==================== block 1
**Block 1: sequential cells grouped by signal name**

Scale bar: 20 µm. Other sequential cells in the stronger gray, the rest of the logic in the fainter gray.
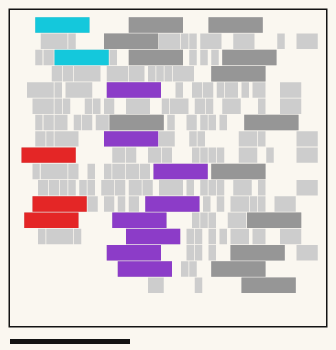
--- config.mk ---
export PLATFORM = sky130hd
export DESIGN_NAME = serial_frame_rx
export DESIGN_NICKNAME = d
export VERILOG_FILES = /design/src/rtl/serial_frame_rx.sv
export SDC_FILE = /design/constraint.sdc
export NUM_CORES = 1
export LEC_CHECK = 0
export ABC_AREA = 1
export CORE_UTILIZATION = 50
export CTS_BUF_LIST = sky130_fd_sc_hd__clkbuf_4
export CTS_CLUSTER_SIZE = 16
export DETAILED_ROUTE_END_ITERATION = 8
export PLACE_DENSITY = 0.8
export SYNTH_ARGS = -nofsm -noshare
export SYNTH_HDL_FRONTEND = slang
export SYNTH_SLANG_ARGS = --single-unit
--- constraint.sdc ---
create_clock -name clk -period 3 [get_ports clk]
set_input_delay 0.6 -clock clk [delete_from_list [all_inputs] [get_ports clk]]
set_output_delay 0.6 -clock clk [all_outputs]
set_load 0.05 [all_outputs]
--- src/rtl/serial_frame_rx.sv ---
// serial_frame_rx: receives start/data/parity/stop frames from a one-bit-per-clock
// stream and presents each recovered word on a valid/ready port, flagging parity
// errors, framing errors and dropped (overflowed) words.
module serial_frame_rx #(
   parameter int DATA_W = 8
) (
   input  logic              clk,
   input  logic              rst,
   input  logic              x,
   output logic [DATA_W-1:0] out_data,
   output logic              out_valid,
   input  logic              out_ready,
   output logic              par_err,
   output logic              frame_err,
   output logic              overflow
);

   localparam int CNT_W = (DATA_W > 1) ? $clog2(DATA_W) : 1;
   localparam logic [CNT_W-1:0] LAST_BIT = CNT_W'(DATA_W - 1);

   typedef enum logic [1:0] {
      S_IDLE   = 2'd0,
      S_DATA   = 2'd1,
      S_PARITY = 2'd2,
      S_STOP   = 2'd3
   } state_t;

   state_t            state, state_nxt;
   logic [CNT_W-1:0]  bit_cnt;
   logic [DATA_W-1:0] shreg;
   logic              par_bit;

   logic frame_done;
   logic frame_bad;
   logic accept;
   logic load;
   logic drop;

   // Even parity check: 1 means the data bits plus parity bit have odd weight.
   function automatic logic parity_fail(input logic [DATA_W-1:0] d, input logic p);
      return (^d) ^ p;
   endfunction

   // State register.
   always_ff @(posedge clk or posedge rst) begin
      if (rst) state <= S_IDLE;
      else     state <= state_nxt;
   end

   // Next-state decode plus frame completion / load / drop qualifiers.
   always_comb begin
      state_nxt  = state;
      frame_done = 1'b0;
      frame_bad  = 1'b0;
      case (state)
         S_IDLE:   if (x) state_nxt = S_DATA;
         S_DATA:   if (bit_cnt == LAST_BIT) state_nxt = S_PARITY;
         S_PARITY: state_nxt = S_STOP;
         S_STOP: begin
            state_nxt = S_IDLE;
            if (x) frame_bad  = 1'b1;
            else   frame_done = 1'b1;
         end
         default:  state_nxt = S_IDLE;
      endcase
      accept = out_valid && out_ready;
      // A held word blocks the new one unless it is accepted on this same edge.
      load   = frame_done && (!out_valid || out_ready);
      drop   = frame_done && out_valid && !out_ready;
   end

   // Bit counter, shift register and captured parity bit.
   always_ff @(posedge clk or posedge rst) begin
      if (rst) begin
         bit_cnt <= '0;
         shreg   <= '0;
         par_bit <= 1'b0;
      end else begin
         case (state)
            S_IDLE: bit_cnt <= '0;
            S_DATA: begin
               shreg[bit_cnt] <= x;
               bit_cnt        <= bit_cnt + CNT_W'(1);
            end
            S_PARITY: par_bit <= x;
            default: ;
         endcase
      end
   end

   // Output word, valid handshake and one-cycle error pulses.
   always_ff @(posedge clk or posedge rst) begin
      if (rst) begin
         out_data  <= '0;
         out_valid <= 1'b0;
         par_err   <= 1'b0;
         frame_err <= 1'b0;
         overflow  <= 1'b0;
      end else begin
         frame_err <= frame_bad;
         overflow  <= drop;
         if (load) begin
            out_data  <= shreg;
            par_err   <= parity_fail(shreg, par_bit);
            out_valid <= 1'b1;
         end else if (accept) begin
            out_valid <= 1'b0;
         end
      end
   end

endmodule

==> impl_table.tex <==
% Generated from flow reports
\begin{tabular}{lr}
\hline
Metric & Value \\
\hline
\multicolumn{2}{l}{\textbf{STA}} \\
\quad Final setup slack of the worst path & 0.899 ns \\
\quad Post-layout period usage & 70.0\% \\
\quad Final-report setup violation count & 0 \\
\quad Setup repair after global routing missed its margin & no \\
\multicolumn{2}{l}{\textbf{Global route}} \\
\quad Global-route congestion overflow total & 0 \\
\quad Pin count of the biggest net entering global routing & 27 \\
\quad First-pass GRT wire length & 3530 µm \\
\quad Met1 track utilization from global routing & 23.3\% \\
\quad Most Crowded Layer GR & met2 \\
\multicolumn{2}{l}{\textbf{Pwr}} \\
\quad Combinational power share & 55.5\% \\
\quad Pwr Density & 1130 nW/µm² \\
\quad Power dissipated by switching net loads & 0.816 mW \\
\quad Sequential power share & 36.1\% \\
\quad Clock power frac & 8.4\% \\
\quad Power of the combinational group & 0.929 mW \\
\quad Main power group & combinational cells \\
\multicolumn{2}{l}{\textbf{Run}} \\
\quad Tally of OpenROAD warnings & 29 \\
\multicolumn{2}{l}{\textbf{Min path}} \\
\quad WHS Path Cells & 2 \\
\quad Min-delay worst type & flop to flop \\
\quad Hold Path End & out\_data[1] \\
\quad Min-delay src & out\_data[1] \\
\multicolumn{2}{l}{\textbf{Critical path}} \\
\quad Arrival time at the worst endpoint & 1.50 ns \\
\quad Endpoint of the worst register-to-register path & shreg[6] \\
\quad Launch point of the worst path & par\_err \\
\multicolumn{2}{l}{\textbf{Synth}} \\
\quad Syn nets & 157 \\
\quad Distinct lib cells & 18 \\
\quad Cell type with the highest aggregate area in the netlist & sky130\_fd\_sc\_hd\_\_dfrtp\_1 \\
\quad Yosys Instances & 147 \\
\quad Largest cells by area after synthesis & sky130\_fd\_sc\_hd\_\_dfrtp\_1, sky130\_fd\_sc\_hd\_\_nand2\_1, sky130\_fd\_sc\_hd\_\_inv\_1 \\
\quad Multiplexer area fraction after synthesis & 0\% \\
\quad Share of async-settable or async-resettable flops after synthesis & 100\% \\
\multicolumn{2}{l}{\textbf{Cells and area}} \\
\quad Multi-input logic area & 522 µm² \\
\quad Relative area of clock buffers and inverters in the final design & 1.52\% \\
\quad Fin cells & 194 \\
\quad Fin nets & 176 \\
\quad N\_diodes & 0 \\
\quad Non-clock buffer share & 10.1\% \\
\quad Comb gates & 95 \\
\quad Top Registers & out\_data (8), shreg (8), bit\_cnt (3) \\
\quad Layout cell share with drive strength beyond 1 & 10.4\% \\
\quad \# clk buffers & 3 \\
\quad Top library cells by usage in the layout, fill and taps aside & sky130\_fd\_sc\_hd\_\_nand2\_1, sky130\_fd\_sc\_hd\_\_dfrtp\_1, sky130\_fd\_sc\_hd\_\_inv\_1 \\
\multicolumn{2}{l}{\textbf{Drt}} \\
\quad Max Used Layer & met4 \\
\quad Routed len/inst & 10.8 µm \\
\quad Via Count & 946 \\
\quad Length of routed met3 wiring & 72 µm \\
\quad DRC violation count after routing & 0 \\
\multicolumn{2}{l}{\textbf{Die}} \\
\quad Starting utilization of the core area & 52.6\% \\
\quad Die boundary width & 52.8 µm \\
\quad Die Footprint & 2790 µm² \\
\quad Boundary pin count & 16 \\
\quad Core area & 2450 µm² \\
\multicolumn{2}{l}{\textbf{Clock tree}} \\
\quad CTS Buf Count & 3 \\
\quad TritonCTS clock tree & built \\
\quad Clock Tree Root & sky130\_fd\_sc\_hd\_\_clkbuf\_4 \\
\quad Number of gates resized after cts & 0 \\
\multicolumn{2}{l}{\textbf{Outcome}} \\
\quad Status & finished, final reports clean \\
\multicolumn{2}{l}{\textbf{Place}} \\
\quad Placed cell count & 191 \\
\hline
\end{tabular}
## Picture notes: 'sequential cells grouped by signal name' of block 1
| signal | color | sequential cells |
|---|---|---|
| `shreg` | purple | 8 |
| `state` | cyan | 2 |
| `bit_cnt` | red | 3 |
not colored: 13
register area: 651 µm²
flop share of the area: 43.9%
share of the core filled with cells: 60.3%


==================== block 2
## src/rtl/mips_pkg.sv

```systemverilog
// -----------------------------------------------------------------------------
// mips_pkg
// Shared definitions for the MIPS front end: instruction width, the default
// fetch timeout, the fetch FSM state encoding and a word-alignment helper.
// -----------------------------------------------------------------------------
package mips_pkg;

  localparam int INSTR_W = 32;

  // Default number of cycles a fetch waits for a memory response.
  localparam int unsigned FETCH_TIMEOUT_DEFAULT = 255;

  // Fetch FSM state encoding (3 bits).
  localparam logic [2:0] FETCH_IDLE  = 3'd0;
  localparam logic [2:0] FETCH_REQ   = 3'd1;
  localparam logic [2:0] FETCH_WAIT  = 3'd2;
  localparam logic [2:0] FETCH_HOLD  = 3'd3;
  localparam logic [2:0] FETCH_DROP  = 3'd4;
  localparam logic [2:0] FETCH_FAULT = 3'd5;

  typedef enum logic [2:0] {
    ST_IDLE  = FETCH_IDLE,
    ST_REQ   = FETCH_REQ,
    ST_WAIT  = FETCH_WAIT,
    ST_HOLD  = FETCH_HOLD,
    ST_DROP  = FETCH_DROP,
    ST_FAULT = FETCH_FAULT
  } fetch_state_e;

  // True when the address points at the start of a 32-bit word.
  function automatic logic is_word_aligned(input logic [INSTR_W-1:0] addr);
    return (addr[1:0] == 2'b00);
  endfunction

endpackage

```

## src/rtl/fetch_timeout_counter.sv

```systemverilog
// -----------------------------------------------------------------------------
// fetch_timeout_counter
// 16-bit saturating cycle counter used by the fetch unit to bound the time it
// waits for an instruction-memory response.
//
// Ports:
//   clk      in   clock
//   reset_n  in   asynchronous active-low reset
//   clear    in   zero the count (takes priority over enable)
//   enable   in   count this cycle
//   expired  out  count >= TIMEOUT_CYCLES
// -----------------------------------------------------------------------------
module fetch_timeout_counter
  import mips_pkg::*;
#(
  parameter int unsigned TIMEOUT_CYCLES = FETCH_TIMEOUT_DEFAULT
) (
  input  logic clk,
  input  logic reset_n,
  input  logic clear,
  input  logic enable,
  output logic expired
);

  localparam logic [15:0] LIMIT = 16'(TIMEOUT_CYCLES);

  logic [15:0] count;

  // NOTE: state registers use non-blocking assignments and an asynchronous
  // reset in the sensitivity list so every flop clears the moment reset_n
  // falls, independent of the clock.
  always_ff @(posedge clk or negedge reset_n) begin
    if (!reset_n) begin
      count <= '0;
    end else if (clear) begin
      count <= '0;
    end else if (enable && (count != 16'hFFFF)) begin
      count <= count + 16'd1;
    end
  end

  // The count holds the number of cycles already completed in WAIT/DROP, so
  // the limit is seen on the cycle after TIMEOUT_CYCLES full cycles elapsed.
  assign expired = (count >= LIMIT);

endmodule

```

## src/rtl/instr_fetch_unit.sv

```systemverilog
// -----------------------------------------------------------------------------
// instr_fetch_unit
// Instruction fetch stage: reads one word at `pc` from instruction memory over
// a valid/ready request channel, holds the returned instruction for decode and
// pulses `pc_en` so the PC register advances. Handles redirects (flush),
// misaligned PCs and memory-response timeouts.
//
// Ports:
//   clk, reset_n      clock, asynchronous active-low reset
//   pc                current PC (changes only on an edge where pc_en=1)
//   pc_en             PC register load enable (one-cycle pulse)
//   imem_req_*        request channel to instruction memory
//   imem_rsp_*        single-cycle response strobe and data
//   instr/instr_valid/instr_ready   handshake towards decode
//   flush             redirect: a new target is waiting on next_pc
//   misaligned        sticky flag, pc[1:0] != 0 seen in REQ
//   imem_timeout      sticky flag, a WAIT exceeded TIMEOUT_CYCLES
// -----------------------------------------------------------------------------
module instr_fetch_unit
  import mips_pkg::*;
#(
  parameter int unsigned TIMEOUT_CYCLES = FETCH_TIMEOUT_DEFAULT
) (
  input  logic               clk,
  input  logic               reset_n,
  input  logic [INSTR_W-1:0] pc,
  output logic               pc_en,
  output logic               imem_req_valid,
  input  logic               imem_req_ready,
  output logic [INSTR_W-1:0] imem_req_addr,
  input  logic               imem_rsp_valid,
  input  logic [INSTR_W-1:0] imem_rsp_data,
  output logic [INSTR_W-1:0] instr,
  output logic               instr_valid,
  input  logic               instr_ready,
  input  logic               flush,
  output logic               misaligned,
  output logic               imem_timeout
);

  fetch_state_e state;

  logic pc_aligned;
  logic req_fire;
  logic cnt_clear;
  logic cnt_enable;
  logic expired;

  assign pc_aligned = is_word_aligned(pc);

  // A flush in REQ withdraws the request: the PC is about to change, and an
  // accepted request would leave a response in flight for the wrong address.
  assign imem_req_valid = (state == ST_REQ) && pc_aligned && !flush;
  assign imem_req_addr  = imem_req_valid ? pc : '0;
  assign req_fire       = imem_req_valid && imem_req_ready;

  // instr_valid comes straight from the state register, so it is glitch-free.
  assign instr_valid = (state == ST_HOLD);

  // pc_en must be seen by the PC register on the same edge that completes the
  // decode handshake or the redirect, so it is decoded combinationally.
  assign pc_en = (flush && (state != ST_IDLE)) || (instr_valid && instr_ready);

  // The counter restarts on entry to WAIT (request accepted) and on entry to
  // DROP (flush in WAIT without a coincident response).
  assign cnt_clear  = req_fire || ((state == ST_WAIT) && flush && !imem_rsp_valid);
  assign cnt_enable = (state == ST_WAIT) || (state == ST_DROP);

  fetch_timeout_counter #(
    .TIMEOUT_CYCLES (TIMEOUT_CYCLES)
  ) u_timeout (
    .clk     (clk),
    .reset_n (reset_n),
    .clear   (cnt_clear),
    .enable  (cnt_enable),
    .expired (expired)
  );

  always_ff @(posedge clk or negedge reset_n) begin
    if (!reset_n) begin
      state        <= ST_IDLE;
      instr        <= '0;
      misaligned   <= 1'b0;
      imem_timeout <= 1'b0;
    end else begin
      case (state)
        ST_IDLE: state <= ST_REQ;

        ST_REQ: begin
          if (flush) begin
            state <= ST_REQ;
          end else if (!pc_aligned) begin
            state      <= ST_FAULT;
            misaligned <= 1'b1;
          end else if (imem_req_ready) begin
            state <= ST_WAIT;
          end
        end

        ST_WAIT: begin
          if (flush) begin
            // A response in the flush cycle closes the transaction, so there
            // is nothing left to drain.
            state <= imem_rsp_valid ? ST_REQ : ST_DROP;
          end else if (imem_rsp_valid) begin
            instr <= imem_rsp_data;
            state <= ST_HOLD;
          end else if (expired) begin
            imem_timeout <= 1'b1;
            state        <= ST_REQ;
          end
        end

        ST_HOLD: begin
          if (flush || instr_ready) begin
            state <= ST_REQ;
          end
        end

        // Drain the response of the flushed request; its data is discarded
        // and a timeout here is not reported.
        ST_DROP: begin
          if (flush || imem_rsp_valid || expired) begin
            state <= ST_REQ;
          end
        end

        ST_FAULT: begin
          if (flush) begin
            state <= ST_REQ;
          end
        end

        default: state <= ST_IDLE;
      endcase
    end
  end

endmodule

```

## config.mk

```make
export PLATFORM = sky130hd
export DESIGN_NAME = instr_fetch_unit
export DESIGN_NICKNAME = d
export VERILOG_FILES = /design/src/rtl/mips_pkg.sv /design/src/rtl/fetch_timeout_counter.sv /design/src/rtl/instr_fetch_unit.sv
export SDC_FILE = /design/constraint.sdc
export NUM_CORES = 1
export LEC_CHECK = 0
export ABC_AREA = 1
export CORE_UTILIZATION = 45
export DETAILED_ROUTE_END_ITERATION = 7
export PLACE_DENSITY_LB_ADDON = 0.05
export SLEW_MARGIN = 0
export SYNTH_ARGS = -nofsm -noshare
export SYNTH_HDL_FRONTEND = slang
export SYNTH_SLANG_ARGS = --single-unit
```

## constraint.sdc

```tcl
create_clock -name clk -period 3.79 [get_ports clk]
set_input_delay 0.9475 -clock clk [delete_from_list [all_inputs] [get_ports clk]]
set_output_delay 0.9475 -clock clk [all_outputs]
set_load 0.02 [all_outputs]
```

==> impl_table.tex <==
% Generated from flow reports
\begin{tabular}{lr}
\hline
Metric & Value \\
\hline
\multicolumn{2}{l}{\textbf{Outcome}} \\
\quad Status & finished, violations left \\
\quad Violated checks & DRC \\
\multicolumn{2}{l}{\textbf{Synth}} \\
\quad Distinct lib cells & 29 \\
\quad Fraction of post-synthesis cell area in the top cell type by area & 43.9\% \\
\quad Yosys Instances & 430 \\
\quad Multiplexer area fraction after synthesis & 0\% \\
\quad Simple-gate portion of the synthesized area & 33.5\% \\
\quad Share of async-settable or async-resettable flops after synthesis & 100\% \\
\quad Post-Synthesis Mean Instance Area & 7.02 µm² \\
\quad Flip-flop cell with the highest count after synthesis & sky130\_fd\_sc\_hd\_\_dfrtp\_1 \\
\multicolumn{2}{l}{\textbf{Die}} \\
\quad Die boundary width & 83.9 µm \\
\quad Die Footprint & 7040 µm² \\
\quad Starting utilization of the core area & 47.0\% \\
\multicolumn{2}{l}{\textbf{Cells and area}} \\
\quad Combinational share of cell area & 28.0\% \\
\quad \# clk buffers & 5 \\
\quad Non-CTS inverters & 92 \\
\quad Layout cell share with drive strength beyond 1 & 7.26\% \\
\quad Registers & 53 \\
\quad Commonest Layout Cell & sky130\_fd\_sc\_hd\_\_clkdlybuf4s50\_1 \\
\quad Non-clock buffer share & 30.9\% \\
\multicolumn{2}{l}{\textbf{Drt}} \\
\quad Detailed-route wire length on metal 1 & 3160 µm \\
\quad Post-DRT Antenna Nets & 0 \\
\quad DRC violation count after routing & 4 \\
\quad Max Used Layer & met4 \\
\quad Drt initial violations & 136 \\
\quad Wire length on met2 & 3600 µm \\
\quad Average via count per standard cell & 4.69 \\
\multicolumn{2}{l}{\textbf{Pwr}} \\
\quad Internal power summed over all cells & 1.40 mW \\
\quad Tot Pwr & 2.30 mW \\
\quad Clock net power & 0.328 mW \\
\quad Power dissipated by switching net loads & 0.892 mW \\
\quad Pwr Density & 509 nW/µm² \\
\multicolumn{2}{l}{\textbf{STA}} \\
\quad Post-layout period usage & 95.5\% \\
\quad Final setup slack of the worst path & 0.172 ns \\
\quad Normalized max-slew margin & 42.4\% \\
\quad Final-report setup violation count & 0 \\
\multicolumn{2}{l}{\textbf{Global route}} \\
\quad Total routing usage reported by global routing & 22.6\% \\
\quad Met1 track utilization from global routing & 27.9\% \\
\quad Number of antenna violations at the first check in global routing & 0 \\
\quad Global-route congestion overflow total & 0 \\
\multicolumn{2}{l}{\textbf{Critical path}} \\
\quad Worst Path Class, Setup & input pin to output pin \\
\quad Cell with the largest stage delay on the worst path & sky130\_fd\_sc\_hd\_\_clkdlybuf4s50\_1 \\
\quad Kind of cell with the highest combined delay on the critical path & buffers and inverters \\
\quad Reg2Reg Launch Point & state[0] \\
\multicolumn{2}{l}{\textbf{Clock tree}} \\
\quad CTS Buf Count & 5 \\
\quad Latency at later pin & 0.32 ns \\
\quad Number of hold buffers added after cts & 0 \\
\multicolumn{2}{l}{\textbf{Place}} \\
\quad Half-perimeter wire length of the detailed placement result & 5690 µm \\
\quad Count of buffers inserted at the top-level ports & 136 \\
\quad Post-place instance area & 4420 µm² \\
\multicolumn{2}{l}{\textbf{Min path}} \\
\quad Min-delay worst type & flop to flop \\
\quad Hold Path End & misaligned \\
\multicolumn{2}{l}{\textbf{Run}} \\
\quad Count of max-cap constraint violations & 0 \\
\hline
\end{tabular}
**Block 2: sequential cells grouped by signal name**

Scale bar: 20 µm. Other sequential cells in the stronger gray, the rest of the logic in the fainter gray.
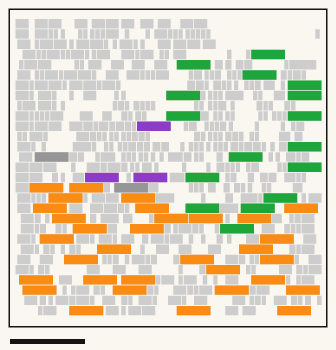
| signal | color | sequential cells |
|---|---|---|
| `state` | purple | 3 |
| `instr` | orange | 32 |
| `u_timeout.count` | green | 16 |
not colored: 2
flop share of the area: 29.4%
seq pwr: 0.880 mW
share of the core filled with cells: 70.3%
register area: 1330 µm²


==================== block 3
[src/rtl/fetch_if.sv]
// Fetch-stage bus bundle: instruction-memory request/response plus the head-of-queue
// handshake and redirect from decode. The master modport is the fetch stage.
interface fetch_if #(
    parameter int WIDTH    = 32,
    parameter int ADDR_LEN = 32
);
    logic                imem_req_valid;
    logic                imem_req_ready;
    logic [ADDR_LEN-1:0] imem_req_addr;
    logic                imem_rsp_valid;
    logic [WIDTH-1:0]    imem_rsp_data;
    logic                inst_valid;
    logic                decode_ready;
    logic [ADDR_LEN-1:0] pc_o;
    logic [WIDTH-1:0]    inst_o;
    logic [1:0]          pcsel;
    logic [ADDR_LEN-1:0] branch_tar;

    modport master (
        output imem_req_valid, imem_req_addr, inst_valid, pc_o, inst_o,
        input  imem_req_ready, imem_rsp_valid, imem_rsp_data, decode_ready, pcsel, branch_tar
    );

    modport slave (
        input  imem_req_valid, imem_req_addr, inst_valid, pc_o, inst_o,
        output imem_req_ready, imem_rsp_valid, imem_rsp_data, decode_ready, pcsel, branch_tar
    );
endinterface

[src/rtl/fetch.sv]
// RV32I fetch stage: in-order imem requests, QDEPTH-entry instruction queue toward decode, redirect flush.
// Latency: a response in cycle N is visible at the queue head in cycle N+1 (no bypass).
// Backpressure: requests are credit-limited to (outstanding + queued) < QDEPTH; FETCH_PERF_EN adds perf counters.
module fetch #(
    parameter int                  WIDTH    = 32,
    parameter int                  ADDR_LEN = 32,
    parameter logic [ADDR_LEN-1:0] RESET_PC = '0,
    parameter int                  QDEPTH   = 2
) (
    input  logic        clk,
    input  logic        reset,
    fetch_if.master     bus
`ifdef FETCH_PERF_EN
    ,
    output logic [31:0] perf_fetched,
    output logic [31:0] perf_redirects,
    output logic [31:0] perf_dropped
`endif
);
    localparam int PTR_W = (QDEPTH > 1) ? $clog2(QDEPTH) : 1;
    localparam int CNT_W = $clog2(QDEPTH + 1);
    localparam logic [WIDTH-1:0] NOP = WIDTH'(32'h0000_0013);

    typedef struct packed {
        logic [ADDR_LEN-1:0] pc;
        logic [WIDTH-1:0]    inst;
    } entry_t;

    entry_t              q_mem [QDEPTH];
    logic [ADDR_LEN-1:0] fetch_pc, rsp_pc, tgt_pc;
    logic [PTR_W-1:0]    rd_ptr, wr_ptr, rd_ptr_nxt, wr_ptr_nxt;
    logic [CNT_W-1:0]    count, count_nxt;
    logic [CNT_W-1:0]    outstanding, outstanding_nxt;
    logic [CNT_W-1:0]    drop_cnt, drop_cnt_nxt;
    logic                redirect, credit_ok, req_fire, pop, push, drop, keep_head;

    function automatic logic [PTR_W-1:0] ptr_inc(input logic [PTR_W-1:0] p);
        return (p == PTR_W'(QDEPTH - 1)) ? '0 : p + PTR_W'(1);
    endfunction

    assign redirect  = (bus.pcsel != 2'b00);
    assign tgt_pc    = {bus.branch_tar[ADDR_LEN-1:2], 2'b00};
    assign credit_ok = ({1'b0, outstanding} + {1'b0, count}) < (CNT_W + 1)'(QDEPTH);

    assign bus.imem_req_valid = !reset && !redirect && credit_ok;
    assign bus.imem_req_addr  = fetch_pc;
    assign bus.inst_valid     = (count != '0);
    assign bus.pc_o           = bus.inst_valid ? q_mem[rd_ptr].pc   : '0;
    assign bus.inst_o         = bus.inst_valid ? q_mem[rd_ptr].inst : NOP;

    assign req_fire  = bus.imem_req_valid && bus.imem_req_ready;
    assign pop       = bus.inst_valid && bus.decode_ready;
    // A response landing in a redirect cycle belongs to the wrong path.
    assign drop      = bus.imem_rsp_valid && (redirect || drop_cnt != '0);
    assign push      = bus.imem_rsp_valid && !drop;
    assign keep_head = (count != '0) && !pop;

    always_comb begin
        rd_ptr_nxt      = pop ? ptr_inc(rd_ptr) : rd_ptr;
        wr_ptr_nxt      = push ? ptr_inc(wr_ptr) : wr_ptr;
        count_nxt       = count + CNT_W'(push) - CNT_W'(pop);
        drop_cnt_nxt    = (bus.imem_rsp_valid && drop_cnt != '0) ? drop_cnt - CNT_W'(1) : drop_cnt;
        outstanding_nxt = outstanding + CNT_W'(req_fire) - CNT_W'(bus.imem_rsp_valid);
        if (redirect) begin
            // The head (the branch itself) survives only if decode did not take it this cycle.
            count_nxt    = keep_head ? CNT_W'(1) : '0;
            wr_ptr_nxt   = keep_head ? ptr_inc(rd_ptr) : rd_ptr_nxt;
            drop_cnt_nxt = outstanding - CNT_W'(bus.imem_rsp_valid);
        end
    end

    always_ff @(posedge clk or posedge reset) begin
        if (reset) begin
            fetch_pc    <= RESET_PC;
            rsp_pc      <= RESET_PC;
            rd_ptr      <= '0;
            wr_ptr      <= '0;
            count       <= '0;
            outstanding <= '0;
            drop_cnt    <= '0;
        end else begin
            rd_ptr      <= rd_ptr_nxt;
            wr_ptr      <= wr_ptr_nxt;
            count       <= count_nxt;
            outstanding <= outstanding_nxt;
            drop_cnt    <= drop_cnt_nxt;
            if (redirect) begin
                fetch_pc <= tgt_pc;
                rsp_pc   <= tgt_pc;
            end else begin
                if (req_fire) fetch_pc <= fetch_pc + ADDR_LEN'(4);
                if (push)     rsp_pc   <= rsp_pc + ADDR_LEN'(4);
            end
        end
    end

    always_ff @(posedge clk) begin
        if (push) q_mem[wr_ptr] <= '{pc: rsp_pc, inst: bus.imem_rsp_data};
    end

`ifdef FETCH_PERF_EN
    always_ff @(posedge clk or posedge reset) begin
        if (reset) begin
            perf_fetched   <= '0;
            perf_redirects <= '0;
            perf_dropped   <= '0;
        end else begin
            perf_fetched   <= perf_fetched + 32'(pop);
            perf_redirects <= perf_redirects + 32'(redirect);
            perf_dropped   <= perf_dropped + 32'(drop);
        end
    end
`endif
endmodule
[src/flat_wrapper.sv]
// flat-port wrapper written by rule: the top's interface ports become plain ports
module fetch_flat 
#(
    parameter int                  WIDTH    = 32,
    parameter int                  ADDR_LEN = 32,
    parameter logic [ADDR_LEN-1:0] RESET_PC = '0,
    parameter int                  QDEPTH   = 2
)
  (clk, reset, bus_imem_req_valid, bus_imem_req_addr, bus_inst_valid, bus_pc_o, bus_inst_o, bus_imem_req_ready, bus_imem_rsp_valid, bus_imem_rsp_data, bus_decode_ready, bus_pcsel, bus_branch_tar);
  fetch_if #(.WIDTH(WIDTH), .ADDR_LEN(ADDR_LEN)) bus_i ();
  input  logic clk;
  input  logic reset;
  output wire logic [$bits(bus_i.imem_req_valid)-1:0] bus_imem_req_valid;
  output wire logic [$bits(bus_i.imem_req_addr)-1:0] bus_imem_req_addr;
  output wire logic [$bits(bus_i.inst_valid)-1:0] bus_inst_valid;
  output wire logic [$bits(bus_i.pc_o)-1:0] bus_pc_o;
  output wire logic [$bits(bus_i.inst_o)-1:0] bus_inst_o;
  input wire logic [$bits(bus_i.imem_req_ready)-1:0] bus_imem_req_ready;
  input wire logic [$bits(bus_i.imem_rsp_valid)-1:0] bus_imem_rsp_valid;
  input wire logic [$bits(bus_i.imem_rsp_data)-1:0] bus_imem_rsp_data;
  input wire logic [$bits(bus_i.decode_ready)-1:0] bus_decode_ready;
  input wire logic [$bits(bus_i.pcsel)-1:0] bus_pcsel;
  input wire logic [$bits(bus_i.branch_tar)-1:0] bus_branch_tar;
  assign bus_imem_req_valid = bus_i.imem_req_valid;
  assign bus_imem_req_addr = bus_i.imem_req_addr;
  assign bus_inst_valid = bus_i.inst_valid;
  assign bus_pc_o = bus_i.pc_o;
  assign bus_inst_o = bus_i.inst_o;
  assign bus_i.imem_req_ready = bus_imem_req_ready;
  assign bus_i.imem_rsp_valid = bus_imem_rsp_valid;
  assign bus_i.imem_rsp_data = bus_imem_rsp_data;
  assign bus_i.decode_ready = bus_decode_ready;
  assign bus_i.pcsel = bus_pcsel;
  assign bus_i.branch_tar = bus_branch_tar;
  fetch #(.WIDTH(WIDTH), .ADDR_LEN(ADDR_LEN), .RESET_PC(RESET_PC), .QDEPTH(QDEPTH)) u_core (.clk(clk), .reset(reset), .bus(bus_i));
endmodule
[config.mk]
export PLATFORM = sky130hd
export DESIGN_NAME = fetch_flat
export DESIGN_NICKNAME = d
export VERILOG_FILES = /design/src/rtl/fetch_if.sv /design/src/rtl/fetch.sv /design/src/flat_wrapper.sv
export SDC_FILE = /design/constraint.sdc
export NUM_CORES = 1
export LEC_CHECK = 0
export CAP_MARGIN = 20
export CORE_UTILIZATION = 47
export CTS_CLUSTER_DIAMETER = 50
export DETAILED_ROUTE_END_ITERATION = 8
export PLACE_DENSITY = 0.86
export SYNTH_ARGS = -nofsm -noshare
export SYNTH_HDL_FRONTEND = slang
export SYNTH_SLANG_ARGS = --single-unit
[constraint.sdc]
create_clock -name clk -period 5.4 [get_ports clk]
set_clock_uncertainty 0.15 [all_clocks]
set_input_delay 1.62 -clock clk [delete_from_list [all_inputs] [get_ports clk]]
set_output_delay 1.62 -clock clk [all_outputs]
set_load 0.02 [all_outputs]
**Block 3: sequential cells grouped by signal name**

Scale bar: 50 µm. Other sequential cells in the stronger gray, the rest of the logic in the fainter gray.
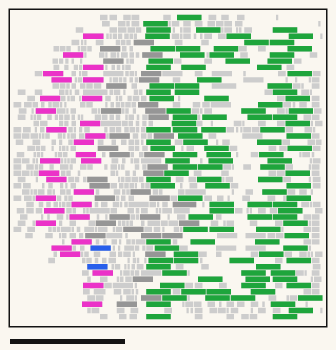
| signal | color | sequential cells |
|---|---|---|
| `u_core.drop_cnt` | blue | 2 |
| `u_core.q_mem` | green | 124 |
| `u_core.bus.imem_req_addr` | magenta | 30 |
not colored: 36
register area: 5430 µm²
seq pwr: 1.84 mW
flop share of the area: 48.8%
share of the core filled with cells: 61.7%

**Block 3: track usage over the die**

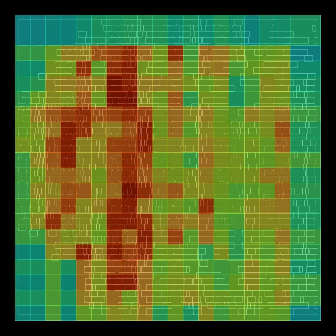
routed len/inst: 17.5 µm
global-route met2 utilization: 34.9%
total routing usage reported by global routing: 21.5%

==> impl_table.tex <==
% Generated from flow reports
\begin{tabular}{lr}
\hline
Metric & Value \\
\hline
\multicolumn{2}{l}{\textbf{Cells and area}} \\
\quad \# clk buffers & 18 \\
\quad Number of signal-net buffers in the layout & 174 \\
\quad Combinational share of cell area & 27.6\% \\
\quad Commonest Layout Cell & sky130\_fd\_sc\_hd\_\_clkdlybuf4s50\_1 \\
\quad Multi-input logic area & 3070 µm² \\
\quad Area-dominant class & flip-flops and latches \\
\quad Comb gates & 490 \\
\quad Filler Cells Inserted & 1,401 \\
\quad Fin cells & 1,133 \\
\quad Non-CTS inverters & 16 \\
\quad Relative area of clock buffers and inverters in the final design & 4.97\% \\
\multicolumn{2}{l}{\textbf{Global route}} \\
\quad Grt met3 use & 4.35\% \\
\quad Number of antenna violations at the first check in global routing & 0 \\
\quad First-pass GRT wire length & 30,800 µm \\
\quad Most Crowded Layer GR & met2 \\
\multicolumn{2}{l}{\textbf{STA}} \\
\quad Final-report setup violation count & 0 \\
\quad Final setup TNS & 0 ns \\
\quad Hold Worst Slack & 0.387 ns \\
\quad Setup repair after global routing missed its margin & no \\
\quad Post-layout period usage & 96.4\% \\
\quad Pins over their slew limit & 0 \\
\quad Final setup slack of the worst path & 0.196 ns \\
\quad Max Clock Freq & 0.192 GHz \\
\multicolumn{2}{l}{\textbf{Synth}} \\
\quad Largest cells by area after synthesis & sky130\_fd\_sc\_hd\_\_edfxtp\_1, sky130\_fd\_sc\_hd\_\_dfrtp\_1, sky130\_fd\_sc\_hd\_\_mux2i\_1 \\
\quad Warnings from Yosys & 0 \\
\quad Share of async-settable or async-resettable flops after synthesis & 35.4\% \\
\quad Post-synth tally of flip-flops with integrated enable & 124 \\
\quad Largest combinational cell category by area & simple AND/OR/NAND/NOR gates \\
\quad Cell type with the highest aggregate area in the netlist & sky130\_fd\_sc\_hd\_\_edfxtp\_1 \\
\quad Fraction of post-synthesis cell area in the top cell type by area & 42.9\% \\
\quad Post-Synthesis Mean Instance Area & 11.8 µm² \\
\quad Post-synthesis cell count & 734 \\
\quad Yosys top cell by instances & sky130\_fd\_sc\_hd\_\_edfxtp\_1 \\
\quad Yosys Instances & 734 \\
\quad Synth Register Bits & 192 \\
\multicolumn{2}{l}{\textbf{Critical path}} \\
\quad Number of cells on the worst reg-to-reg path & 7 \\
\quad Arrival time at the worst endpoint & 3.43 ns \\
\quad Reg2Reg Launch Point & u\_core.count[0] \\
\quad Endpoint of the worst register-to-register path & u\_core.bus.imem\_req\_addr[26] \\
\quad Stage delay of the slowest cell on the critical path & 0.67 ns \\
\quad Critical Path End Type & output pin \\
\quad Slack of the worst reg-to-reg path & 2.03 ns \\
\quad Kind of cell with the highest combined delay on the critical path & buffers and inverters \\
\quad CP endpoint & bus\_imem\_req\_valid \\
\quad Top fanout value on the critical path & 4 \\
\quad Required time worst endpoint & 3.63 ns \\
\multicolumn{2}{l}{\textbf{Die}} \\
\quad Tapcells inserted & 229 \\
\quad Boundary pin count & 169 \\
\quad Starting utilization of the core area & 48.2\% \\
\multicolumn{2}{l}{\textbf{Pwr}} \\
\quad Switching share of power & 29.1\% \\
\quad Clock net power & 1.18 mW \\
\quad Clock power frac & 30.0\% \\
\quad Power dissipated by switching net loads & 1.14 mW \\
\quad Combinational power share & 23.2\% \\
\multicolumn{2}{l}{\textbf{Clock tree}} \\
\quad Buffers inserted during post-CTS setup optimization & 0 \\
\quad TritonCTS clock tree & built \\
\quad Clock Tree Root & sky130\_fd\_sc\_hd\_\_clkbuf\_16 \\
\quad CTS Buf Count & 17 \\
\quad Number of gates resized after cts & 0 \\
\multicolumn{2}{l}{\textbf{Drt}} \\
\quad Post-DRT Antenna Nets & 0 \\
\quad Wire length on met2 & 9370 µm \\
\quad Routed wire length & 19,800 µm \\
\multicolumn{2}{l}{\textbf{Place}} \\
\quad Count of buffers inserted at the top-level ports & 162 \\
\quad Worst setup slack before clock tree synthesis & 0.162 ns \\
\quad Placed cell count & 1,101 \\
\quad Final weighted congestion in routability-driven placement & 0.846 \\
\multicolumn{2}{l}{\textbf{Run}} \\
\quad Tally of OpenROAD warnings & 28 \\
\multicolumn{2}{l}{\textbf{Min path}} \\
\quad Min-delay src & u\_core.rsp\_pc[22] \\
\multicolumn{2}{l}{\textbf{Outcome}} \\
\quad Status & finished, final reports clean \\
\hline
\end{tabular}

==================== block 4
$ cat src/rtl/nmr_tx_pkg.sv
// Shared types and helpers for the NMR transmit pulse sequencer:
// FSM state encoding, phase codes, sample defaults and saturating negate.
package nmr_tx_pkg;

  localparam int SAMPLES_DEF = 4;
  localparam int BITS_DEF    = 16;

  typedef enum logic [2:0] {
    ST_IDLE,
    ST_LEAD,
    ST_PULSE,
    ST_TAIL,
    ST_DELAY
  } tx_state_e;

  localparam logic [1:0] PH_0   = 2'd0;
  localparam logic [1:0] PH_90  = 2'd1;
  localparam logic [1:0] PH_180 = 2'd2;
  localparam logic [1:0] PH_270 = 2'd3;

  // Two's-complement negate of a w-bit value (w <= 31) that clamps the
  // most negative code to the most positive one instead of wrapping.
  function automatic logic signed [31:0] sat_neg(input logic signed [31:0] x, input int w);
    logic signed [31:0] lo;
    logic signed [31:0] hi;
    lo = -(32'sd1 <<< (w - 1));
    hi = (32'sd1 <<< (w - 1)) - 32'sd1;
    return (x == lo) ? hi : -x;
  endfunction

endpackage

$ cat src/rtl/tx_phase_amp.sv
// One transmit lane: rotate by the phase code and gate (stage 1), then scale
// by the unsigned Q0.16 amplitude and keep product bits [BITS+15:16] (stage 2).
module tx_phase_amp
  import nmr_tx_pkg::*;
#(
  parameter int BITS = BITS_DEF
) (
  input  logic            clk,
  input  logic            rst,
  input  logic            en,
  input  logic [1:0]      phase,
  input  logic [15:0]     amp,
  input  logic [BITS-1:0] i_in,
  input  logic [BITS-1:0] q_in,
  output logic [BITS-1:0] y
);

  logic signed [BITS-1:0]  rot_d, rot_q;
  logic signed [BITS-1:0]  y_d, y_q;
  logic signed [BITS+17:0] prod;

  // NOTE: every always_comb output gets a default first so no path leaves it
  // unassigned, which would otherwise infer a latch.
  always_comb begin
    rot_d = '0;
    if (en) begin
      case (phase)
        PH_90:   rot_d = BITS'(sat_neg(32'($signed(q_in)), BITS));
        PH_180:  rot_d = BITS'(sat_neg(32'($signed(i_in)), BITS));
        PH_270:  rot_d = q_in;
        default: rot_d = i_in;
      endcase
    end
    prod = (BITS+18)'(rot_q) * (BITS+18)'($signed({1'b0, amp}));
    // Arithmetic shift truncates toward minus infinity.
    y_d  = BITS'(prod >>> 16);
  end

  // NOTE: sequential state uses non-blocking assignments so every flop
  // samples the pre-edge values of its inputs.
  always_ff @(posedge clk) begin
    if (rst) begin
      rot_q <= '0;
      y_q   <= '0;
    end else begin
      rot_q <= rot_d;
      y_q   <= y_d;
    end
  end

  assign y = y_q;

endmodule

$ cat src/rtl/tx_pulse_sequencer.sv
// NMR transmit pulse-train sequencer: gated, phase-cycled, amplitude-scaled
// DDS samples to the DAC. Define TX_RAMP_EN for linear edge ramps (+1 cycle).
module tx_pulse_sequencer
  import nmr_tx_pkg::*;
#(
  parameter int SAMPLES   = SAMPLES_DEF,
  parameter int BITS      = BITS_DEF,
  parameter int CNT_W     = 32,
  parameter int GATE_LEAD = 8,
  parameter int GATE_TAIL = 4,
  parameter int RAMP_LEN  = 16
) (
  input  logic                    clk,
  input  logic                    rst,
  input  logic                    start,
  input  logic [CNT_W-1:0]        pulse_len,
  input  logic [CNT_W-1:0]        delay_len,
  input  logic [15:0]             num_pulses,
  input  logic [1:0]              phase_sel,
  input  logic [15:0]             amplitude,
  input  logic                    dds_val,
  input  logic [SAMPLES*BITS-1:0] dds_i,
  input  logic [SAMPLES*BITS-1:0] dds_q,
  output logic [SAMPLES*BITS-1:0] dac_out,
  output logic                    dac_valid,
  output logic                    tx_gate,
  output logic                    busy,
  output logic                    done,
  output logic                    underrun
);

  if (GATE_LEAD < 1 || GATE_TAIL < 2 || RAMP_LEN < 1 || (RAMP_LEN & (RAMP_LEN - 1)) != 0) begin : g_bad_cfg
    $error("tx_pulse_sequencer: illegal GATE_LEAD, GATE_TAIL or RAMP_LEN");
  end

`ifdef TX_RAMP_EN
  localparam int LAT = 3;
`else
  localparam int LAT = 2;
`endif

  tx_state_e          state_q, state_d;
  logic [CNT_W-1:0]   cnt_q, cnt_d, plen_q, plen_d, dlen_q, dlen_d;
  logic [15:0]        left_q, left_d, amp_q, amp_d;
  logic [1:0]         phase_q, phase_d;
  logic               busy_q, busy_d, gate_q, gate_d, done_q, done_d;
  logic               underrun_q, underrun_d;
  logic [LAT-1:0]     vpipe_q, vpipe_d;
  logic               enter_lead;
  logic               rf_en;

  assign rf_en = (state_q == ST_PULSE) && dds_val;

  always_comb begin
    state_d    = state_q;
    cnt_d      = cnt_q;
    plen_d     = plen_q;
    dlen_d     = dlen_q;
    left_d     = left_q;
    amp_d      = amp_q;
    phase_d    = phase_q;
    done_d     = 1'b0;
    underrun_d = underrun_q || ((state_q == ST_PULSE) && !dds_val);
    enter_lead = 1'b0;
    case (state_q)
      ST_IDLE: if (start) begin
        underrun_d = 1'b0;
        plen_d     = pulse_len;
        dlen_d     = delay_len;
        left_d     = num_pulses;
        if (num_pulses == 16'd0) done_d = 1'b1;
        else                     enter_lead = 1'b1;
      end
      ST_LEAD: begin
        cnt_d = cnt_q - CNT_W'(1);
        if (cnt_q == '0) begin
          if (plen_q == '0) begin
            state_d = ST_TAIL;
            cnt_d   = CNT_W'(GATE_TAIL - 1);
          end else begin
            state_d = ST_PULSE;
            cnt_d   = plen_q - CNT_W'(1);
          end
        end
      end
      ST_PULSE: begin
        cnt_d = cnt_q - CNT_W'(1);
        if (cnt_q == '0) begin
          state_d = ST_TAIL;
          cnt_d   = CNT_W'(GATE_TAIL - 1);
        end
      end
      ST_TAIL: begin
        cnt_d = cnt_q - CNT_W'(1);
        if (cnt_q == '0) begin
          if (left_q <= 16'd1) begin
            state_d = ST_IDLE;
            done_d  = 1'b1;
          end else begin
            left_d = left_q - 16'd1;
            if (dlen_q == '0) begin
              enter_lead = 1'b1;
            end else begin
              state_d = ST_DELAY;
              cnt_d   = dlen_q - CNT_W'(1);
            end
          end
        end
      end
      ST_DELAY: begin
        cnt_d = cnt_q - CNT_W'(1);
        if (cnt_q == '0) enter_lead = 1'b1;
      end
      default: state_d = ST_IDLE;
    endcase
    // Phase and amplitude are captured per pulse to allow phase cycling.
    if (enter_lead) begin
      state_d = ST_LEAD;
      cnt_d   = CNT_W'(GATE_LEAD - 1);
      phase_d = phase_sel;
      amp_d   = amplitude;
    end
    busy_d  = (state_d != ST_IDLE);
    gate_d  = (state_d == ST_LEAD) || (state_d == ST_PULSE) || (state_d == ST_TAIL);
    vpipe_d = {vpipe_q[LAT-2:0], (state_q == ST_PULSE)};
  end

  // NOTE: reset is synchronous and clears every control and pipeline flop so
  // a mid-train reset leaves all outputs at zero on the next cycle.
  always_ff @(posedge clk) begin
    if (rst) begin
      state_q    <= ST_IDLE;
      cnt_q      <= '0;
      plen_q     <= '0;
      dlen_q     <= '0;
      left_q     <= '0;
      amp_q      <= '0;
      phase_q    <= PH_0;
      busy_q     <= 1'b0;
      gate_q     <= 1'b0;
      done_q     <= 1'b0;
      underrun_q <= 1'b0;
      vpipe_q    <= '0;
    end else begin
      state_q    <= state_d;
      cnt_q      <= cnt_d;
      plen_q     <= plen_d;
      dlen_q     <= dlen_d;
      left_q     <= left_d;
      amp_q      <= amp_d;
      phase_q    <= phase_d;
      busy_q     <= busy_d;
      gate_q     <= gate_d;
      done_q     <= done_d;
      underrun_q <= underrun_d;
      vpipe_q    <= vpipe_d;
    end
  end

  logic                    sub_en;
  logic [1:0]              sub_phase;
  logic [15:0]             sub_amp;
  logic [SAMPLES*BITS-1:0] sub_i, sub_q;

`ifdef TX_RAMP_EN
  localparam int RAMP_SH = $clog2(RAMP_LEN);

  logic [CNT_W-1:0]        k_up, k_down, k_min;
  logic [RAMP_SH:0]        fac;
  logic [RAMP_SH+16:0]     amp_scaled;
  logic                    pre_en_d, pre_en_q;
  logic [1:0]              pre_phase_d, pre_phase_q;
  logic [15:0]             pre_amp_d, pre_amp_q;
  logic [SAMPLES*BITS-1:0] pre_i_d, pre_i_q, pre_q_d, pre_q_q;

  // Envelope factor min(k_up, k_down, RAMP_LEN)/RAMP_LEN; a short pulse
  // naturally becomes a triangle.
  always_comb begin
    k_up        = plen_q - cnt_q;
    k_down      = cnt_q + CNT_W'(1);
    k_min       = (k_up < k_down) ? k_up : k_down;
    fac         = (k_min >= CNT_W'(RAMP_LEN)) ? (RAMP_SH+1)'(RAMP_LEN) : k_min[RAMP_SH:0];
    amp_scaled  = (RAMP_SH+17)'(amp_q) * (RAMP_SH+17)'(fac);
    pre_amp_d   = 16'(amp_scaled >> RAMP_SH);
    pre_en_d    = rf_en;
    pre_phase_d = phase_q;
    pre_i_d     = dds_i;
    pre_q_d     = dds_q;
  end

  always_ff @(posedge clk) begin
    if (rst) begin
      pre_en_q    <= 1'b0;
      pre_phase_q <= PH_0;
      pre_amp_q   <= '0;
      pre_i_q     <= '0;
      pre_q_q     <= '0;
    end else begin
      pre_en_q    <= pre_en_d;
      pre_phase_q <= pre_phase_d;
      pre_amp_q   <= pre_amp_d;
      pre_i_q     <= pre_i_d;
      pre_q_q     <= pre_q_d;
    end
  end

  assign sub_en    = pre_en_q;
  assign sub_phase = pre_phase_q;
  assign sub_amp   = pre_amp_q;
  assign sub_i     = pre_i_q;
  assign sub_q     = pre_q_q;
`else
  assign sub_en    = rf_en;
  assign sub_phase = phase_q;
  assign sub_amp   = amp_q;
  assign sub_i     = dds_i;
  assign sub_q     = dds_q;
`endif

  for (genvar g = 0; g < SAMPLES; g++) begin : g_lane
    tx_phase_amp #(.BITS(BITS)) u_lane (
      .clk   (clk),
      .rst   (rst),
      .en    (sub_en),
      .phase (sub_phase),
      .amp   (sub_amp),
      .i_in  (sub_i[g*BITS +: BITS]),
      .q_in  (sub_q[g*BITS +: BITS]),
      .y     (dac_out[g*BITS +: BITS])
    );
  end

  assign dac_valid = vpipe_q[LAT-1];
  assign tx_gate   = gate_q;
  assign busy      = busy_q;
  assign done      = done_q;
  assign underrun  = underrun_q;

endmodule

$ cat config.mk
export PLATFORM = sky130hd
export DESIGN_NAME = tx_pulse_sequencer
export DESIGN_NICKNAME = d
export VERILOG_FILES = /design/src/rtl/nmr_tx_pkg.sv /design/src/rtl/tx_phase_amp.sv /design/src/rtl/tx_pulse_sequencer.sv
export SDC_FILE = /design/constraint.sdc
export NUM_CORES = 2
export LEC_CHECK = 0
export ABC_AREA = 1
export CORE_ASPECT_RATIO = 1.4
export CORE_UTILIZATION = 60
export CTS_CLUSTER_SIZE = 10
export DETAILED_ROUTE_END_ITERATION = 6
export PLACE_DENSITY = 0.8
export SLEW_MARGIN = 10
export SYNTH_ARGS = -nofsm -noshare
export SYNTH_HDL_FRONTEND = slang
export SYNTH_HIERARCHICAL = 1
export SYNTH_SLANG_ARGS = --single-unit
$ cat constraint.sdc
create_clock -name clk -period 6.67 [get_ports clk]
set_clock_uncertainty 0.2 [all_clocks]
set_input_delay 0.667 -clock clk [delete_from_list [all_inputs] [get_ports clk]]
set_output_delay 0.667 -clock clk [all_outputs]
set_load 0.02 [all_outputs]
==> impl_table.tex <==
% Generated from flow reports
\begin{tabular}{lr}
\hline
Metric & Value \\
\hline
\multicolumn{2}{l}{\textbf{Outcome}} \\
\quad Violated checks & DRC \\
\quad Status & finished, violations left \\
\multicolumn{2}{l}{\textbf{Global route}} \\
\quad Global-route met2 utilization & 67.5\% \\
\quad Via count of the first global-routing pass & 54.6k \\
\quad Pin count of the biggest net entering global routing & 102 \\
\quad Met1 track utilization from global routing & 41.3\% \\
\quad Number of antenna violations at the first check in global routing & 19 \\
\multicolumn{2}{l}{\textbf{Run}} \\
\quad Count of max-cap constraint violations & 0 \\
\multicolumn{2}{l}{\textbf{Die}} \\
\quad Tapcells inserted & 1,188 \\
\quad Die boundary width & 257 µm \\
\quad Boundary pin count & 299 \\
\quad Vertical extent of the die & 359 µm \\
\quad Starting utilization of the core area & 60.8\% \\
\quad Core area & 89,900 µm² \\
\multicolumn{2}{l}{\textbf{Cells and area}} \\
\quad Registers & 267 \\
\quad Filler Cells Inserted & 8,129 \\
\quad Top library cells by usage in the layout, fill and taps aside & sky130\_fd\_sc\_hd\_\_nand2\_1, sky130\_fd\_sc\_hd\_\_inv\_1, sky130\_fd\_sc\_hd\_\_nor2\_1 \\
\quad Flop share of the area & 8.92\% \\
\quad \# clk buffers & 45 \\
\quad Layout cell share with drive strength beyond 1 & 4.44\% \\
\quad Commonest Layout Cell & sky130\_fd\_sc\_hd\_\_nand2\_1 \\
\quad Fin nets & 9,719 \\
\quad Register area & 5370 µm² \\
\quad Area of all placed cells without fillers & 60,100 µm² \\
\quad Combinational share of cell area & 68.0\% \\
\multicolumn{2}{l}{\textbf{Synth}} \\
\quad Yosys Instances & 8,097 \\
\quad Post-synthesis cell count & 8,097 \\
\quad Post-synth tally of flip-flops with integrated enable & 0 \\
\quad Syn Std Cell Area & 54,700 µm² \\
\quad Adder share & 39.1\% \\
\quad Flip-flop cell with the highest count after synthesis & sky130\_fd\_sc\_hd\_\_dfxtp\_1 \\
\quad Total cell area reported by yosys after synthesis & 54,700 µm² \\
\quad Most instantiated cells after synthesis & sky130\_fd\_sc\_hd\_\_nand2\_1, sky130\_fd\_sc\_hd\_\_inv\_1, sky130\_fd\_sc\_hd\_\_nor2\_1 \\
\quad Multiplexer area fraction after synthesis & 0\% \\
\multicolumn{2}{l}{\textbf{Critical path}} \\
\quad Worst Path Class, Setup & flop to flop \\
\quad Number of cells on the worst reg-to-reg path & 19 \\
\quad Required time worst endpoint & 6.96 ns \\
\quad Levels on crit path & 19 \\
\quad CP startpoint kind & flop \\
\quad Cell Chain, Critical Path & buf\_4 > nand2\_1 > fa\_1 > fa\_1 > fa\_1 > inv\_1 > fa\_1 > fa\_1 > inv\_1 > fa\_1 > inv\_1 > ha\_1 > a21oi\_1 > o21ai\_0 > o21bai\_1 > o21ai\_0 > nand3\_1 > nand2\_1 > nor2\_1 \\
\quad Cell with the largest stage delay on the worst path & sky130\_fd\_sc\_hd\_\_dfxtp\_2 \\
\quad Arrival time at the worst endpoint & 6.48 ns \\
\quad Kind of cell with the highest combined delay on the critical path & adder cells \\
\quad Top fanout value on the critical path & 23 \\
\multicolumn{2}{l}{\textbf{Drt}} \\
\quad Drt initial violations & 3,580 \\
\quad Max Used Layer & met5 \\
\quad DRC violation count after routing & 1 \\
\multicolumn{2}{l}{\textbf{Pwr}} \\
\quad Seq pwr & 1.82 mW \\
\quad Pwr Density & 93.6 nW/µm² \\
\quad Sequential power share & 32.3\% \\
\quad Clock net power & 2.13 mW \\
\quad Internal power summed over all cells & 3.46 mW \\
\quad Leakage power figure & 34.4 nW \\
\multicolumn{2}{l}{\textbf{STA}} \\
\quad Setup repair after global routing missed its margin & no \\
\quad Normalized max-slew margin & 29.6\% \\
\quad Max Clock Freq & 0.162 GHz \\
\quad Final setup slack of the worst path & 0.481 ns \\
\quad Slew at the pin closest to its max-slew limit & 1.05 ns \\
\quad Final setup TNS & 0 ns \\
\multicolumn{2}{l}{\textbf{Clock tree}} \\
\quad TritonCTS clock tree & built \\
\quad Clock Tree Root & sky130\_fd\_sc\_hd\_\_clkbuf\_16 \\
\quad Number of hold buffers added after cts & 0 \\
\quad Num Clock Sinks & 267 \\
\quad Buffers inserted during post-CTS setup optimization & 0 \\
\multicolumn{2}{l}{\textbf{Min path}} \\
\quad Hold Path End & vpipe\_q[1] \\
\quad WHS Path Cells & 2 \\
\multicolumn{2}{l}{\textbf{Place}} \\
\quad Worst setup slack before clock tree synthesis & 0.555 ns \\
\quad Count of buffers inserted at the top-level ports & 298 \\
\hline
\end{tabular}
**Block 4: placement by RTL instance**

Scale bar: 100 µm. Other cells in gray.
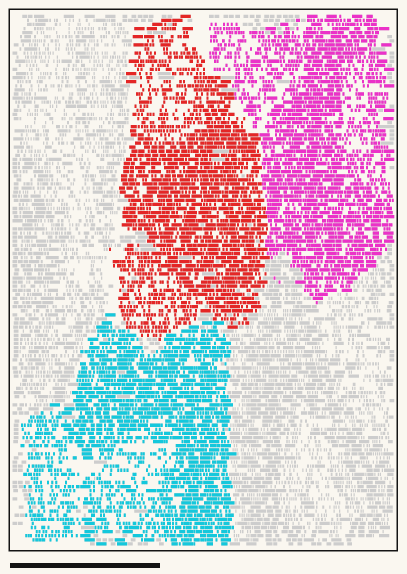
| instance | color | cells |
|---|---|---|
| `g_lane[2].u_lane` | red | 1,574 |
| `g_lane[1].u_lane` | cyan | 1,595 |
| `g_lane[3].u_lane` | magenta | 1,586 |
fin cells: 9,461
Die Footprint: 92,300 µm²
share of the core filled with cells: 66.9%

**Block 4: track usage over the die**

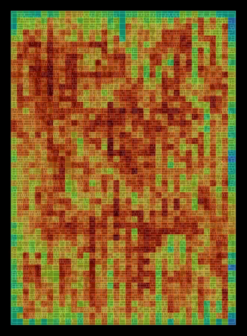
Most Crowded Layer GR: met2
routed len/inst: 18.3 µm


==================== block 5
**Block 5: sizing map**

Scale bar: 20 µm.
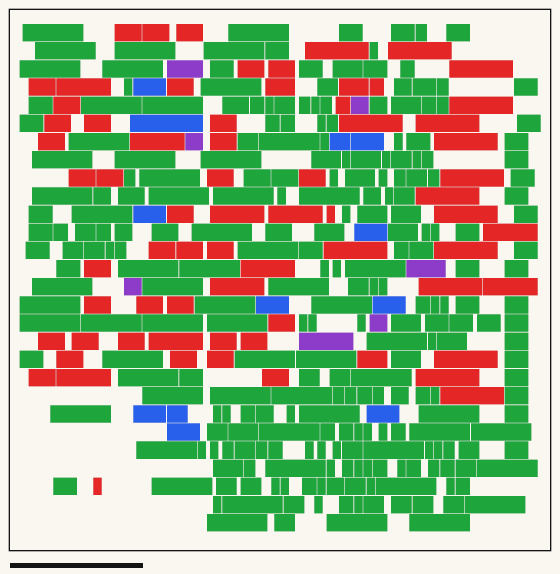
**Block 5: cells colored by class**

Scale bar: 20 µm.
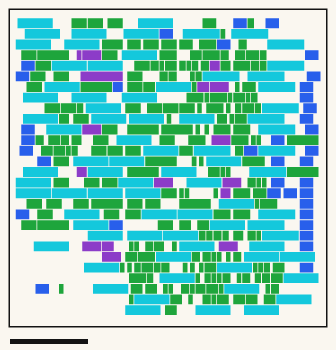
**Block 5: track usage over the die**

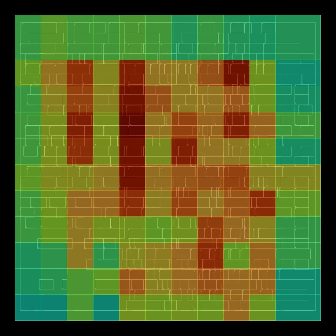
**config.mk**
```make
export PLATFORM = sky130hd
export DESIGN_NAME = seg7_scan_ctrl_flat
export DESIGN_NICKNAME = d
export VERILOG_FILES = /design/src/rtl/seg7_scan_ctrl_if.sv /design/src/rtl/seg7_scan_ctrl.sv /design/src/flat_wrapper.sv
export SDC_FILE = /design/constraint.sdc
export NUM_CORES = 1
export LEC_CHECK = 0
export CAP_MARGIN = 10
export CORE_UTILIZATION = 61
export CTS_CLUSTER_DIAMETER = 40
export DETAILED_ROUTE_END_ITERATION = 7
export PLACE_DENSITY = 0.89
export SETUP_SLACK_MARGIN = 0.02
export SKIP_LAST_GASP = 1
export SLEW_MARGIN = 20
export SYNTH_ARGS = -nofsm -noshare
export SYNTH_HDL_FRONTEND = slang
export SYNTH_SLANG_ARGS = --single-unit
```
**constraint.sdc**
```tcl
create_clock -name clk -period 5.43 [get_ports clk]
set_input_delay 1.086 -clock clk [delete_from_list [all_inputs] [get_ports clk]]
set_output_delay 1.086 -clock clk [all_outputs]
set_load 0.01 [all_outputs]
```
**src/rtl/seg7_scan_ctrl_if.sv**
```systemverilog
// Bundles the digit write port, scan controls and the display pins for seg7_scan_ctrl.
// The master drives writes and controls; the slave (the controller) drives the pins.
interface seg7_scan_ctrl_if;
   logic       wr_en;
   logic [2:0] wr_addr;
   logic [3:0] wr_data;
   logic       wr_dp;
   logic [7:0] digit_en;
   logic       blank;
   logic [6:0] seg;
   logic       dp;
   logic [7:0] an;
   logic       frame_done;

   modport master (
      output wr_en, wr_addr, wr_data, wr_dp, digit_en, blank,
      input  seg, dp, an, frame_done
   );

   modport slave (
      input  wr_en, wr_addr, wr_data, wr_dp, digit_en, blank,
      output seg, dp, an, frame_done
   );
endinterface

```
**src/rtl/seg7_scan_ctrl.sv**
```systemverilog
// Time-multiplexed scan controller for an 8-digit common-anode 7-segment display,
// with per-digit hex/dp storage and an all-dark gap between digits against ghosting.
module seg7_scan_ctrl #(
   parameter int TICKS_PER_DIGIT = 100000,
   parameter int GAP_TICKS       = 2,
   parameter int CNT_W           = 17
) (
   input  logic            clk,
   input  logic            rst,
   seg7_scan_ctrl_if.slave bus
);

   typedef enum logic {SHOW = 1'b0, GAP = 1'b1} state_t;

   localparam logic [CNT_W-1:0] SHOW_LAST = CNT_W'(TICKS_PER_DIGIT - 1);
   // With the gap disabled the GAP state is never entered, so its terminal value is moot.
   localparam logic [CNT_W-1:0] GAP_LAST  = CNT_W'((GAP_TICKS > 0) ? GAP_TICKS - 1 : 0);

   state_t           state_q, state_d;
   logic [2:0]       idx_q, idx_d;
   logic [CNT_W-1:0] cnt_q, cnt_d;
   logic [7:0][3:0]  val_q, val_d;
   logic [7:0]       dpb_q, dpb_d;
   logic [7:0]       an_q, an_d;
   logic [6:0]       seg_q, seg_d;
   logic             dp_q, dp_d;
   logic             fd_q, fd_d;
   logic             adv;
   logic             lit;

   function automatic logic [6:0] hex_to_seg(input logic [3:0] v);
      logic [6:0] s;
      case (v)
         4'h0: s = 7'b1000000;
         4'h1: s = 7'b1111001;
         4'h2: s = 7'b0100100;
         4'h3: s = 7'b0110000;
         4'h4: s = 7'b0011001;
         4'h5: s = 7'b0010010;
         4'h6: s = 7'b0000010;
         4'h7: s = 7'b1111000;
         4'h8: s = 7'b0000000;
         4'h9: s = 7'b0010000;
         4'hA: s = 7'b0001000;
         4'hB: s = 7'b0000011;
         4'hC: s = 7'b1000110;
         4'hD: s = 7'b0100001;
         4'hE: s = 7'b0000110;
         default: s = 7'b0001110;
      endcase
      return s;
   endfunction

   always_comb begin
      state_d = state_q;
      idx_d   = idx_q;
      cnt_d   = cnt_q + 1'b1;
      adv     = 1'b0;
      unique case (state_q)
         SHOW: begin
            if (cnt_q == SHOW_LAST) begin
               cnt_d = '0;
               if (GAP_TICKS > 0) state_d = GAP;
               else               adv     = 1'b1;
            end
         end
         GAP: begin
            if (cnt_q == GAP_LAST) begin
               cnt_d   = '0;
               state_d = SHOW;
               adv     = 1'b1;
            end
         end
      endcase
      if (adv) idx_d = idx_q + 3'd1;
      fd_d = adv && (idx_q == 3'd7);
   end

   always_comb begin
      val_d = val_q;
      dpb_d = dpb_q;
      if (bus.wr_en) begin
         val_d[bus.wr_addr] = bus.wr_data;
         dpb_d[bus.wr_addr] = bus.wr_dp;
      end
   end

   // A disabled or blanked digit still occupies its slot; only the pins go dark.
   always_comb begin
      lit   = (state_q == SHOW) && bus.digit_en[idx_q] && !bus.blank;
      an_d  = lit ? ~(8'b1 << idx_q) : 8'hFF;
      seg_d = lit ? hex_to_seg(val_q[idx_q]) : 7'h7F;
      dp_d  = lit ? ~dpb_q[idx_q] : 1'b1;
   end

   always_ff @(posedge clk or posedge rst) begin
      if (rst) begin
         state_q <= SHOW;
         idx_q   <= '0;
         cnt_q   <= '0;
         val_q   <= '0;
         dpb_q   <= '0;
         an_q    <= 8'hFF;
         seg_q   <= 7'h7F;
         dp_q    <= 1'b1;
         fd_q    <= 1'b0;
      end else begin
         state_q <= state_d;
         idx_q   <= idx_d;
         cnt_q   <= cnt_d;
         val_q   <= val_d;
         dpb_q   <= dpb_d;
         an_q    <= an_d;
         seg_q   <= seg_d;
         dp_q    <= dp_d;
         fd_q    <= fd_d;
      end
   end

   assign bus.an         = an_q;
   assign bus.seg        = seg_q;
   assign bus.dp         = dp_q;
   assign bus.frame_done = fd_q;

endmodule

```
**src/flat_wrapper.sv**
```systemverilog
// flat-port wrapper written by rule: the top's interface ports become plain ports
module seg7_scan_ctrl_flat 
#(
   parameter int TICKS_PER_DIGIT = 100000,
   parameter int GAP_TICKS       = 2,
   parameter int CNT_W           = 17
)
  (clk, rst, bus_wr_en, bus_wr_addr, bus_wr_data, bus_wr_dp, bus_digit_en, bus_blank, bus_seg, bus_dp, bus_an, bus_frame_done);
  seg7_scan_ctrl_if bus_i ();
  input  logic clk;
  input  logic rst;
  input wire logic [$bits(bus_i.wr_en)-1:0] bus_wr_en;
  input wire logic [$bits(bus_i.wr_addr)-1:0] bus_wr_addr;
  input wire logic [$bits(bus_i.wr_data)-1:0] bus_wr_data;
  input wire logic [$bits(bus_i.wr_dp)-1:0] bus_wr_dp;
  input wire logic [$bits(bus_i.digit_en)-1:0] bus_digit_en;
  input wire logic [$bits(bus_i.blank)-1:0] bus_blank;
  output wire logic [$bits(bus_i.seg)-1:0] bus_seg;
  output wire logic [$bits(bus_i.dp)-1:0] bus_dp;
  output wire logic [$bits(bus_i.an)-1:0] bus_an;
  output wire logic [$bits(bus_i.frame_done)-1:0] bus_frame_done;
  assign bus_i.wr_en = bus_wr_en;
  assign bus_i.wr_addr = bus_wr_addr;
  assign bus_i.wr_data = bus_wr_data;
  assign bus_i.wr_dp = bus_wr_dp;
  assign bus_i.digit_en = bus_digit_en;
  assign bus_i.blank = bus_blank;
  assign bus_seg = bus_i.seg;
  assign bus_dp = bus_i.dp;
  assign bus_an = bus_i.an;
  assign bus_frame_done = bus_i.frame_done;
  seg7_scan_ctrl #(.TICKS_PER_DIGIT(TICKS_PER_DIGIT), .GAP_TICKS(GAP_TICKS), .CNT_W(CNT_W)) u_core (.clk(clk), .rst(rst), .bus(bus_i));
endmodule
```
==> impl_table.tex <==
% Generated from flow reports
\begin{tabular}{lr}
\hline
Metric & Value \\
\hline
\multicolumn{2}{l}{\textbf{Synth}} \\
\quad Synth Register Bits & 78 \\
\quad Post-synth tally of flip-flops with integrated enable & 0 \\
\quad Multiplexer area fraction after synthesis & 20.9\% \\
\quad Post-synthesis cell count & 296 \\
\quad Yosys top cell by instances & sky130\_fd\_sc\_hd\_\_dfrtp\_1 \\
\quad Cell type with the highest aggregate area in the netlist & sky130\_fd\_sc\_hd\_\_dfrtp\_1 \\
\quad Syn Std Cell Area & 3800 µm² \\
\quad Total cell area reported by yosys after synthesis & 3800 µm² \\
\quad Most instantiated cells after synthesis & sky130\_fd\_sc\_hd\_\_dfrtp\_1, sky130\_fd\_sc\_hd\_\_mux2\_2, sky130\_fd\_sc\_hd\_\_nand2\_1 \\
\quad Synthesized-area fraction occupied by ao, oa, aoi and oai cells & 3.92\% \\
\quad Share of async-settable or async-resettable flops after synthesis & 100\% \\
\multicolumn{2}{l}{\textbf{Pwr}} \\
\quad Seq pwr & 0.697 mW \\
\quad Power of the combinational group & 0.243 mW \\
\quad Peak supply drop & 0.246 mV \\
\multicolumn{2}{l}{\textbf{Die}} \\
\quad Starting utilization of the core area & 63.8\% \\
\quad Die Footprint & 6550 µm² \\
\multicolumn{2}{l}{\textbf{Cells and area}} \\
\quad Non-CTS inverters & 13 \\
\quad Fin nets & 372 \\
\quad Comb gates & 199 \\
\quad Register area & 1970 µm² \\
\quad Top reg by flops & u\_core.val\_q \\
\quad Number of flip-flops in the largest register & 32 \\
\multicolumn{2}{l}{\textbf{Critical path}} \\
\quad Kind of cell with the highest combined delay on the critical path & flip-flops \\
\quad Reg2Reg Launch Point & u\_core.idx\_q[0] \\
\quad Number of cells on the worst reg-to-reg path & 8 \\
\multicolumn{2}{l}{\textbf{Clock tree}} \\
\quad TritonCTS clock tree & built \\
\quad Clock Tree Root & sky130\_fd\_sc\_hd\_\_clkbuf\_8 \\
\quad Number of gates resized after cts & 0 \\
\quad Buffers from clock root to sink, at most & 2 \\
\quad CTS Buf Count & 9 \\
\multicolumn{2}{l}{\textbf{STA}} \\
\quad Slew at the pin closest to its max-slew limit & 0.947 ns \\
\multicolumn{2}{l}{\textbf{Place}} \\
\quad Count of buffers inserted at the top-level ports & 36 \\
\quad Post-place instance area & 4210 µm² \\
\multicolumn{2}{l}{\textbf{Global route}} \\
\quad Grt met3 use & 5.28\% \\
\quad Via count of the first global-routing pass & 2,559 \\
\multicolumn{2}{l}{\textbf{Min path}} \\
\quad Hold Path End & u\_core.cnt\_q[14] \\
\quad WHS Path Cells & 1 \\
\multicolumn{2}{l}{\textbf{Outcome}} \\
\quad Status & finished, final reports clean \\
\multicolumn{2}{l}{\textbf{Drt}} \\
\quad Average via count per standard cell & 6.09 \\
\quad Routed len/inst & 18.2 µm \\
\hline
\end{tabular}
## Picture notes: 'sizing map' of block 5
| size | color | cells | share | most used |
|---|---|---|---|---|
| x2 | red | 69 | 20% | mux2_2 |
| x1 and smaller | green | 255 | 74% | dfrtp_1 |
| x6 and larger | blue | 12 | 3.5% | clkbuf_8 |
| x3 and x4 | purple | 7 | 2.0% | clkinvlp_4 |
number of signal-net buffers in the layout: 37
area of all placed cells without fillers: 4410 µm²
final setup slack of the worst path: 2.61 ns
synthesis-to-finish area growth: 16.1%

## Picture notes: 'cells colored by class' of block 5
| class | color | cells | share of their area |
|---|---|---|---|
| clock drivers and dummy loads | purple | 16 | 4.6% |
| remaining logic cells | green | 212 | 41% |
| registers | cyan | 78 | 46% |
| remaining buffers and delay cells | blue | 37 | 8.5% |
share of the core filled with cells: 74.1%
site row count: 28
core area: 5960 µm²
flop share of the area: 44.7%

## Picture notes: 'track usage over the die' of block 5
met1 track utilization from global routing: 32.1%
Most Crowded Layer GR: met2
total routing usage reported by global routing: 25.6%


==================== block 6
**Block 6: cells colored by class**

Scale bar: 20 µm.
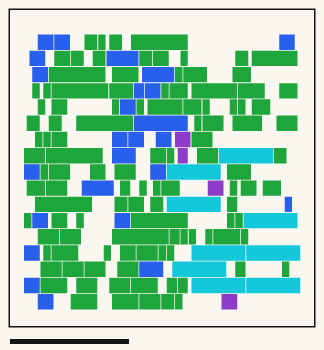
$ cat config.mk
export PLATFORM = sky130hd
export DESIGN_NAME = round_robin_memory_port_arbiter
export DESIGN_NICKNAME = d
export VERILOG_FILES = /design/src/rtl/round_robin_memory_port_arbiter.sv
export SDC_FILE = /design/constraint.sdc
export NUM_CORES = 1
export LEC_CHECK = 0
export CORE_AREA = 2 2 49 51
export CTS_BUF_LIST = sky130_fd_sc_hd__clkbuf_4 sky130_fd_sc_hd__clkbuf_8
export DETAILED_ROUTE_END_ITERATION = 8
export DIE_AREA = 0 0 51 53
export DONT_BUFFER_PORTS = 1
export GPL_TIMING_DRIVEN = 0
export SYNTH_ARGS = -nofsm -noshare
export SYNTH_HDL_FRONTEND = slang
export SYNTH_SLANG_ARGS = --single-unit
$ cat constraint.sdc
create_clock -name clock -period 4.1 [get_ports clock]
set_input_delay 1.23 -clock clock [delete_from_list [all_inputs] [get_ports clock]]
set_output_delay 1.23 -clock clock [all_outputs]
set_load 0.03 [all_outputs]
$ cat src/rtl/round_robin_memory_port_arbiter.sv
// Round-robin arbiter sharing one RAM read/write port among several requesters,
// with an optional lock that keeps the grant on one requester for multi-beat sequences.
//
// state     | meaning
// ARBITRATE | grant the first valid requester starting at pointer, wrapping around
// LOCKED    | only the lock owner may be granted; other requesters are held off
module round_robin_memory_port_arbiter #(
  parameter int REQUESTERS      = 4,
  parameter int WIDTH           = 8,
  parameter int DEPTH           = 16,
  parameter int REGISTERED_READ = 1,
  parameter int ADDRESS_WIDTH   = $clog2(DEPTH)
) (
  input  logic                                clock,
  input  logic                                reset,
  input  logic [REQUESTERS-1:0]               request_valid,
  output logic [REQUESTERS-1:0]               request_ready,
  input  logic [REQUESTERS-1:0]               request_write,
  input  logic [REQUESTERS-1:0]               request_lock,
  input  logic [REQUESTERS*ADDRESS_WIDTH-1:0] request_address,
  input  logic [REQUESTERS*WIDTH-1:0]         request_write_data,
  output logic [REQUESTERS-1:0]               response_valid,
  output logic [WIDTH-1:0]                    response_read_data,
  output logic                                memory_access_enable,
  output logic                                memory_write,
  output logic [ADDRESS_WIDTH-1:0]            memory_address,
  output logic [WIDTH-1:0]                    memory_write_data,
  input  logic [WIDTH-1:0]                    memory_read_data
);

  localparam int PW = (REQUESTERS > 1) ? $clog2(REQUESTERS) : 1;

  typedef enum logic {
    ARBITRATE = 1'b0,
    LOCKED    = 1'b1
  } state_t;

  state_t          state_q, state_d;
  logic [PW-1:0]   pointer_q, pointer_d;
  logic [PW-1:0]   owner_q, owner_d;
  logic            grant_valid;
  logic [PW-1:0]   grant_idx;
  logic [PW-1:0]   next_pointer;
  logic [REQUESTERS-1:0] resp_valid_d;
  int              cand;

  always_ff @(posedge clock or posedge reset) begin
    if (reset) begin
      state_q   <= ARBITRATE;
      pointer_q <= '0;
      owner_q   <= '0;
    end else begin
      state_q   <= state_d;
      pointer_q <= pointer_d;
      owner_q   <= owner_d;
    end
  end

  // Scan downward from the farthest offset so the candidate closest to pointer wins.
  always_comb begin
    grant_valid = 1'b0;
    grant_idx   = '0;
    cand        = 0;
    if (state_q == LOCKED) begin
      if (request_valid[owner_q]) begin
        grant_valid = 1'b1;
        grant_idx   = owner_q;
      end
    end else begin
      for (int k = REQUESTERS - 1; k >= 0; k--) begin
        cand = int'(pointer_q) + k;
        if (cand >= REQUESTERS) cand = cand - REQUESTERS;
        if (request_valid[cand]) begin
          grant_valid = 1'b1;
          grant_idx   = PW'(cand);
        end
      end
    end
  end

  always_comb begin
    request_ready        = '0;
    memory_access_enable = grant_valid;
    memory_write         = 1'b0;
    memory_address       = '0;
    memory_write_data    = '0;
    if (grant_valid) begin
      request_ready[grant_idx] = 1'b1;
      memory_write      = request_write[grant_idx];
      memory_address    = request_address[int'(grant_idx)*ADDRESS_WIDTH +: ADDRESS_WIDTH];
      memory_write_data = request_write_data[int'(grant_idx)*WIDTH +: WIDTH];
    end
  end

  always_comb begin
    state_d      = state_q;
    pointer_d    = pointer_q;
    owner_d      = owner_q;
    next_pointer = (grant_idx == PW'(REQUESTERS - 1)) ? '0 : grant_idx + 1'b1;
    if (grant_valid) begin
      pointer_d = next_pointer;
      if (request_lock[grant_idx]) begin
        state_d = LOCKED;
        owner_d = grant_idx;
      end else begin
        state_d = ARBITRATE;
      end
    end
  end

  assign resp_valid_d       = request_ready & ~request_write;
  assign response_read_data = memory_read_data;

  generate
    if (REGISTERED_READ != 0) begin : g_registered
      logic [REQUESTERS-1:0] resp_valid_q;
      // Flushed by reset so an in-flight read never produces a late response.
      always_ff @(posedge clock or posedge reset) begin
        if (reset) resp_valid_q <= '0;
        else       resp_valid_q <= resp_valid_d;
      end
      assign response_valid = resp_valid_q;
    end else begin : g_combinational
      assign response_valid = resp_valid_d;
    end
  endgenerate

endmodule

==> impl_table.tex <==
% Generated from flow reports
\begin{tabular}{lr}
\hline
Metric & Value \\
\hline
\multicolumn{2}{l}{\textbf{Critical path}} \\
\quad Endpoint of the worst register-to-register path & state\_q \\
\quad Cell Chain, Critical Path & nand2b\_4 > a211o\_1 > a31oi\_4 > o31ai\_4 > buf\_4 > inv\_8 > clkbuf\_16 > nand2\_1 > a311oi\_4 \\
\quad Reg2Reg Launch Point & pointer\_q[1] \\
\quad Number of cells on the worst reg-to-reg path & 8 \\
\quad Kind of cell with the highest combined delay on the critical path & AND-OR/OR-AND gates \\
\quad Arrival time at the worst endpoint & 2.85 ns \\
\quad CP startpoint kind & input pin \\
\quad Stage delay of the slowest cell on the critical path & 0.45 ns \\
\multicolumn{2}{l}{\textbf{Drt}} \\
\quad Average via count per standard cell & 6.42 \\
\quad Routed wire length & 3560 µm \\
\quad Detailed-route wire length on metal 1 & 1370 µm \\
\quad Length of routed met3 wiring & 275 µm \\
\multicolumn{2}{l}{\textbf{STA}} \\
\quad Max Clock Freq & 0.245 GHz \\
\quad Slew at the pin closest to its max-slew limit & 0.537 ns \\
\quad Setup repair after global routing missed its margin & yes \\
\quad Number of hold violations in the final report & 0 \\
\multicolumn{2}{l}{\textbf{Global route}} \\
\quad Met1 track utilization from global routing & 27.9\% \\
\quad Global-route met2 utilization & 44.2\% \\
\quad Total routing usage reported by global routing & 24.7\% \\
\quad Grt met3 use & 6.50\% \\
\quad Most Crowded Layer GR & met2 \\
\quad Global-route congestion overflow total & 0 \\
\quad Number of antenna violations at the first check in global routing & 0 \\
\multicolumn{2}{l}{\textbf{Cells and area}} \\
\quad Fin cells & 177 \\
\quad Register area & 225 µm² \\
\quad Commonest Layout Cell & sky130\_fd\_sc\_hd\_\_nand2\_1 \\
\quad Number of signal-net buffers in the layout & 25 \\
\quad Area-dominant class & multi-input combinational cells \\
\quad Registers & 9 \\
\quad Fin nets & 221 \\
\quad Filler Cells Inserted & 187 \\
\quad Layout cell share with drive strength beyond 1 & 38.9\% \\
\quad Combinational share of cell area & 62.8\% \\
\quad Non-CTS inverters & 8 \\
\quad Multi-input logic area & 937 µm² \\
\quad Synthesis-to-finish area growth & 38.9\% \\
\multicolumn{2}{l}{\textbf{Synth}} \\
\quad Largest cells by area after synthesis & sky130\_fd\_sc\_hd\_\_dfrtp\_1, sky130\_fd\_sc\_hd\_\_mux2i\_1, sky130\_fd\_sc\_hd\_\_nand2\_1 \\
\quad Total cell area reported by yosys after synthesis & 1070 µm² \\
\quad Warnings from Yosys & 0 \\
\quad Yosys Instances & 137 \\
\quad Post-Synthesis Mean Instance Area & 7.84 µm² \\
\quad Largest combinational cell category by area & AND-OR/OR-AND gates \\
\quad Adder share & 1.17\% \\
\quad Fraction of synthesized cell area in xor and xnor cells & 0\% \\
\multicolumn{2}{l}{\textbf{Pwr}} \\
\quad Peak supply drop & 0.708 mV \\
\quad Switching share of power & 58.7\% \\
\quad Seq pwr & 0.193 mW \\
\quad Tot Pwr & 1.74 mW \\
\quad Combinational power share & 84.9\% \\
\quad Clock power frac & 4.0\% \\
\multicolumn{2}{l}{\textbf{Clock tree}} \\
\quad Latency at later pin & 0.26 ns \\
\quad Clock Tree Root & sky130\_fd\_sc\_hd\_\_clkbuf\_4 \\
\quad H-Tree Depth & 1 \\
\quad Num Clock Sinks & 9 \\
\multicolumn{2}{l}{\textbf{Min path}} \\
\quad WHS Path Cells & 2 \\
\quad Min-delay src & owner\_q[1] \\
\quad Hold Path End & owner\_q[1] \\
\multicolumn{2}{l}{\textbf{Outcome}} \\
\quad Status & finished, final reports clean \\
\multicolumn{2}{l}{\textbf{Place}} \\
\quad Count of buffers inserted at the top-level ports & 0 \\
\quad Half-perimeter wire length of the detailed placement result & 2450 µm \\
\quad Final weighted congestion in routability-driven placement & 0.745 \\
\quad Placed cell count & 165 \\
\multicolumn{2}{l}{\textbf{Die}} \\
\quad Vertical extent of the die & 53 µm \\
\quad Starting utilization of the core area & 50.0\% \\
\quad Boundary pin count & 100 \\
\hline
\end{tabular}
Notes on 'cells colored by class' of block 6 above:
| class | color | cells | share of their area |
|---|---|---|---|
| remaining logic cells | green | 111 | 67% |
| clock drivers and dummy loads | purple | 4 | 1.9% |
| remaining buffers and delay cells | blue | 25 | 16% |
| registers | cyan | 9 | 15% |
share of the core filled with cells: 69.4%
area of all placed cells without fillers: 1490 µm²
core area: 2150 µm²
flop share of the area: 15.1%


==================== block 7
$ cat config.mk
export PLATFORM = sky130hd
export DESIGN_NAME = uart_rx_fifo_p_flat
export DESIGN_NICKNAME = d
export VERILOG_FILES = /design/src/rtl/uart_rx_fifo_p_if.sv /design/src/rtl/uart_rx_fifo_p.sv /design/src/flat_wrapper.sv
export SDC_FILE = /design/constraint.sdc
export NUM_CORES = 1
export LEC_CHECK = 0
export ABC_AREA = 1
export CAP_MARGIN = 25
export CORE_UTILIZATION = 30
export CTS_BUF_LIST = sky130_fd_sc_hd__clkbuf_4
export DETAILED_ROUTE_END_ITERATION = 10
export PLACE_DENSITY = 0.47
export SLEW_MARGIN = 20
export SYNTH_ARGS = -nofsm -noshare
export SYNTH_HDL_FRONTEND = slang
export SYNTH_SLANG_ARGS = --single-unit
$ cat constraint.sdc
create_clock -name clk -period 3.85 [get_ports clk]
set_input_delay 0.77 -clock clk [delete_from_list [all_inputs] [get_ports clk]]
set_output_delay 0.77 -clock clk [all_outputs]
set_load 0.005 [all_outputs]
$ cat src/rtl/uart_rx_fifo_p_if.sv
// Handshake bundle between the UART receiver/host side and the receive FIFO.
// The master side drives the receiver flag and read requests; the slave is the FIFO.
interface uart_rx_fifo_p_if #(
  parameter int DATA_W = 8,
  parameter int DEPTH  = 16
);
  localparam int AW = $clog2(DEPTH);

  logic              rx_enbl;
  logic              flag;
  logic [DATA_W-1:0] dout;
  logic              rd_en;
  logic [DATA_W-1:0] rd_data;
  logic              rd_valid;
  logic              empty;
  logic              full;
  logic              almost_full;
  logic [AW:0]       count;
  logic              overflow;
  logic              ovf_clr;
  logic [7:0]        drop_cnt;

  modport master (
    output rx_enbl, flag, dout, rd_en, ovf_clr,
    input  rd_data, rd_valid, empty, full, almost_full, count, overflow, drop_cnt
  );

  modport slave (
    input  rx_enbl, flag, dout, rd_en, ovf_clr,
    output rd_data, rd_valid, empty, full, almost_full, count, overflow, drop_cnt
  );
endinterface

$ cat src/rtl/uart_rx_fifo_p.sv
// Receive FIFO between the UART receiver and the host read port: one write per flag
// rising edge, registered 1-cycle read, selectable overwrite/drop policy when full.
module uart_rx_fifo_p #(
  parameter int DATA_W   = 8,
  parameter int DEPTH    = 16,
  parameter int OVF_MODE = 1,
  parameter int AF_LEVEL = 12
) (
  input  logic             clk,
  input  logic             areset,
  uart_rx_fifo_p_if.slave  bus
);
  localparam int          AW        = $clog2(DEPTH);
  localparam logic [AW:0] DEPTH_C   = (AW+1)'(DEPTH);
  localparam logic [AW:0] AF_C      = (AW+1)'(AF_LEVEL);
  localparam logic        OVERWRITE = (OVF_MODE != 0);

  logic [DATA_W-1:0] mem_q [DEPTH];

  logic [AW-1:0]     wr_ptr_q, wr_ptr_d;
  logic [AW-1:0]     rd_ptr_q, rd_ptr_d;
  logic [AW:0]       count_q, count_d;
  logic              flag_q, flag_d;
  logic              arm_q, arm_d;
  logic [DATA_W-1:0] rd_data_q, rd_data_d;
  logic              rd_valid_q, rd_valid_d;
  logic              overflow_q, overflow_d;
  logic [7:0]        drop_cnt_q, drop_cnt_d;

  logic is_full, is_empty;
  logic wr_evt, pop, ovf_evt, discard, do_write;

  always_comb begin
    is_full  = (count_q == DEPTH_C);
    is_empty = (count_q == '0);

    // arm_q stays low for the first clock after reset so a flag that is already
    // high at release is absorbed into flag_q instead of looking like an edge.
    flag_d   = bus.flag;
    arm_d    = 1'b1;
    wr_evt   = arm_q & bus.rx_enbl & bus.flag & ~flag_q;

    pop      = bus.rd_en & ~is_empty;
    ovf_evt  = wr_evt & is_full & ~pop;
    discard  = ovf_evt & OVERWRITE;
    do_write = wr_evt & (~is_full | pop | OVERWRITE);

    wr_ptr_d = do_write        ? wr_ptr_q + AW'(1) : wr_ptr_q;
    rd_ptr_d = (pop | discard) ? rd_ptr_q + AW'(1) : rd_ptr_q;

    count_d = count_q;
    if (do_write && !discard && !pop)  count_d = count_q + (AW+1)'(1);
    else if (pop && !do_write)         count_d = count_q - (AW+1)'(1);

    rd_data_d  = pop ? mem_q[rd_ptr_q] : rd_data_q;
    rd_valid_d = pop;

    overflow_d = overflow_q;
    drop_cnt_d = drop_cnt_q;
    if (bus.ovf_clr) begin
      overflow_d = 1'b0;
      drop_cnt_d = '0;
    end else if (ovf_evt) begin
      overflow_d = 1'b1;
      if (drop_cnt_q != 8'hFF) drop_cnt_d = drop_cnt_q + 8'd1;
    end
  end

  always_ff @(posedge clk or posedge areset) begin
    if (areset) begin
      wr_ptr_q   <= '0;
      rd_ptr_q   <= '0;
      count_q    <= '0;
      flag_q     <= 1'b0;
      arm_q      <= 1'b0;
      rd_data_q  <= '0;
      rd_valid_q <= 1'b0;
      overflow_q <= 1'b0;
      drop_cnt_q <= '0;
    end else begin
      wr_ptr_q   <= wr_ptr_d;
      rd_ptr_q   <= rd_ptr_d;
      count_q    <= count_d;
      flag_q     <= flag_d;
      arm_q      <= arm_d;
      rd_data_q  <= rd_data_d;
      rd_valid_q <= rd_valid_d;
      overflow_q <= overflow_d;
      drop_cnt_q <= drop_cnt_d;
    end
  end

  // NOTE: storage has no reset; every entry is written before count lets it be read,
  // and leaving it out keeps the array mappable to plain RAM.
  always_ff @(posedge clk) begin
    if (do_write) mem_q[wr_ptr_q] <= bus.dout;
  end

  assign bus.rd_data     = rd_data_q;
  assign bus.rd_valid    = rd_valid_q;
  assign bus.empty       = is_empty;
  assign bus.full        = is_full;
  assign bus.almost_full = (count_q >= AF_C);
  assign bus.count       = count_q;
  assign bus.overflow    = overflow_q;
  assign bus.drop_cnt    = drop_cnt_q;
endmodule

$ cat src/flat_wrapper.sv
// flat-port wrapper written by rule: the top's interface ports become plain ports
module uart_rx_fifo_p_flat 
#(
  parameter int DATA_W   = 8,
  parameter int DEPTH    = 16,
  parameter int OVF_MODE = 1,
  parameter int AF_LEVEL = 12
)
  (clk, areset, bus_rx_enbl, bus_flag, bus_dout, bus_rd_en, bus_ovf_clr, bus_rd_data, bus_rd_valid, bus_empty, bus_full, bus_almost_full, bus_count, bus_overflow, bus_drop_cnt);
  uart_rx_fifo_p_if #(.DATA_W(DATA_W), .DEPTH(DEPTH)) bus_i ();
  input  logic clk;
  input  logic areset;
  input wire logic [$bits(bus_i.rx_enbl)-1:0] bus_rx_enbl;
  input wire logic [$bits(bus_i.flag)-1:0] bus_flag;
  input wire logic [$bits(bus_i.dout)-1:0] bus_dout;
  input wire logic [$bits(bus_i.rd_en)-1:0] bus_rd_en;
  input wire logic [$bits(bus_i.ovf_clr)-1:0] bus_ovf_clr;
  output wire logic [$bits(bus_i.rd_data)-1:0] bus_rd_data;
  output wire logic [$bits(bus_i.rd_valid)-1:0] bus_rd_valid;
  output wire logic [$bits(bus_i.empty)-1:0] bus_empty;
  output wire logic [$bits(bus_i.full)-1:0] bus_full;
  output wire logic [$bits(bus_i.almost_full)-1:0] bus_almost_full;
  output wire logic [$bits(bus_i.count)-1:0] bus_count;
  output wire logic [$bits(bus_i.overflow)-1:0] bus_overflow;
  output wire logic [$bits(bus_i.drop_cnt)-1:0] bus_drop_cnt;
  assign bus_i.rx_enbl = bus_rx_enbl;
  assign bus_i.flag = bus_flag;
  assign bus_i.dout = bus_dout;
  assign bus_i.rd_en = bus_rd_en;
  assign bus_i.ovf_clr = bus_ovf_clr;
  assign bus_rd_data = bus_i.rd_data;
  assign bus_rd_valid = bus_i.rd_valid;
  assign bus_empty = bus_i.empty;
  assign bus_full = bus_i.full;
  assign bus_almost_full = bus_i.almost_full;
  assign bus_count = bus_i.count;
  assign bus_overflow = bus_i.overflow;
  assign bus_drop_cnt = bus_i.drop_cnt;
  uart_rx_fifo_p #(.DATA_W(DATA_W), .DEPTH(DEPTH), .OVF_MODE(OVF_MODE), .AF_LEVEL(AF_LEVEL)) u_core (.clk(clk), .areset(areset), .bus(bus_i));
endmodule
**Block 7: sizing map**

Scale bar: 50 µm.
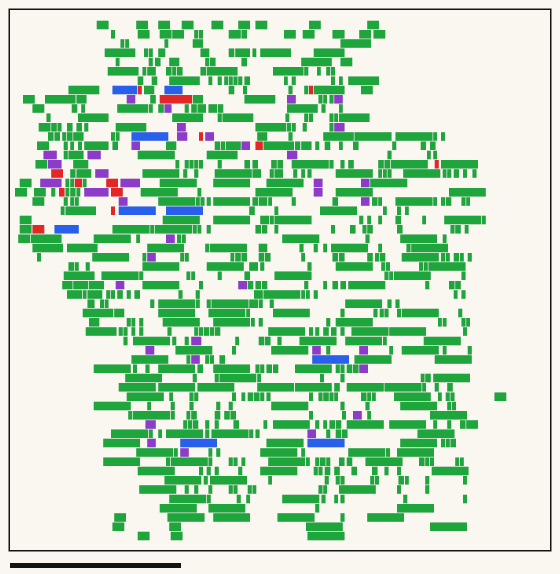
| size | color | cells | share | most used |
|---|---|---|---|---|
| x3 and x4 | purple | 38 | 5.0% | clkbuf_4 |
| x2 | red | 13 | 1.7% | inv_2 |
| x6 and larger | blue | 9 | 1.2% | bufinv_16 |
| x1 and smaller | green | 699 | 92% | nand2_1 |
synthesis-to-finish area growth: 14.1%
number of signal-net buffers in the layout: 45
final setup slack of the worst path: 1.10 ns

**Block 7: track usage over the die**

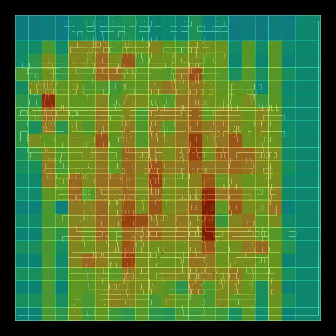
met1 track utilization from global routing: 19.9%
routed len/inst: 15.8 µm
global-route met2 utilization: 23.6%
grt met3 use: 2.44%
share of the core filled with cells: 35.2%

==> impl_table.tex <==
% Generated from flow reports
\begin{tabular}{lr}
\hline
Metric & Value \\
\hline
\multicolumn{2}{l}{\textbf{Drt}} \\
\quad Post-DRT Antenna Nets & 0 \\
\quad Average via count per standard cell & 4.31 \\
\quad Drt initial violations & 281 \\
\quad Count of TritonRoute iterations in the first routing pass & 5 \\
\multicolumn{2}{l}{\textbf{Cells and area}} \\
\quad Top library cells by usage in the layout, fill and taps aside & sky130\_fd\_sc\_hd\_\_nand2\_1, sky130\_fd\_sc\_hd\_\_edfxtp\_1, sky130\_fd\_sc\_hd\_\_nand3\_1 \\
\quad Comb gates & 420 \\
\quad Area-dominant class & flip-flops and latches \\
\quad Relative area of clock buffers and inverters in the final design & 4.53\% \\
\quad Register area & 4670 µm² \\
\quad Fin cells & 1,079 \\
\quad Non-CTS inverters & 101 \\
\quad Non-clock buffer share & 5.32\% \\
\quad Commonest Layout Cell & sky130\_fd\_sc\_hd\_\_nand2\_1 \\
\multicolumn{2}{l}{\textbf{Pwr}} \\
\quad Main power group & registers \\
\quad Leakage power figure & 3.55 nW \\
\quad Seq pwr & 2.17 mW \\
\quad Sequential power share & 41.6\% \\
\quad Tot Pwr & 5.21 mW \\
\quad Power of the combinational group & 1.78 mW \\
\quad Pwr Density & 625 nW/µm² \\
\quad Internal power summed over all cells & 3.28 mW \\
\quad Switching share of power & 37.0\% \\
\quad Clock net power & 1.26 mW \\
\multicolumn{2}{l}{\textbf{Place}} \\
\quad Post-place instance area & 7940 µm² \\
\quad Half-perimeter wire length of the detailed placement result & 11,000 µm \\
\quad Placed cell count & 1,045 \\
\quad Worst setup slack before clock tree synthesis & 0.783 ns \\
\multicolumn{2}{l}{\textbf{Critical path}} \\
\quad CP startpoint kind & flop \\
\quad Required time worst endpoint & 3.08 ns \\
\quad Reg2Reg Launch Point & u\_core.bus.count[0] \\
\quad Top fanout value on the critical path & 5 \\
\quad Kind of cell with the highest combined delay on the critical path & buffers and inverters \\
\quad CP endpoint & bus\_empty \\
\quad Slack of the worst reg-to-reg path & 1.40 ns \\
\quad Levels on crit path & 4 \\
\quad Cell with the largest stage delay on the worst path & sky130\_fd\_sc\_hd\_\_dfrtp\_1 \\
\quad Cell Chain, Critical Path & nor2\_4 > nand3\_2 > inv\_1 > clkdlybuf4s50\_1 \\
\multicolumn{2}{l}{\textbf{STA}} \\
\quad Final-report setup violation count & 0 \\
\quad Hold Worst Slack & 0.422 ns \\
\quad Normalized max-slew margin & 34.6\% \\
\quad Pins over their slew limit & 0 \\
\quad Minimum period implied by the final worst setup slack & 2.75 ns \\
\multicolumn{2}{l}{\textbf{Outcome}} \\
\quad Status & finished, final reports clean \\
\multicolumn{2}{l}{\textbf{Synth}} \\
\quad Fraction of synthesized cell area in xor and xnor cells & 1.44\% \\
\quad Synth Register Bits & 161 \\
\quad Yosys top cell by instances & sky130\_fd\_sc\_hd\_\_nand2\_1 \\
\quad Largest cells by area after synthesis & sky130\_fd\_sc\_hd\_\_edfxtp\_1, sky130\_fd\_sc\_hd\_\_nand2\_1, sky130\_fd\_sc\_hd\_\_dfrtp\_1 \\
\quad Synthesized-area fraction occupied by ao, oa, aoi and oai cells & 1.66\% \\
\quad Total cell area reported by yosys after synthesis & 7300 µm² \\
\quad Post-synth tally of flip-flops with integrated enable & 128 \\
\quad Post-synthesis cell count & 709 \\
\quad Distinct lib cells & 35 \\
\quad Simple-gate portion of the synthesized area & 23.2\% \\
\quad Multiplexer area fraction after synthesis & 0\% \\
\quad Adder share & 1.82\% \\
\quad Syn Std Cell Area & 7300 µm² \\
\quad Yosys Instances & 709 \\
\quad Cell type with the highest aggregate area in the netlist & sky130\_fd\_sc\_hd\_\_edfxtp\_1 \\
\multicolumn{2}{l}{\textbf{Min path}} \\
\quad Min-delay worst type & input pin to asynchronous set/reset pin \\
\multicolumn{2}{l}{\textbf{Clock tree}} \\
\quad Number of hold buffers added after cts & 0 \\
\quad H-Tree Depth & 4 \\
\quad Number of gates resized after cts & 0 \\
\quad CTS Buf Count & 17 \\
\quad Num Clock Sinks & 161 \\
\quad Clock Tree Root & sky130\_fd\_sc\_hd\_\_clkbuf\_4 \\
\quad Buffers inserted during post-CTS setup optimization & 0 \\
\multicolumn{2}{l}{\textbf{Global route}} \\
\quad Pin count of the biggest net entering global routing & 76 \\
\quad Most Crowded Layer GR & met2 \\
\hline
\end{tabular}
**Block 7: cells colored by class**

Scale bar: 50 µm.
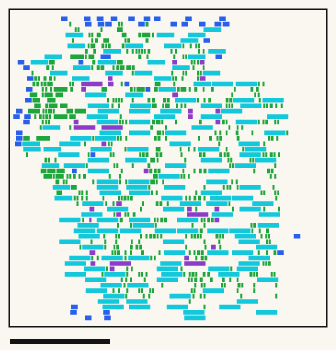
| class | color | cells | share of their area |
|---|---|---|---|
| clock drivers and dummy loads | purple | 32 | 4.8% |
| remaining buffers and delay cells | blue | 45 | 5.6% |
| registers | cyan | 161 | 59% |
| remaining logic cells | green | 521 | 31% |
area of all placed cells without fillers: 8330 µm²
flop share of the area: 56.1%
core area: 23,700 µm²
site row count: 56


==================== block 8
[src/rtl/acct_min_cost_window.sv]
// acct_min_cost_window: sliding-window minimum-cost account selector.
// Takes (account, A, T) records. Once WIN records have been accepted, it emits
// one result per accepted record: the account with the smallest A*T in the
// current window. On equal cost the newest record wins.
// Optional feature macro: ACCT_WIN_COST_OUT_EN adds the out_cost port, which
// carries the winning cost.
// Ports:
//   clk, rst                      clock, synchronous active-high reset
//   in_valid/in_ready             record handshake
//   in_account, in_A, in_T        record payload
//   out_valid/out_ready           result handshake
//   out_account                   selected account ID
//   out_cost (optional)           winning cost, 2*DSIZE bits
module acct_min_cost_window #(
   parameter int unsigned DSIZE = 8,
   parameter int unsigned WIN   = 5
) (
   input  logic               clk,
   input  logic               rst,
   input  logic               in_valid,
   output logic               in_ready,
   input  logic [DSIZE-1:0]   in_account,
   input  logic [DSIZE-1:0]   in_A,
   input  logic [DSIZE-1:0]   in_T,
   output logic               out_valid,
   input  logic               out_ready,
   output logic [DSIZE-1:0]   out_account
`ifdef ACCT_WIN_COST_OUT_EN
   ,
   output logic [2*DSIZE-1:0] out_cost
`endif
);

   localparam int unsigned CW = 2 * DSIZE;
   localparam int unsigned FW = $clog2(WIN + 1);

   typedef enum logic {FILL, RUN} state_t;

   state_t           state;
   logic [FW-1:0]    fill;
   logic [DSIZE-1:0] win_acct [WIN];
   logic [CW-1:0]    win_cost [WIN];
   logic [DSIZE-1:0] nxt_acct [WIN];
   logic [CW-1:0]    nxt_cost [WIN];
   logic [DSIZE-1:0] best_acct;
   logic [CW-1:0]    best_cost;
   logic             accept;

   // in_ready depends only on registered state, out_ready and rst.
   // It never depends on in_valid.
   assign in_ready = !rst && (!out_valid || out_ready);
   assign accept   = in_valid && in_ready;

   // Post-shift window: the incoming record goes to slot 0.
   always_comb begin
      nxt_acct[0] = in_account;
      nxt_cost[0] = CW'(in_A) * CW'(in_T);
      for (int unsigned i = 1; i < WIN; i++) begin
         nxt_acct[i] = win_acct[i-1];
         nxt_cost[i] = win_cost[i-1];
      end
   end

   // Minimum search from the oldest slot to the newest.
   // The '<=' test lets a newer slot take over on a tie.
   always_comb begin
      best_acct = nxt_acct[WIN-1];
      best_cost = nxt_cost[WIN-1];
      for (int i = int'(WIN) - 2; i >= 0; i--) begin
         if (nxt_cost[i] <= best_cost) begin
            best_acct = nxt_acct[i];
            best_cost = nxt_cost[i];
         end
      end
   end

   // Window shift register, fill counter, FSM and output registers.
   always_ff @(posedge clk) begin
      if (rst) begin
         state       <= FILL;
         fill        <= '0;
         out_valid   <= 1'b0;
         out_account <= '0;
`ifdef ACCT_WIN_COST_OUT_EN
         out_cost    <= '0;
`endif
         for (int unsigned i = 0; i < WIN; i++) begin
            win_acct[i] <= '0;
            win_cost[i] <= '0;
         end
      end else begin
         if (out_valid && out_ready) begin
            out_valid <= 1'b0;
         end
         if (accept) begin
            for (int unsigned i = 0; i < WIN; i++) begin
               win_acct[i] <= nxt_acct[i];
               win_cost[i] <= nxt_cost[i];
            end
            case (state)
               FILL: begin
                  fill <= fill + FW'(1);
                  if (fill == FW'(WIN - 1)) begin
                     state       <= RUN;
                     out_valid   <= 1'b1;
                     out_account <= best_acct;
`ifdef ACCT_WIN_COST_OUT_EN
                     out_cost    <= best_cost;
`endif
                  end
               end
               RUN: begin
                  out_valid   <= 1'b1;
                  out_account <= best_acct;
`ifdef ACCT_WIN_COST_OUT_EN
                  out_cost    <= best_cost;
`endif
               end
               default: state <= FILL;
            endcase
         end
      end
   end

endmodule

[config.mk]
export PLATFORM = sky130hd
export DESIGN_NAME = acct_min_cost_window
export DESIGN_NICKNAME = d
export VERILOG_FILES = /design/src/rtl/acct_min_cost_window.sv
export SDC_FILE = /design/constraint.sdc
export NUM_CORES = 1
export LEC_CHECK = 0
export CAP_MARGIN = 0
export CORE_AREA = 2 2 134 136
export DETAILED_ROUTE_END_ITERATION = 7
export DIE_AREA = 0 0 136 138
export GPL_TIMING_DRIVEN = 0
export PLACE_DENSITY = 0.68
export SLEW_MARGIN = 5
export SYNTH_ARGS = -nofsm -noshare
export SYNTH_HDL_FRONTEND = slang
export SYNTH_SLANG_ARGS = --single-unit
[constraint.sdc]
create_clock -name clk -period 22.1 [get_ports clk]
set_input_delay 3.315 -clock clk [delete_from_list [all_inputs] [get_ports clk]]
set_output_delay 3.315 -clock clk [all_outputs]
set_load 0.02 [all_outputs]
==> impl_table.tex <==
% Generated from flow reports
\begin{tabular}{lr}
\hline
Metric & Value \\
\hline
\multicolumn{2}{l}{\textbf{Cells and area}} \\
\quad Top Registers & win\_cost (64), win\_acct (32), out\_account (8) \\
\quad Top reg by flops & win\_cost \\
\quad Layout cell share with drive strength beyond 1 & 7.02\% \\
\quad Registers & 109 \\
\quad Relative area of clock buffers and inverters in the final design & 2.93\% \\
\multicolumn{2}{l}{\textbf{Pwr}} \\
\quad Pwr Density & 85.0 nW/µm² \\
\quad Combinational power share & 49.3\% \\
\quad Power dissipated by switching net loads & 0.312 mW \\
\quad Peak supply drop & 0.0445 mV \\
\quad Switching share of power & 38.3\% \\
\multicolumn{2}{l}{\textbf{Place}} \\
\quad Post-place instance area & 9310 µm² \\
\multicolumn{2}{l}{\textbf{Synth}} \\
\quad Simple-gate portion of the synthesized area & 17.6\% \\
\quad Share of async-settable or async-resettable flops after synthesis & 0\% \\
\quad Cell type with the highest aggregate area in the netlist & sky130\_fd\_sc\_hd\_\_edfxtp\_1 \\
\quad Distinct lib cells & 53 \\
\multicolumn{2}{l}{\textbf{STA}} \\
\quad Setup repair after global routing missed its margin & no \\
\quad Final setup slack of the worst path & 11.05 ns \\
\multicolumn{2}{l}{\textbf{Drt}} \\
\quad Max Used Layer & met4 \\
\quad Count of TritonRoute iterations in the first routing pass & 4 \\
\multicolumn{2}{l}{\textbf{Die}} \\
\quad Die boundary width & 136 µm \\
\quad Site row count & 49 \\
\multicolumn{2}{l}{\textbf{Clock tree}} \\
\quad Buffers inserted during post-CTS setup optimization & 0 \\
\quad Number of gates resized after cts & 0 \\
\multicolumn{2}{l}{\textbf{Critical path}} \\
\quad Required time worst endpoint & 22.27 ns \\
\quad Slack of the worst reg-to-reg path & 11.05 ns \\
\quad Endpoint of the worst register-to-register path & out\_account[4] \\
\quad Reg2Reg Launch Point & win\_cost[0][46] \\
\multicolumn{2}{l}{\textbf{Global route}} \\
\quad Total routing usage reported by global routing & 20.2\% \\
\multicolumn{2}{l}{\textbf{Outcome}} \\
\quad Status & finished, final reports clean \\
\hline
\end{tabular}
**Block 8: sequential cells grouped by signal name**

Scale bar: 50 µm. Other sequential cells in the stronger gray, the rest of the logic in the fainter gray.
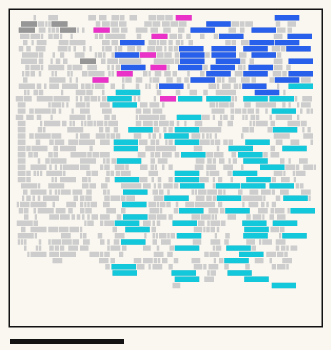
| signal | color | sequential cells |
|---|---|---|
| `win_cost` | cyan | 64 |
| `win_acct` | blue | 32 |
| `out_account` | magenta | 8 |
not colored: 5
share of the core filled with cells: 54.7%
flop share of the area: 32.8%
register area: 3140 µm²
seq pwr: 0.259 mW

**Block 8: gate families picked out**

Scale bar: 50 µm.
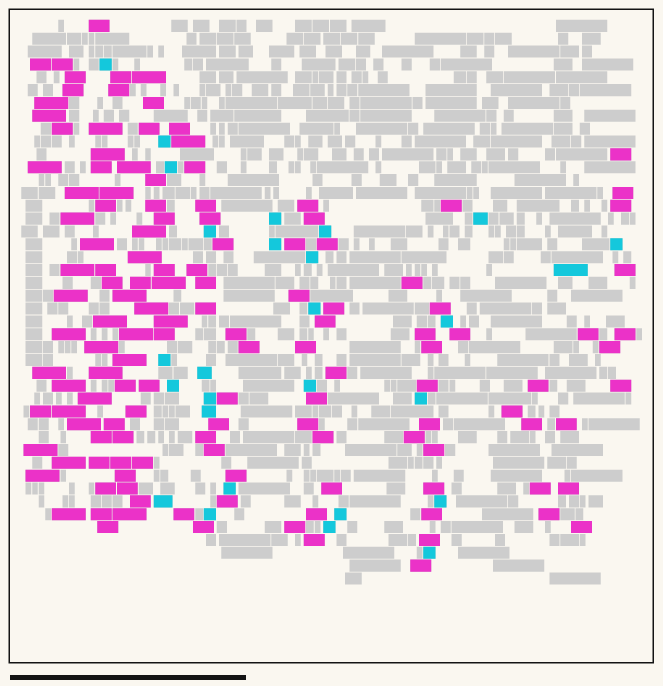
| family | color | cells | most used |
|---|---|---|---|
| fa/ha/maj cells | magenta | 136 | ha_1 |
| non-inverting ao/oa cells | cyan | 27 | o21a_1 |
Commonest Layout Cell: sky130_fd_sc_hd__ha_1
fin cells: 1,098
combinational share of cell area: 52.0%


==================== block 9
**Block 9: sizing map**

Scale bar: 100 µm.
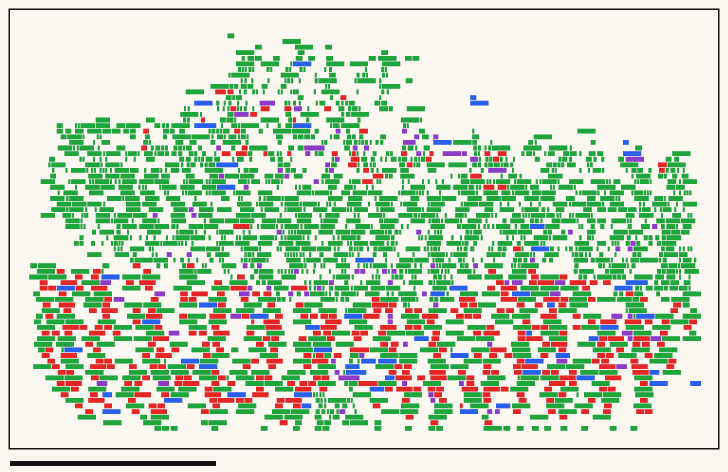
**Block 9: track usage over the die**

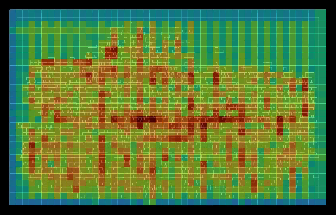
$ cat config.mk
export PLATFORM = sky130hd
export DESIGN_NAME = fir_serial_eq_flat
export DESIGN_NICKNAME = d
export VERILOG_FILES = /design/src/rtl/fir_pkg.sv /design/src/rtl/fir_serial_eq_if.sv /design/src/rtl/fir_mac.sv /design/src/rtl/fir_serial_eq.sv /design/src/flat_wrapper.sv
export SDC_FILE = /design/constraint.sdc
export NUM_CORES = 1
export LEC_CHECK = 0
export ABC_CLOCK_PERIOD_IN_PS = 7600
export CAP_MARGIN = 10
export CORE_ASPECT_RATIO = 0.6
export CORE_MARGIN = 8
export CORE_UTILIZATION = 40
export DETAILED_ROUTE_END_ITERATION = 6
export HOLD_SLACK_MARGIN = 0.06
export SETUP_SLACK_MARGIN = 0.02
export SLEW_MARGIN = 20
export SYNTH_ARGS = -nofsm -noshare
export SYNTH_HDL_FRONTEND = slang
export SYNTH_HIERARCHICAL = 1
export SYNTH_SLANG_ARGS = --single-unit
export TNS_END_PERCENT = 100
$ cat constraint.sdc
create_clock -name clk -period 7.6 [get_ports clk]
set_input_delay 1.52 -clock clk [delete_from_list [all_inputs] [get_ports clk]]
set_output_delay 1.52 -clock clk [all_outputs]
set_load 0.02 [all_outputs]
$ cat src/rtl/fir_pkg.sv
// Shared types, Q1.15 constants and the round/saturate helper for the serial FIR equalizer.
package fir_pkg;

   typedef enum logic [1:0] {IDLE, MAC, ROUND, OUT} fir_state_t;

   localparam logic signed [15:0] Q15_MAX    = 16'sh7FFF;
   localparam logic signed [15:0] Q15_MIN    = 16'sh8000;
   localparam int                 ROUND_HALF = 2**14;

   // Wide enough to hold any accumulator this engine can be built with.
   localparam int unsigned SAT_W = 64;

   // Round half up from Q2.30-scaled accumulator to Q1.15, then clip.
   function automatic logic signed [15:0] sat_q15(input logic signed [SAT_W-1:0] acc);
      logic signed [SAT_W-1:0] r;
      r = (acc + SAT_W'(ROUND_HALF)) >>> 15;
      if (r > SAT_W'(Q15_MAX))
         return Q15_MAX;
      else if (r < SAT_W'(Q15_MIN))
         return Q15_MIN;
      else
         return r[15:0];
   endfunction

endpackage

$ cat src/rtl/fir_serial_eq_if.sv
// Sample stream, result stream and coefficient write port of the serial FIR equalizer.
interface fir_serial_eq_if #(
   parameter int unsigned TAPS = 8,
   parameter int unsigned DW   = 16
);
   localparam int unsigned KW = $clog2(TAPS);

   logic                 in_valid;
   logic                 in_ready;
   logic signed [DW-1:0] in_data;
   logic                 coef_we;
   logic [KW-1:0]        coef_addr;
   logic signed [DW-1:0] coef_data;
   logic                 out_valid;
   logic                 out_ready;
   logic signed [DW-1:0] out_data;

   modport master (
      output in_valid, in_data, coef_we, coef_addr, coef_data, out_ready,
      input  in_ready, out_valid, out_data
   );

   modport slave (
      input  in_valid, in_data, coef_we, coef_addr, coef_data, out_ready,
      output in_ready, out_valid, out_data
   );
endinterface

$ cat src/rtl/fir_mac.sv
// Registered signed multiply-accumulate with synchronous clear and enable.
module fir_mac #(
   parameter int unsigned DW = 16,
   parameter int unsigned AW = 35
) (
   input  logic                 clk,
   input  logic                 rst,
   input  logic                 clr,
   input  logic                 en,
   input  logic signed [DW-1:0] a,
   input  logic signed [DW-1:0] b,
   output logic signed [AW-1:0] acc
);
   logic signed [2*DW-1:0] prod_c;

   assign prod_c = a * b;

   always_ff @(posedge clk or negedge rst) begin
      if (!rst)
         acc <= '0;
      else if (clr)
         acc <= '0;
      else if (en)
         acc <= acc + AW'(prod_c);
   end
endmodule

$ cat src/rtl/fir_serial_eq.sv
// Time-multiplexed FIR tap engine: one sample in, TAPS serial MACs, one rounded Q1.15 sample out.
module fir_serial_eq
   import fir_pkg::*;
#(
   parameter int unsigned TAPS = 8,
   parameter int unsigned DW   = 16
) (
   input  logic           clk,
   input  logic           rst,
   fir_serial_eq_if.slave bus,
   output logic           busy
);
   localparam int unsigned KW = $clog2(TAPS);
   localparam int unsigned AW = 2*DW + KW;

   fir_state_t           state, state_nxt;
   logic [KW-1:0]        k_q;
   logic signed [DW-1:0] x_q [TAPS];
   logic signed [DW-1:0] h_q [TAPS];
   logic                 mac_clr, mac_en, accept;
   logic signed [AW-1:0] acc;

   assign accept = (state == IDLE) && bus.in_valid;

   // Next-state and MAC control.
   always_comb begin
      state_nxt = state;
      mac_clr   = 1'b0;
      mac_en    = 1'b0;
      case (state)
         IDLE: begin
            if (accept) begin
               mac_clr   = 1'b1;
               state_nxt = MAC;
            end
         end
         MAC: begin
            mac_en = 1'b1;
            if (k_q == KW'(TAPS-1))
               state_nxt = ROUND;
         end
         ROUND: state_nxt = OUT;
         OUT: begin
            if (bus.out_ready)
               state_nxt = IDLE;
         end
         default: state_nxt = IDLE;
      endcase
   end

   always_ff @(posedge clk or negedge rst) begin
      if (!rst) begin
         state         <= IDLE;
         k_q           <= '0;
         bus.out_data  <= '0;
         bus.out_valid <= 1'b0;
         bus.in_ready  <= 1'b1;
         busy          <= 1'b0;
      end else begin
         state         <= state_nxt;
         k_q           <= (state == MAC) ? k_q + KW'(1) : '0;
         bus.out_valid <= (state_nxt == OUT);
         bus.in_ready  <= (state_nxt == IDLE);
         busy          <= (state_nxt != IDLE);
         if (state == ROUND)
            bus.out_data <= DW'(sat_q15(SAT_W'(acc)));
      end
   end

   // Delay line and coefficient bank; both only change while idle.
   always_ff @(posedge clk or negedge rst) begin
      if (!rst) begin
         for (int i = 0; i < TAPS; i++) begin
            x_q[i] <= '0;
            h_q[i] <= '0;
         end
      end else if (state == IDLE) begin
         if (accept) begin
            x_q[0] <= bus.in_data;
            for (int i = 1; i < TAPS; i++)
               x_q[i] <= x_q[i-1];
         end
         if (bus.coef_we)
            h_q[bus.coef_addr] <= bus.coef_data;
      end
   end

   fir_mac #(.DW(DW), .AW(AW)) u_mac (
      .clk (clk),
      .rst (rst),
      .clr (mac_clr),
      .en  (mac_en),
      .a   (x_q[k_q]),
      .b   (h_q[k_q]),
      .acc (acc)
   );
endmodule
$ cat src/flat_wrapper.sv
// flat-port wrapper written by rule: the top's interface ports become plain ports
module fir_serial_eq_flat import fir_pkg::*;
#(
   parameter int unsigned TAPS = 8,
   parameter int unsigned DW   = 16
)
  (clk, rst, busy, bus_in_valid, bus_in_data, bus_coef_we, bus_coef_addr, bus_coef_data, bus_out_ready, bus_in_ready, bus_out_valid, bus_out_data);
  fir_serial_eq_if #(.TAPS(TAPS), .DW(DW)) bus_i ();
  input  logic clk;
  input  logic rst;
  output logic busy;
  input wire logic [$bits(bus_i.in_valid)-1:0] bus_in_valid;
  input wire logic [$bits(bus_i.in_data)-1:0] bus_in_data;
  input wire logic [$bits(bus_i.coef_we)-1:0] bus_coef_we;
  input wire logic [$bits(bus_i.coef_addr)-1:0] bus_coef_addr;
  input wire logic [$bits(bus_i.coef_data)-1:0] bus_coef_data;
  input wire logic [$bits(bus_i.out_ready)-1:0] bus_out_ready;
  output wire logic [$bits(bus_i.in_ready)-1:0] bus_in_ready;
  output wire logic [$bits(bus_i.out_valid)-1:0] bus_out_valid;
  output wire logic [$bits(bus_i.out_data)-1:0] bus_out_data;
  assign bus_i.in_valid = bus_in_valid;
  assign bus_i.in_data = bus_in_data;
  assign bus_i.coef_we = bus_coef_we;
  assign bus_i.coef_addr = bus_coef_addr;
  assign bus_i.coef_data = bus_coef_data;
  assign bus_i.out_ready = bus_out_ready;
  assign bus_in_ready = bus_i.in_ready;
  assign bus_out_valid = bus_i.out_valid;
  assign bus_out_data = bus_i.out_data;
  fir_serial_eq #(.TAPS(TAPS), .DW(DW)) u_core (.clk(clk), .rst(rst), .bus(bus_i), .busy(busy));
endmodule
==> impl_table.tex <==
% Generated from flow reports
\begin{tabular}{lr}
\hline
Metric & Value \\
\hline
\multicolumn{2}{l}{\textbf{Synth}} \\
\quad Syn Std Cell Area & 25,700 µm² \\
\quad Flip-flop cell with the highest count after synthesis & sky130\_fd\_sc\_hd\_\_dfrtp\_1 \\
\quad Share of async-settable or async-resettable flops after synthesis & 100\% \\
\quad Post-synthesis cell count & 2,213 \\
\multicolumn{2}{l}{\textbf{Cells and area}} \\
\quad Comb gates & 1,432 \\
\quad Filler Cells Inserted & 5,887 \\
\quad Area-dominant class & multi-input combinational cells \\
\quad \# clk buffers & 50 \\
\multicolumn{2}{l}{\textbf{Critical path}} \\
\quad Reg2Reg Launch Point & u\_core/k\_q[0] \\
\quad CP endpoint & u\_core/u\_mac/acc[34] \\
\quad Launch point of the worst path & u\_core/k\_q[0] \\
\quad Slack of the worst reg-to-reg path & 0.25 ns \\
\quad Levels on crit path & 23 \\
\multicolumn{2}{l}{\textbf{Outcome}} \\
\quad Status & finished, violations left \\
\quad Violated checks & DRC \\
\multicolumn{2}{l}{\textbf{STA}} \\
\quad Slew at the pin closest to its max-slew limit & 1.12 ns \\
\quad Setup repair after global routing missed its margin & no \\
\multicolumn{2}{l}{\textbf{Clock tree}} \\
\quad Buffers from clock root to sink, at most & 3 \\
\quad Num Clock Sinks & 315 \\
\multicolumn{2}{l}{\textbf{Drt}} \\
\quad Drt initial violations & 1,016 \\
\quad DRC violation count after routing & 4 \\
\multicolumn{2}{l}{\textbf{Die}} \\
\quad Vertical extent of the die & 212 µm \\
\quad Tapcells inserted & 851 \\
\multicolumn{2}{l}{\textbf{Run}} \\
\quad Count of max-cap constraint violations & 0 \\
\multicolumn{2}{l}{\textbf{Place}} \\
\quad Worst setup slack before clock tree synthesis & 0.0962 ns \\
\multicolumn{2}{l}{\textbf{Global route}} \\
\quad Global-route met2 utilization & 26.3\% \\
\quad Number of antenna violations at the first check in global routing & 0 \\
\hline
\end{tabular}
About 'sizing map' of block 9:
| size | color | cells | share | most used |
|---|---|---|---|---|
| x1 and smaller | green | 1,785 | 77% | inv_1 |
| x3 and x4 | purple | 92 | 4.0% | buf_4 |
| x2 | red | 381 | 16% | mux2_2 |
| x6 and larger | blue | 58 | 2.5% | clkbuf_16 |
synthesis-to-finish area growth: 12.8%
area of all placed cells without fillers: 29,000 µm²
number of signal-net buffers in the layout: 132
final setup slack of the worst path: 0.251 ns

About 'track usage over the die' of block 9:
total routing usage reported by global routing: 17.1%
grt met3 use: 3.47%
met1 track utilization from global routing: 24.9%


==================== block 10
[src/rtl/fetch_unit.sv]
// LEGv8 instruction fetch stage: PC, one-outstanding-request memory port,
// one-word skid buffer, and branch resolution with wrong-path drain.
module fetch_unit #(
  parameter logic [63:0] RESET_PC = 64'h0
) (
  input  logic        clk,
  input  logic        rst_n,
  output logic        imem_req,
  output logic [63:0] imem_addr,
  input  logic        imem_ack,
  input  logic [31:0] imem_rdata,
  input  logic        stall,
  input  logic        br_valid,
  input  logic        br_uncond,
  input  logic        br_reg,
  input  logic        br_lt,
  input  logic        br_cbz,
  input  logic        flag_n,
  input  logic        flag_v,
  input  logic        alu_zero,
  input  logic [63:0] br_pc,
  input  logic [63:0] br_offset,
  input  logic [63:0] br_reg_target,
  output logic        if_valid,
  output logic [31:0] if_instr,
  output logic [10:0] if_opcode,
  output logic [63:0] if_pc,
  output logic [63:0] if_pc_plus4,
  output logic        redirect,
  output logic [1:0]  fsm_state
);

  localparam logic [1:0] S_REQ   = 2'd0;
  localparam logic [1:0] S_FULL  = 2'd1;
  localparam logic [1:0] S_DRAIN = 2'd2;

  logic [1:0]  state;
  logic [63:0] pc;
  logic [63:0] drain_addr;
  logic [31:0] skid_instr;
  logic [63:0] skid_pc;
  logic        taken;
  logic [63:0] target_raw;
  logic [63:0] target;
  logic        ack;

  always_comb begin
    taken = br_valid & (br_uncond | br_reg | (br_lt & (flag_n ^ flag_v)) | (br_cbz & alu_zero));
    target_raw = br_reg ? br_reg_target : br_pc + (br_offset << 2);
    target = {target_raw[63:2], 2'b00};
  end

  // Handshake: imem_req stays high with imem_addr frozen until imem_ack; an
  // ack is only honoured while a request is outstanding (REQ or DRAIN).
  assign ack         = imem_ack & (state != S_FULL);
  assign imem_req    = rst_n & (state != S_FULL);
  // In DRAIN the pc already holds the redirect target; the old address stays on the bus.
  assign imem_addr   = (state == S_DRAIN) ? drain_addr : pc;
  assign redirect    = taken;
  assign if_opcode   = if_instr[31:21];
  assign fsm_state   = state;

  always_ff @(posedge clk or negedge rst_n) begin
    if (!rst_n) begin
      state       <= S_REQ;
      pc          <= {RESET_PC[63:2], 2'b00};
      drain_addr  <= 64'h0;
      skid_instr  <= 32'h0;
      skid_pc     <= 64'h0;
      if_valid    <= 1'b0;
      if_instr    <= 32'h0;
      if_pc       <= 64'h0;
      if_pc_plus4 <= 64'h0;
    end else begin
      case (state)
        S_REQ: begin
          if (taken) begin
            if_valid <= 1'b0;
            pc       <= target;
            if (!ack) begin
              drain_addr <= pc;
              state      <= S_DRAIN;
            end
          end else if (ack) begin
            pc <= pc + 64'd4;
            if (!if_valid || !stall) begin
              if_valid    <= 1'b1;
              if_instr    <= imem_rdata;
              if_pc       <= pc;
              if_pc_plus4 <= pc + 64'd4;
            end else begin
              skid_instr <= imem_rdata;
              skid_pc    <= pc;
              state      <= S_FULL;
            end
          end else if (!stall) begin
            if_valid <= 1'b0;
          end
        end
        S_FULL: begin
          if (taken) begin
            if_valid <= 1'b0;
            pc       <= target;
            state    <= S_REQ;
          end else if (!stall) begin
            if_valid    <= 1'b1;
            if_instr    <= skid_instr;
            if_pc       <= skid_pc;
            if_pc_plus4 <= skid_pc + 64'd4;
            state       <= S_REQ;
          end
        end
        S_DRAIN: begin
          if (taken) begin
            if_valid <= 1'b0;
            pc       <= target;
          end
          if (ack) state <= S_REQ;
        end
        default: state <= S_REQ;
      endcase
    end
  end

endmodule

[config.mk]
export PLATFORM = sky130hd
export DESIGN_NAME = fetch_unit
export DESIGN_NICKNAME = d
export VERILOG_FILES = /design/src/rtl/fetch_unit.sv
export SDC_FILE = /design/constraint.sdc
export NUM_CORES = 1
export LEC_CHECK = 0
export CAP_MARGIN = 5
export CORE_MARGIN = 2
export CORE_UTILIZATION = 59
export CTS_CLUSTER_DIAMETER = 120
export DETAILED_ROUTE_END_ITERATION = 8
export DONT_BUFFER_PORTS = 1
export GPL_TIMING_DRIVEN = 1
export PLACE_DENSITY = 0.87
export SLEW_MARGIN = 15
export SYNTH_ARGS = -nofsm -noshare
export SYNTH_HDL_FRONTEND = slang
export SYNTH_SLANG_ARGS = --single-unit
[constraint.sdc]
create_clock -name clk -period 2.4 [get_ports clk]
set_clock_uncertainty 0.05 [all_clocks]
set_input_delay 0.24 -clock clk [delete_from_list [all_inputs] [get_ports clk]]
set_output_delay 0.24 -clock clk [all_outputs]
set_load 0.005 [all_outputs]
**Block 10: gate families picked out**

Scale bar: 50 µm.
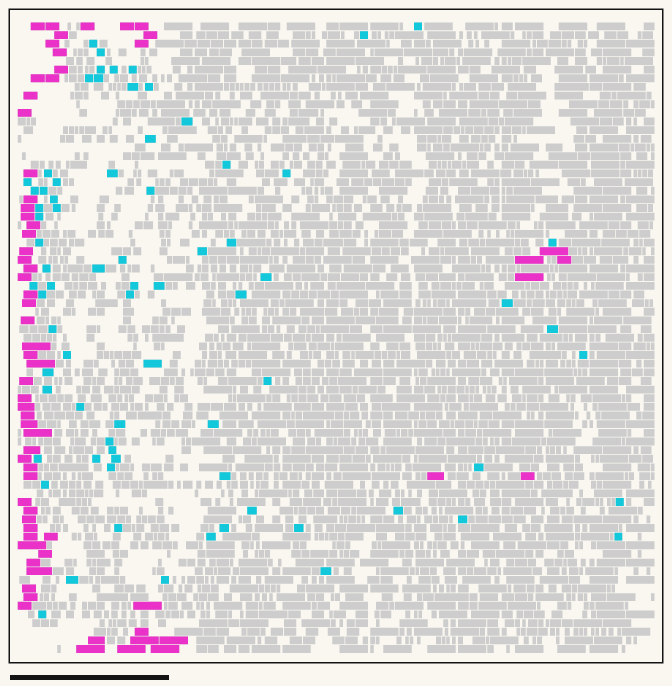
| family | color | cells | most used | where |
|---|---|---|---|---|
| non-inverting ao/oa cells | cyan | 75 | a21o_1 | all over the die |
| fa/ha/maj cells | magenta | 68 | ha_1 | a vertical strip on the left |
fin cells: 3,515
Commonest Layout Cell: sky130_fd_sc_hd__buf_4
combinational share of cell area: 47.5%

==> impl_table.tex <==
% Generated from flow reports
\begin{tabular}{lr}
\hline
Metric & Value \\
\hline
\multicolumn{2}{l}{\textbf{Die}} \\
\quad Boundary pin count & 476 \\
\quad Die Footprint & 42,100 µm² \\
\quad Site row count & 73 \\
\quad Vertical extent of the die & 205 µm \\
\multicolumn{2}{l}{\textbf{Cells and area}} \\
\quad Top library cells by usage in the layout, fill and taps aside & sky130\_fd\_sc\_hd\_\_buf\_4, sky130\_fd\_sc\_hd\_\_dfrtp\_1, sky130\_fd\_sc\_hd\_\_nand2\_1 \\
\quad Area of all placed cells without fillers & 30,400 µm² \\
\quad Flop share of the area & 31.0\% \\
\quad Register area & 9440 µm² \\
\quad Relative area of clock buffers and inverters in the final design & 4.10\% \\
\quad Non-CTS inverters & 35 \\
\quad \# clk buffers & 52 \\
\quad Layout cell share with drive strength beyond 1 & 31.4\% \\
\quad Area-dominant class & multi-input combinational cells \\
\quad Number of signal-net buffers in the layout & 528 \\
\quad Non-clock buffer share & 14.8\% \\
\multicolumn{2}{l}{\textbf{Place}} \\
\quad Half-perimeter wire length of the detailed placement result & 63,600 µm \\
\quad Worst setup slack before clock tree synthesis & -0.589 ns \\
\quad Final weighted congestion in routability-driven placement & 1.02 \\
\multicolumn{2}{l}{\textbf{Global route}} \\
\quad Global-route congestion overflow total & 0 \\
\quad Pin count of the biggest net entering global routing & 379 \\
\quad First-pass GRT wire length & 130,000 µm \\
\quad Via count of the first global-routing pass & 22.1k \\
\multicolumn{2}{l}{\textbf{Critical path}} \\
\quad CP startpoint kind & flop \\
\quad CP Buf/Inv Count & 4 \\
\quad Required time worst endpoint & 2.79 ns \\
\quad Cell with the largest stage delay on the worst path & sky130\_fd\_sc\_hd\_\_or4\_4 \\
\quad Endpoint of the worst register-to-register path & pc[27] \\
\quad CP endpoint & pc[27] \\
\quad Stage delay of the slowest cell on the critical path & 0.46 ns \\
\quad Reg2Reg Launch Point & pc[18] \\
\quad Slack of the worst reg-to-reg path & -0.09 ns \\
\multicolumn{2}{l}{\textbf{Synth}} \\
\quad Post-synthesis cell count & 2,610 \\
\quad Largest combinational cell category by area & AND-OR/OR-AND gates \\
\quad Synth Register Bits & 377 \\
\quad Fraction of synthesized cell area in xor and xnor cells & 6.13\% \\
\quad Multiplexer area fraction after synthesis & 14.1\% \\
\quad Flip-flop cell with the highest count after synthesis & sky130\_fd\_sc\_hd\_\_dfrtp\_1 \\
\quad Synthesized-area fraction occupied by ao, oa, aoi and oai cells & 17.2\% \\
\multicolumn{2}{l}{\textbf{Drt}} \\
\quad Routed wire length & 90,200 µm \\
\quad Max Used Layer & met5 \\
\quad Drt initial violations & 2,522 \\
\quad Count of TritonRoute iterations in the first routing pass & 5 \\
\multicolumn{2}{l}{\textbf{Outcome}} \\
\quad Violated checks & hold timing, setup timing \\
\quad Status & finished, violations left \\
\multicolumn{2}{l}{\textbf{STA}} \\
\quad Minimum period implied by the final worst setup slack & 2.49 ns \\
\quad Post-layout period usage & 104\% \\
\quad Setup repair after global routing missed its margin & yes \\
\quad Final-report setup violation count & 16 \\
\quad Number of hold violations in the final report & 378 \\
\quad Final setup slack of the worst path & -0.0899 ns \\
\quad Normalized max-slew margin & 39.5\% \\
\quad Hold Worst Slack & -0.653 ns \\
\multicolumn{2}{l}{\textbf{Pwr}} \\
\quad Power of the combinational group & 19.6 mW \\
\quad Power dissipated by switching net loads & 16.5 mW \\
\quad Combinational power share & 51.7\% \\
\quad Peak supply drop & 0.797 mV \\
\quad Leakage power figure & 13.3 nW \\
\quad Clock power frac & 16.0\% \\
\quad Switching share of power & 43.3\% \\
\multicolumn{2}{l}{\textbf{Clock tree}} \\
\quad Latency at later pin & 0.56 ns \\
\quad Number of gates resized after cts & 34 \\
\quad Buffers from clock root to sink, at most & 3 \\
\quad CTS clk-pin slew, worst paths & 0.07 ns \\
\quad Buffers inserted during post-CTS setup optimization & 5 \\
\quad TritonCTS clock tree & built \\
\hline
\end{tabular}
**Block 10: track usage over the die**

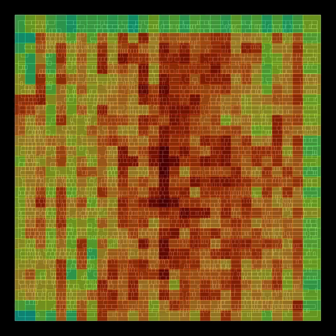
grt met3 use: 10.6%
global-route met2 utilization: 63.2%
routed len/inst: 25.7 µm
total routing usage reported by global routing: 40.3%



==> gallery <==
Track usage over the die.
picture 1
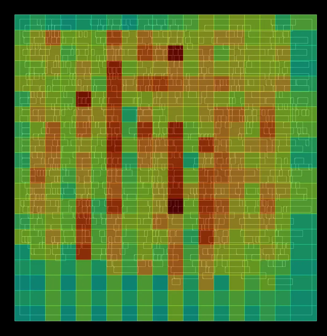
picture 2
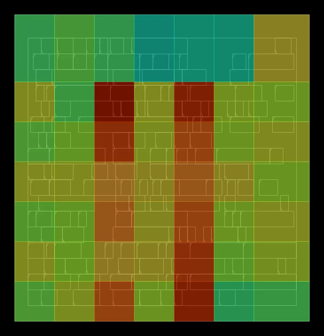
picture 3
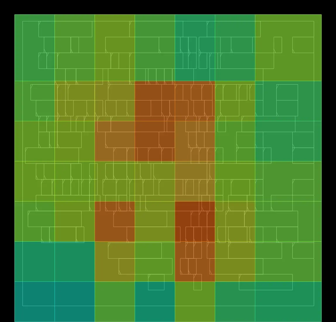
picture 4
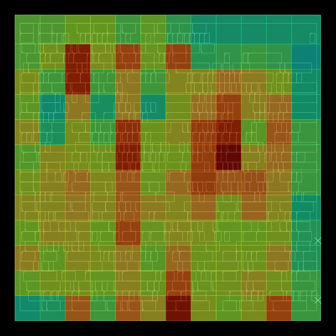
Picture 2 comes from block 6.
Picture 4 comes from block 2.
Picture 3 comes from block 1.
Picture 1 comes from block 8.
Of these, most wire per cell: picture 2


## Gallery

Gate families picked out.
panel A
Scale bar: 50 µm.
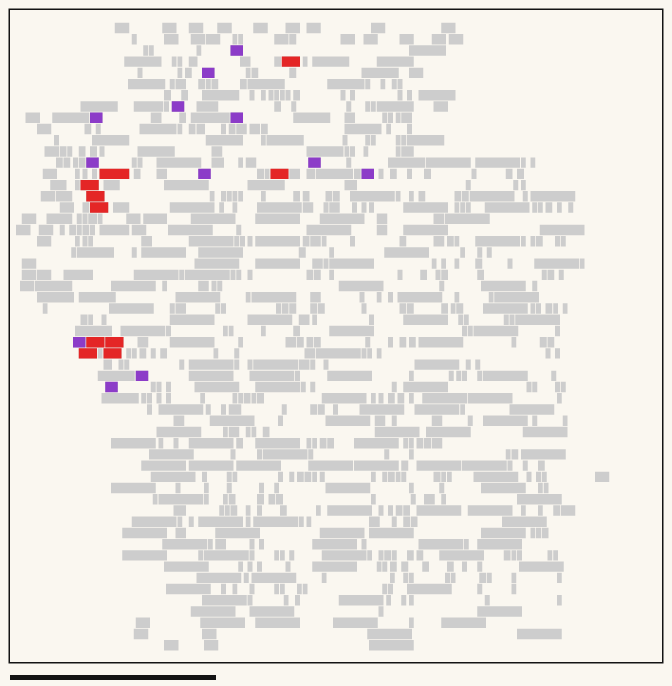
panel B
Scale bar: 100 µm.
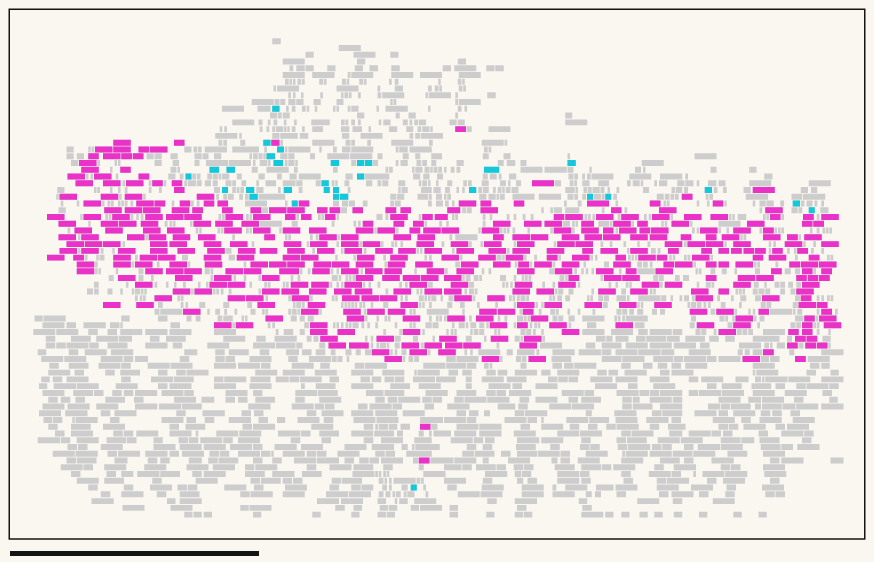
panel C
Scale bar: 20 µm.
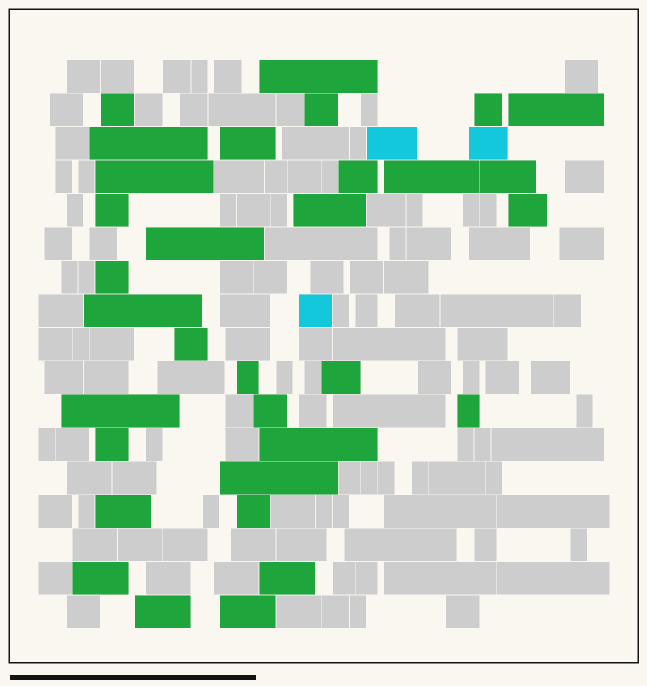
panel D
Scale bar: 20 µm.
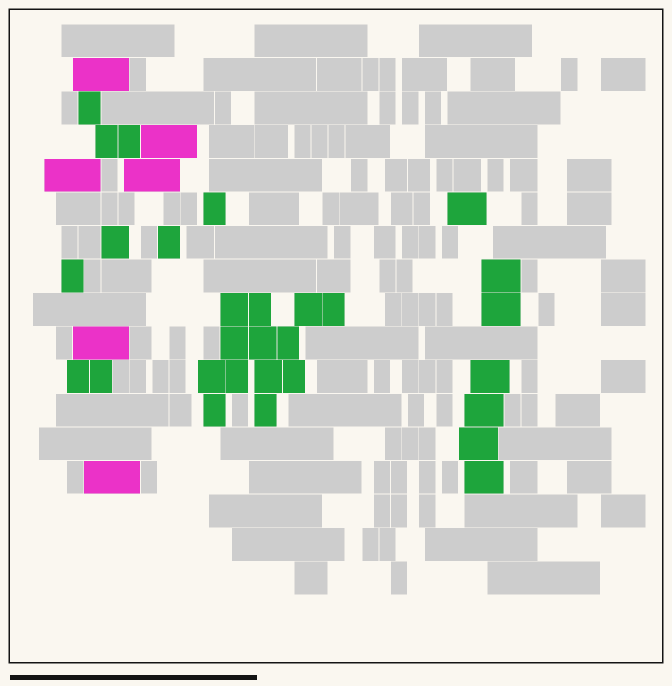
panel E
Scale bar: 20 µm.
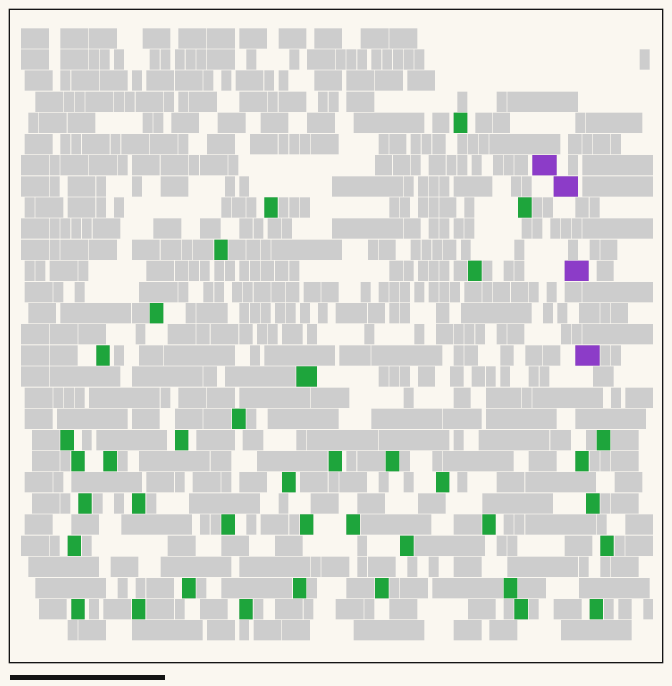
panel F
Scale bar: 50 µm.
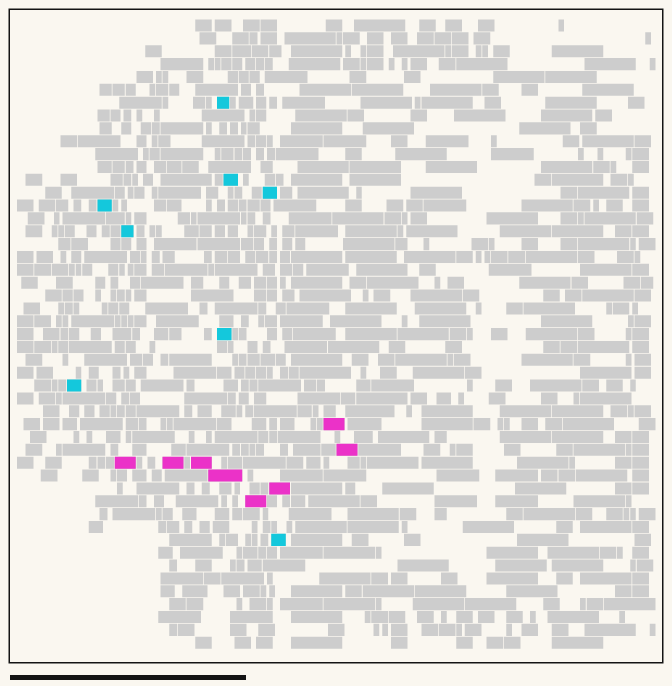
- largest die: panel B
- most cells: panel B
block 9: panel B
block 3: panel F
block 2: panel E
block 1: panel D
block 6: panel C
block 7: panel A

Key to panel A:
| family | color | cells | most used |
|---|---|---|---|
| xor and xnor cells | purple | 12 | xor2_1 |
| fa/ha/maj cells | red | 10 | ha_1 |

Power figures rest on the tool's default switching activity, not on a simulated workload.
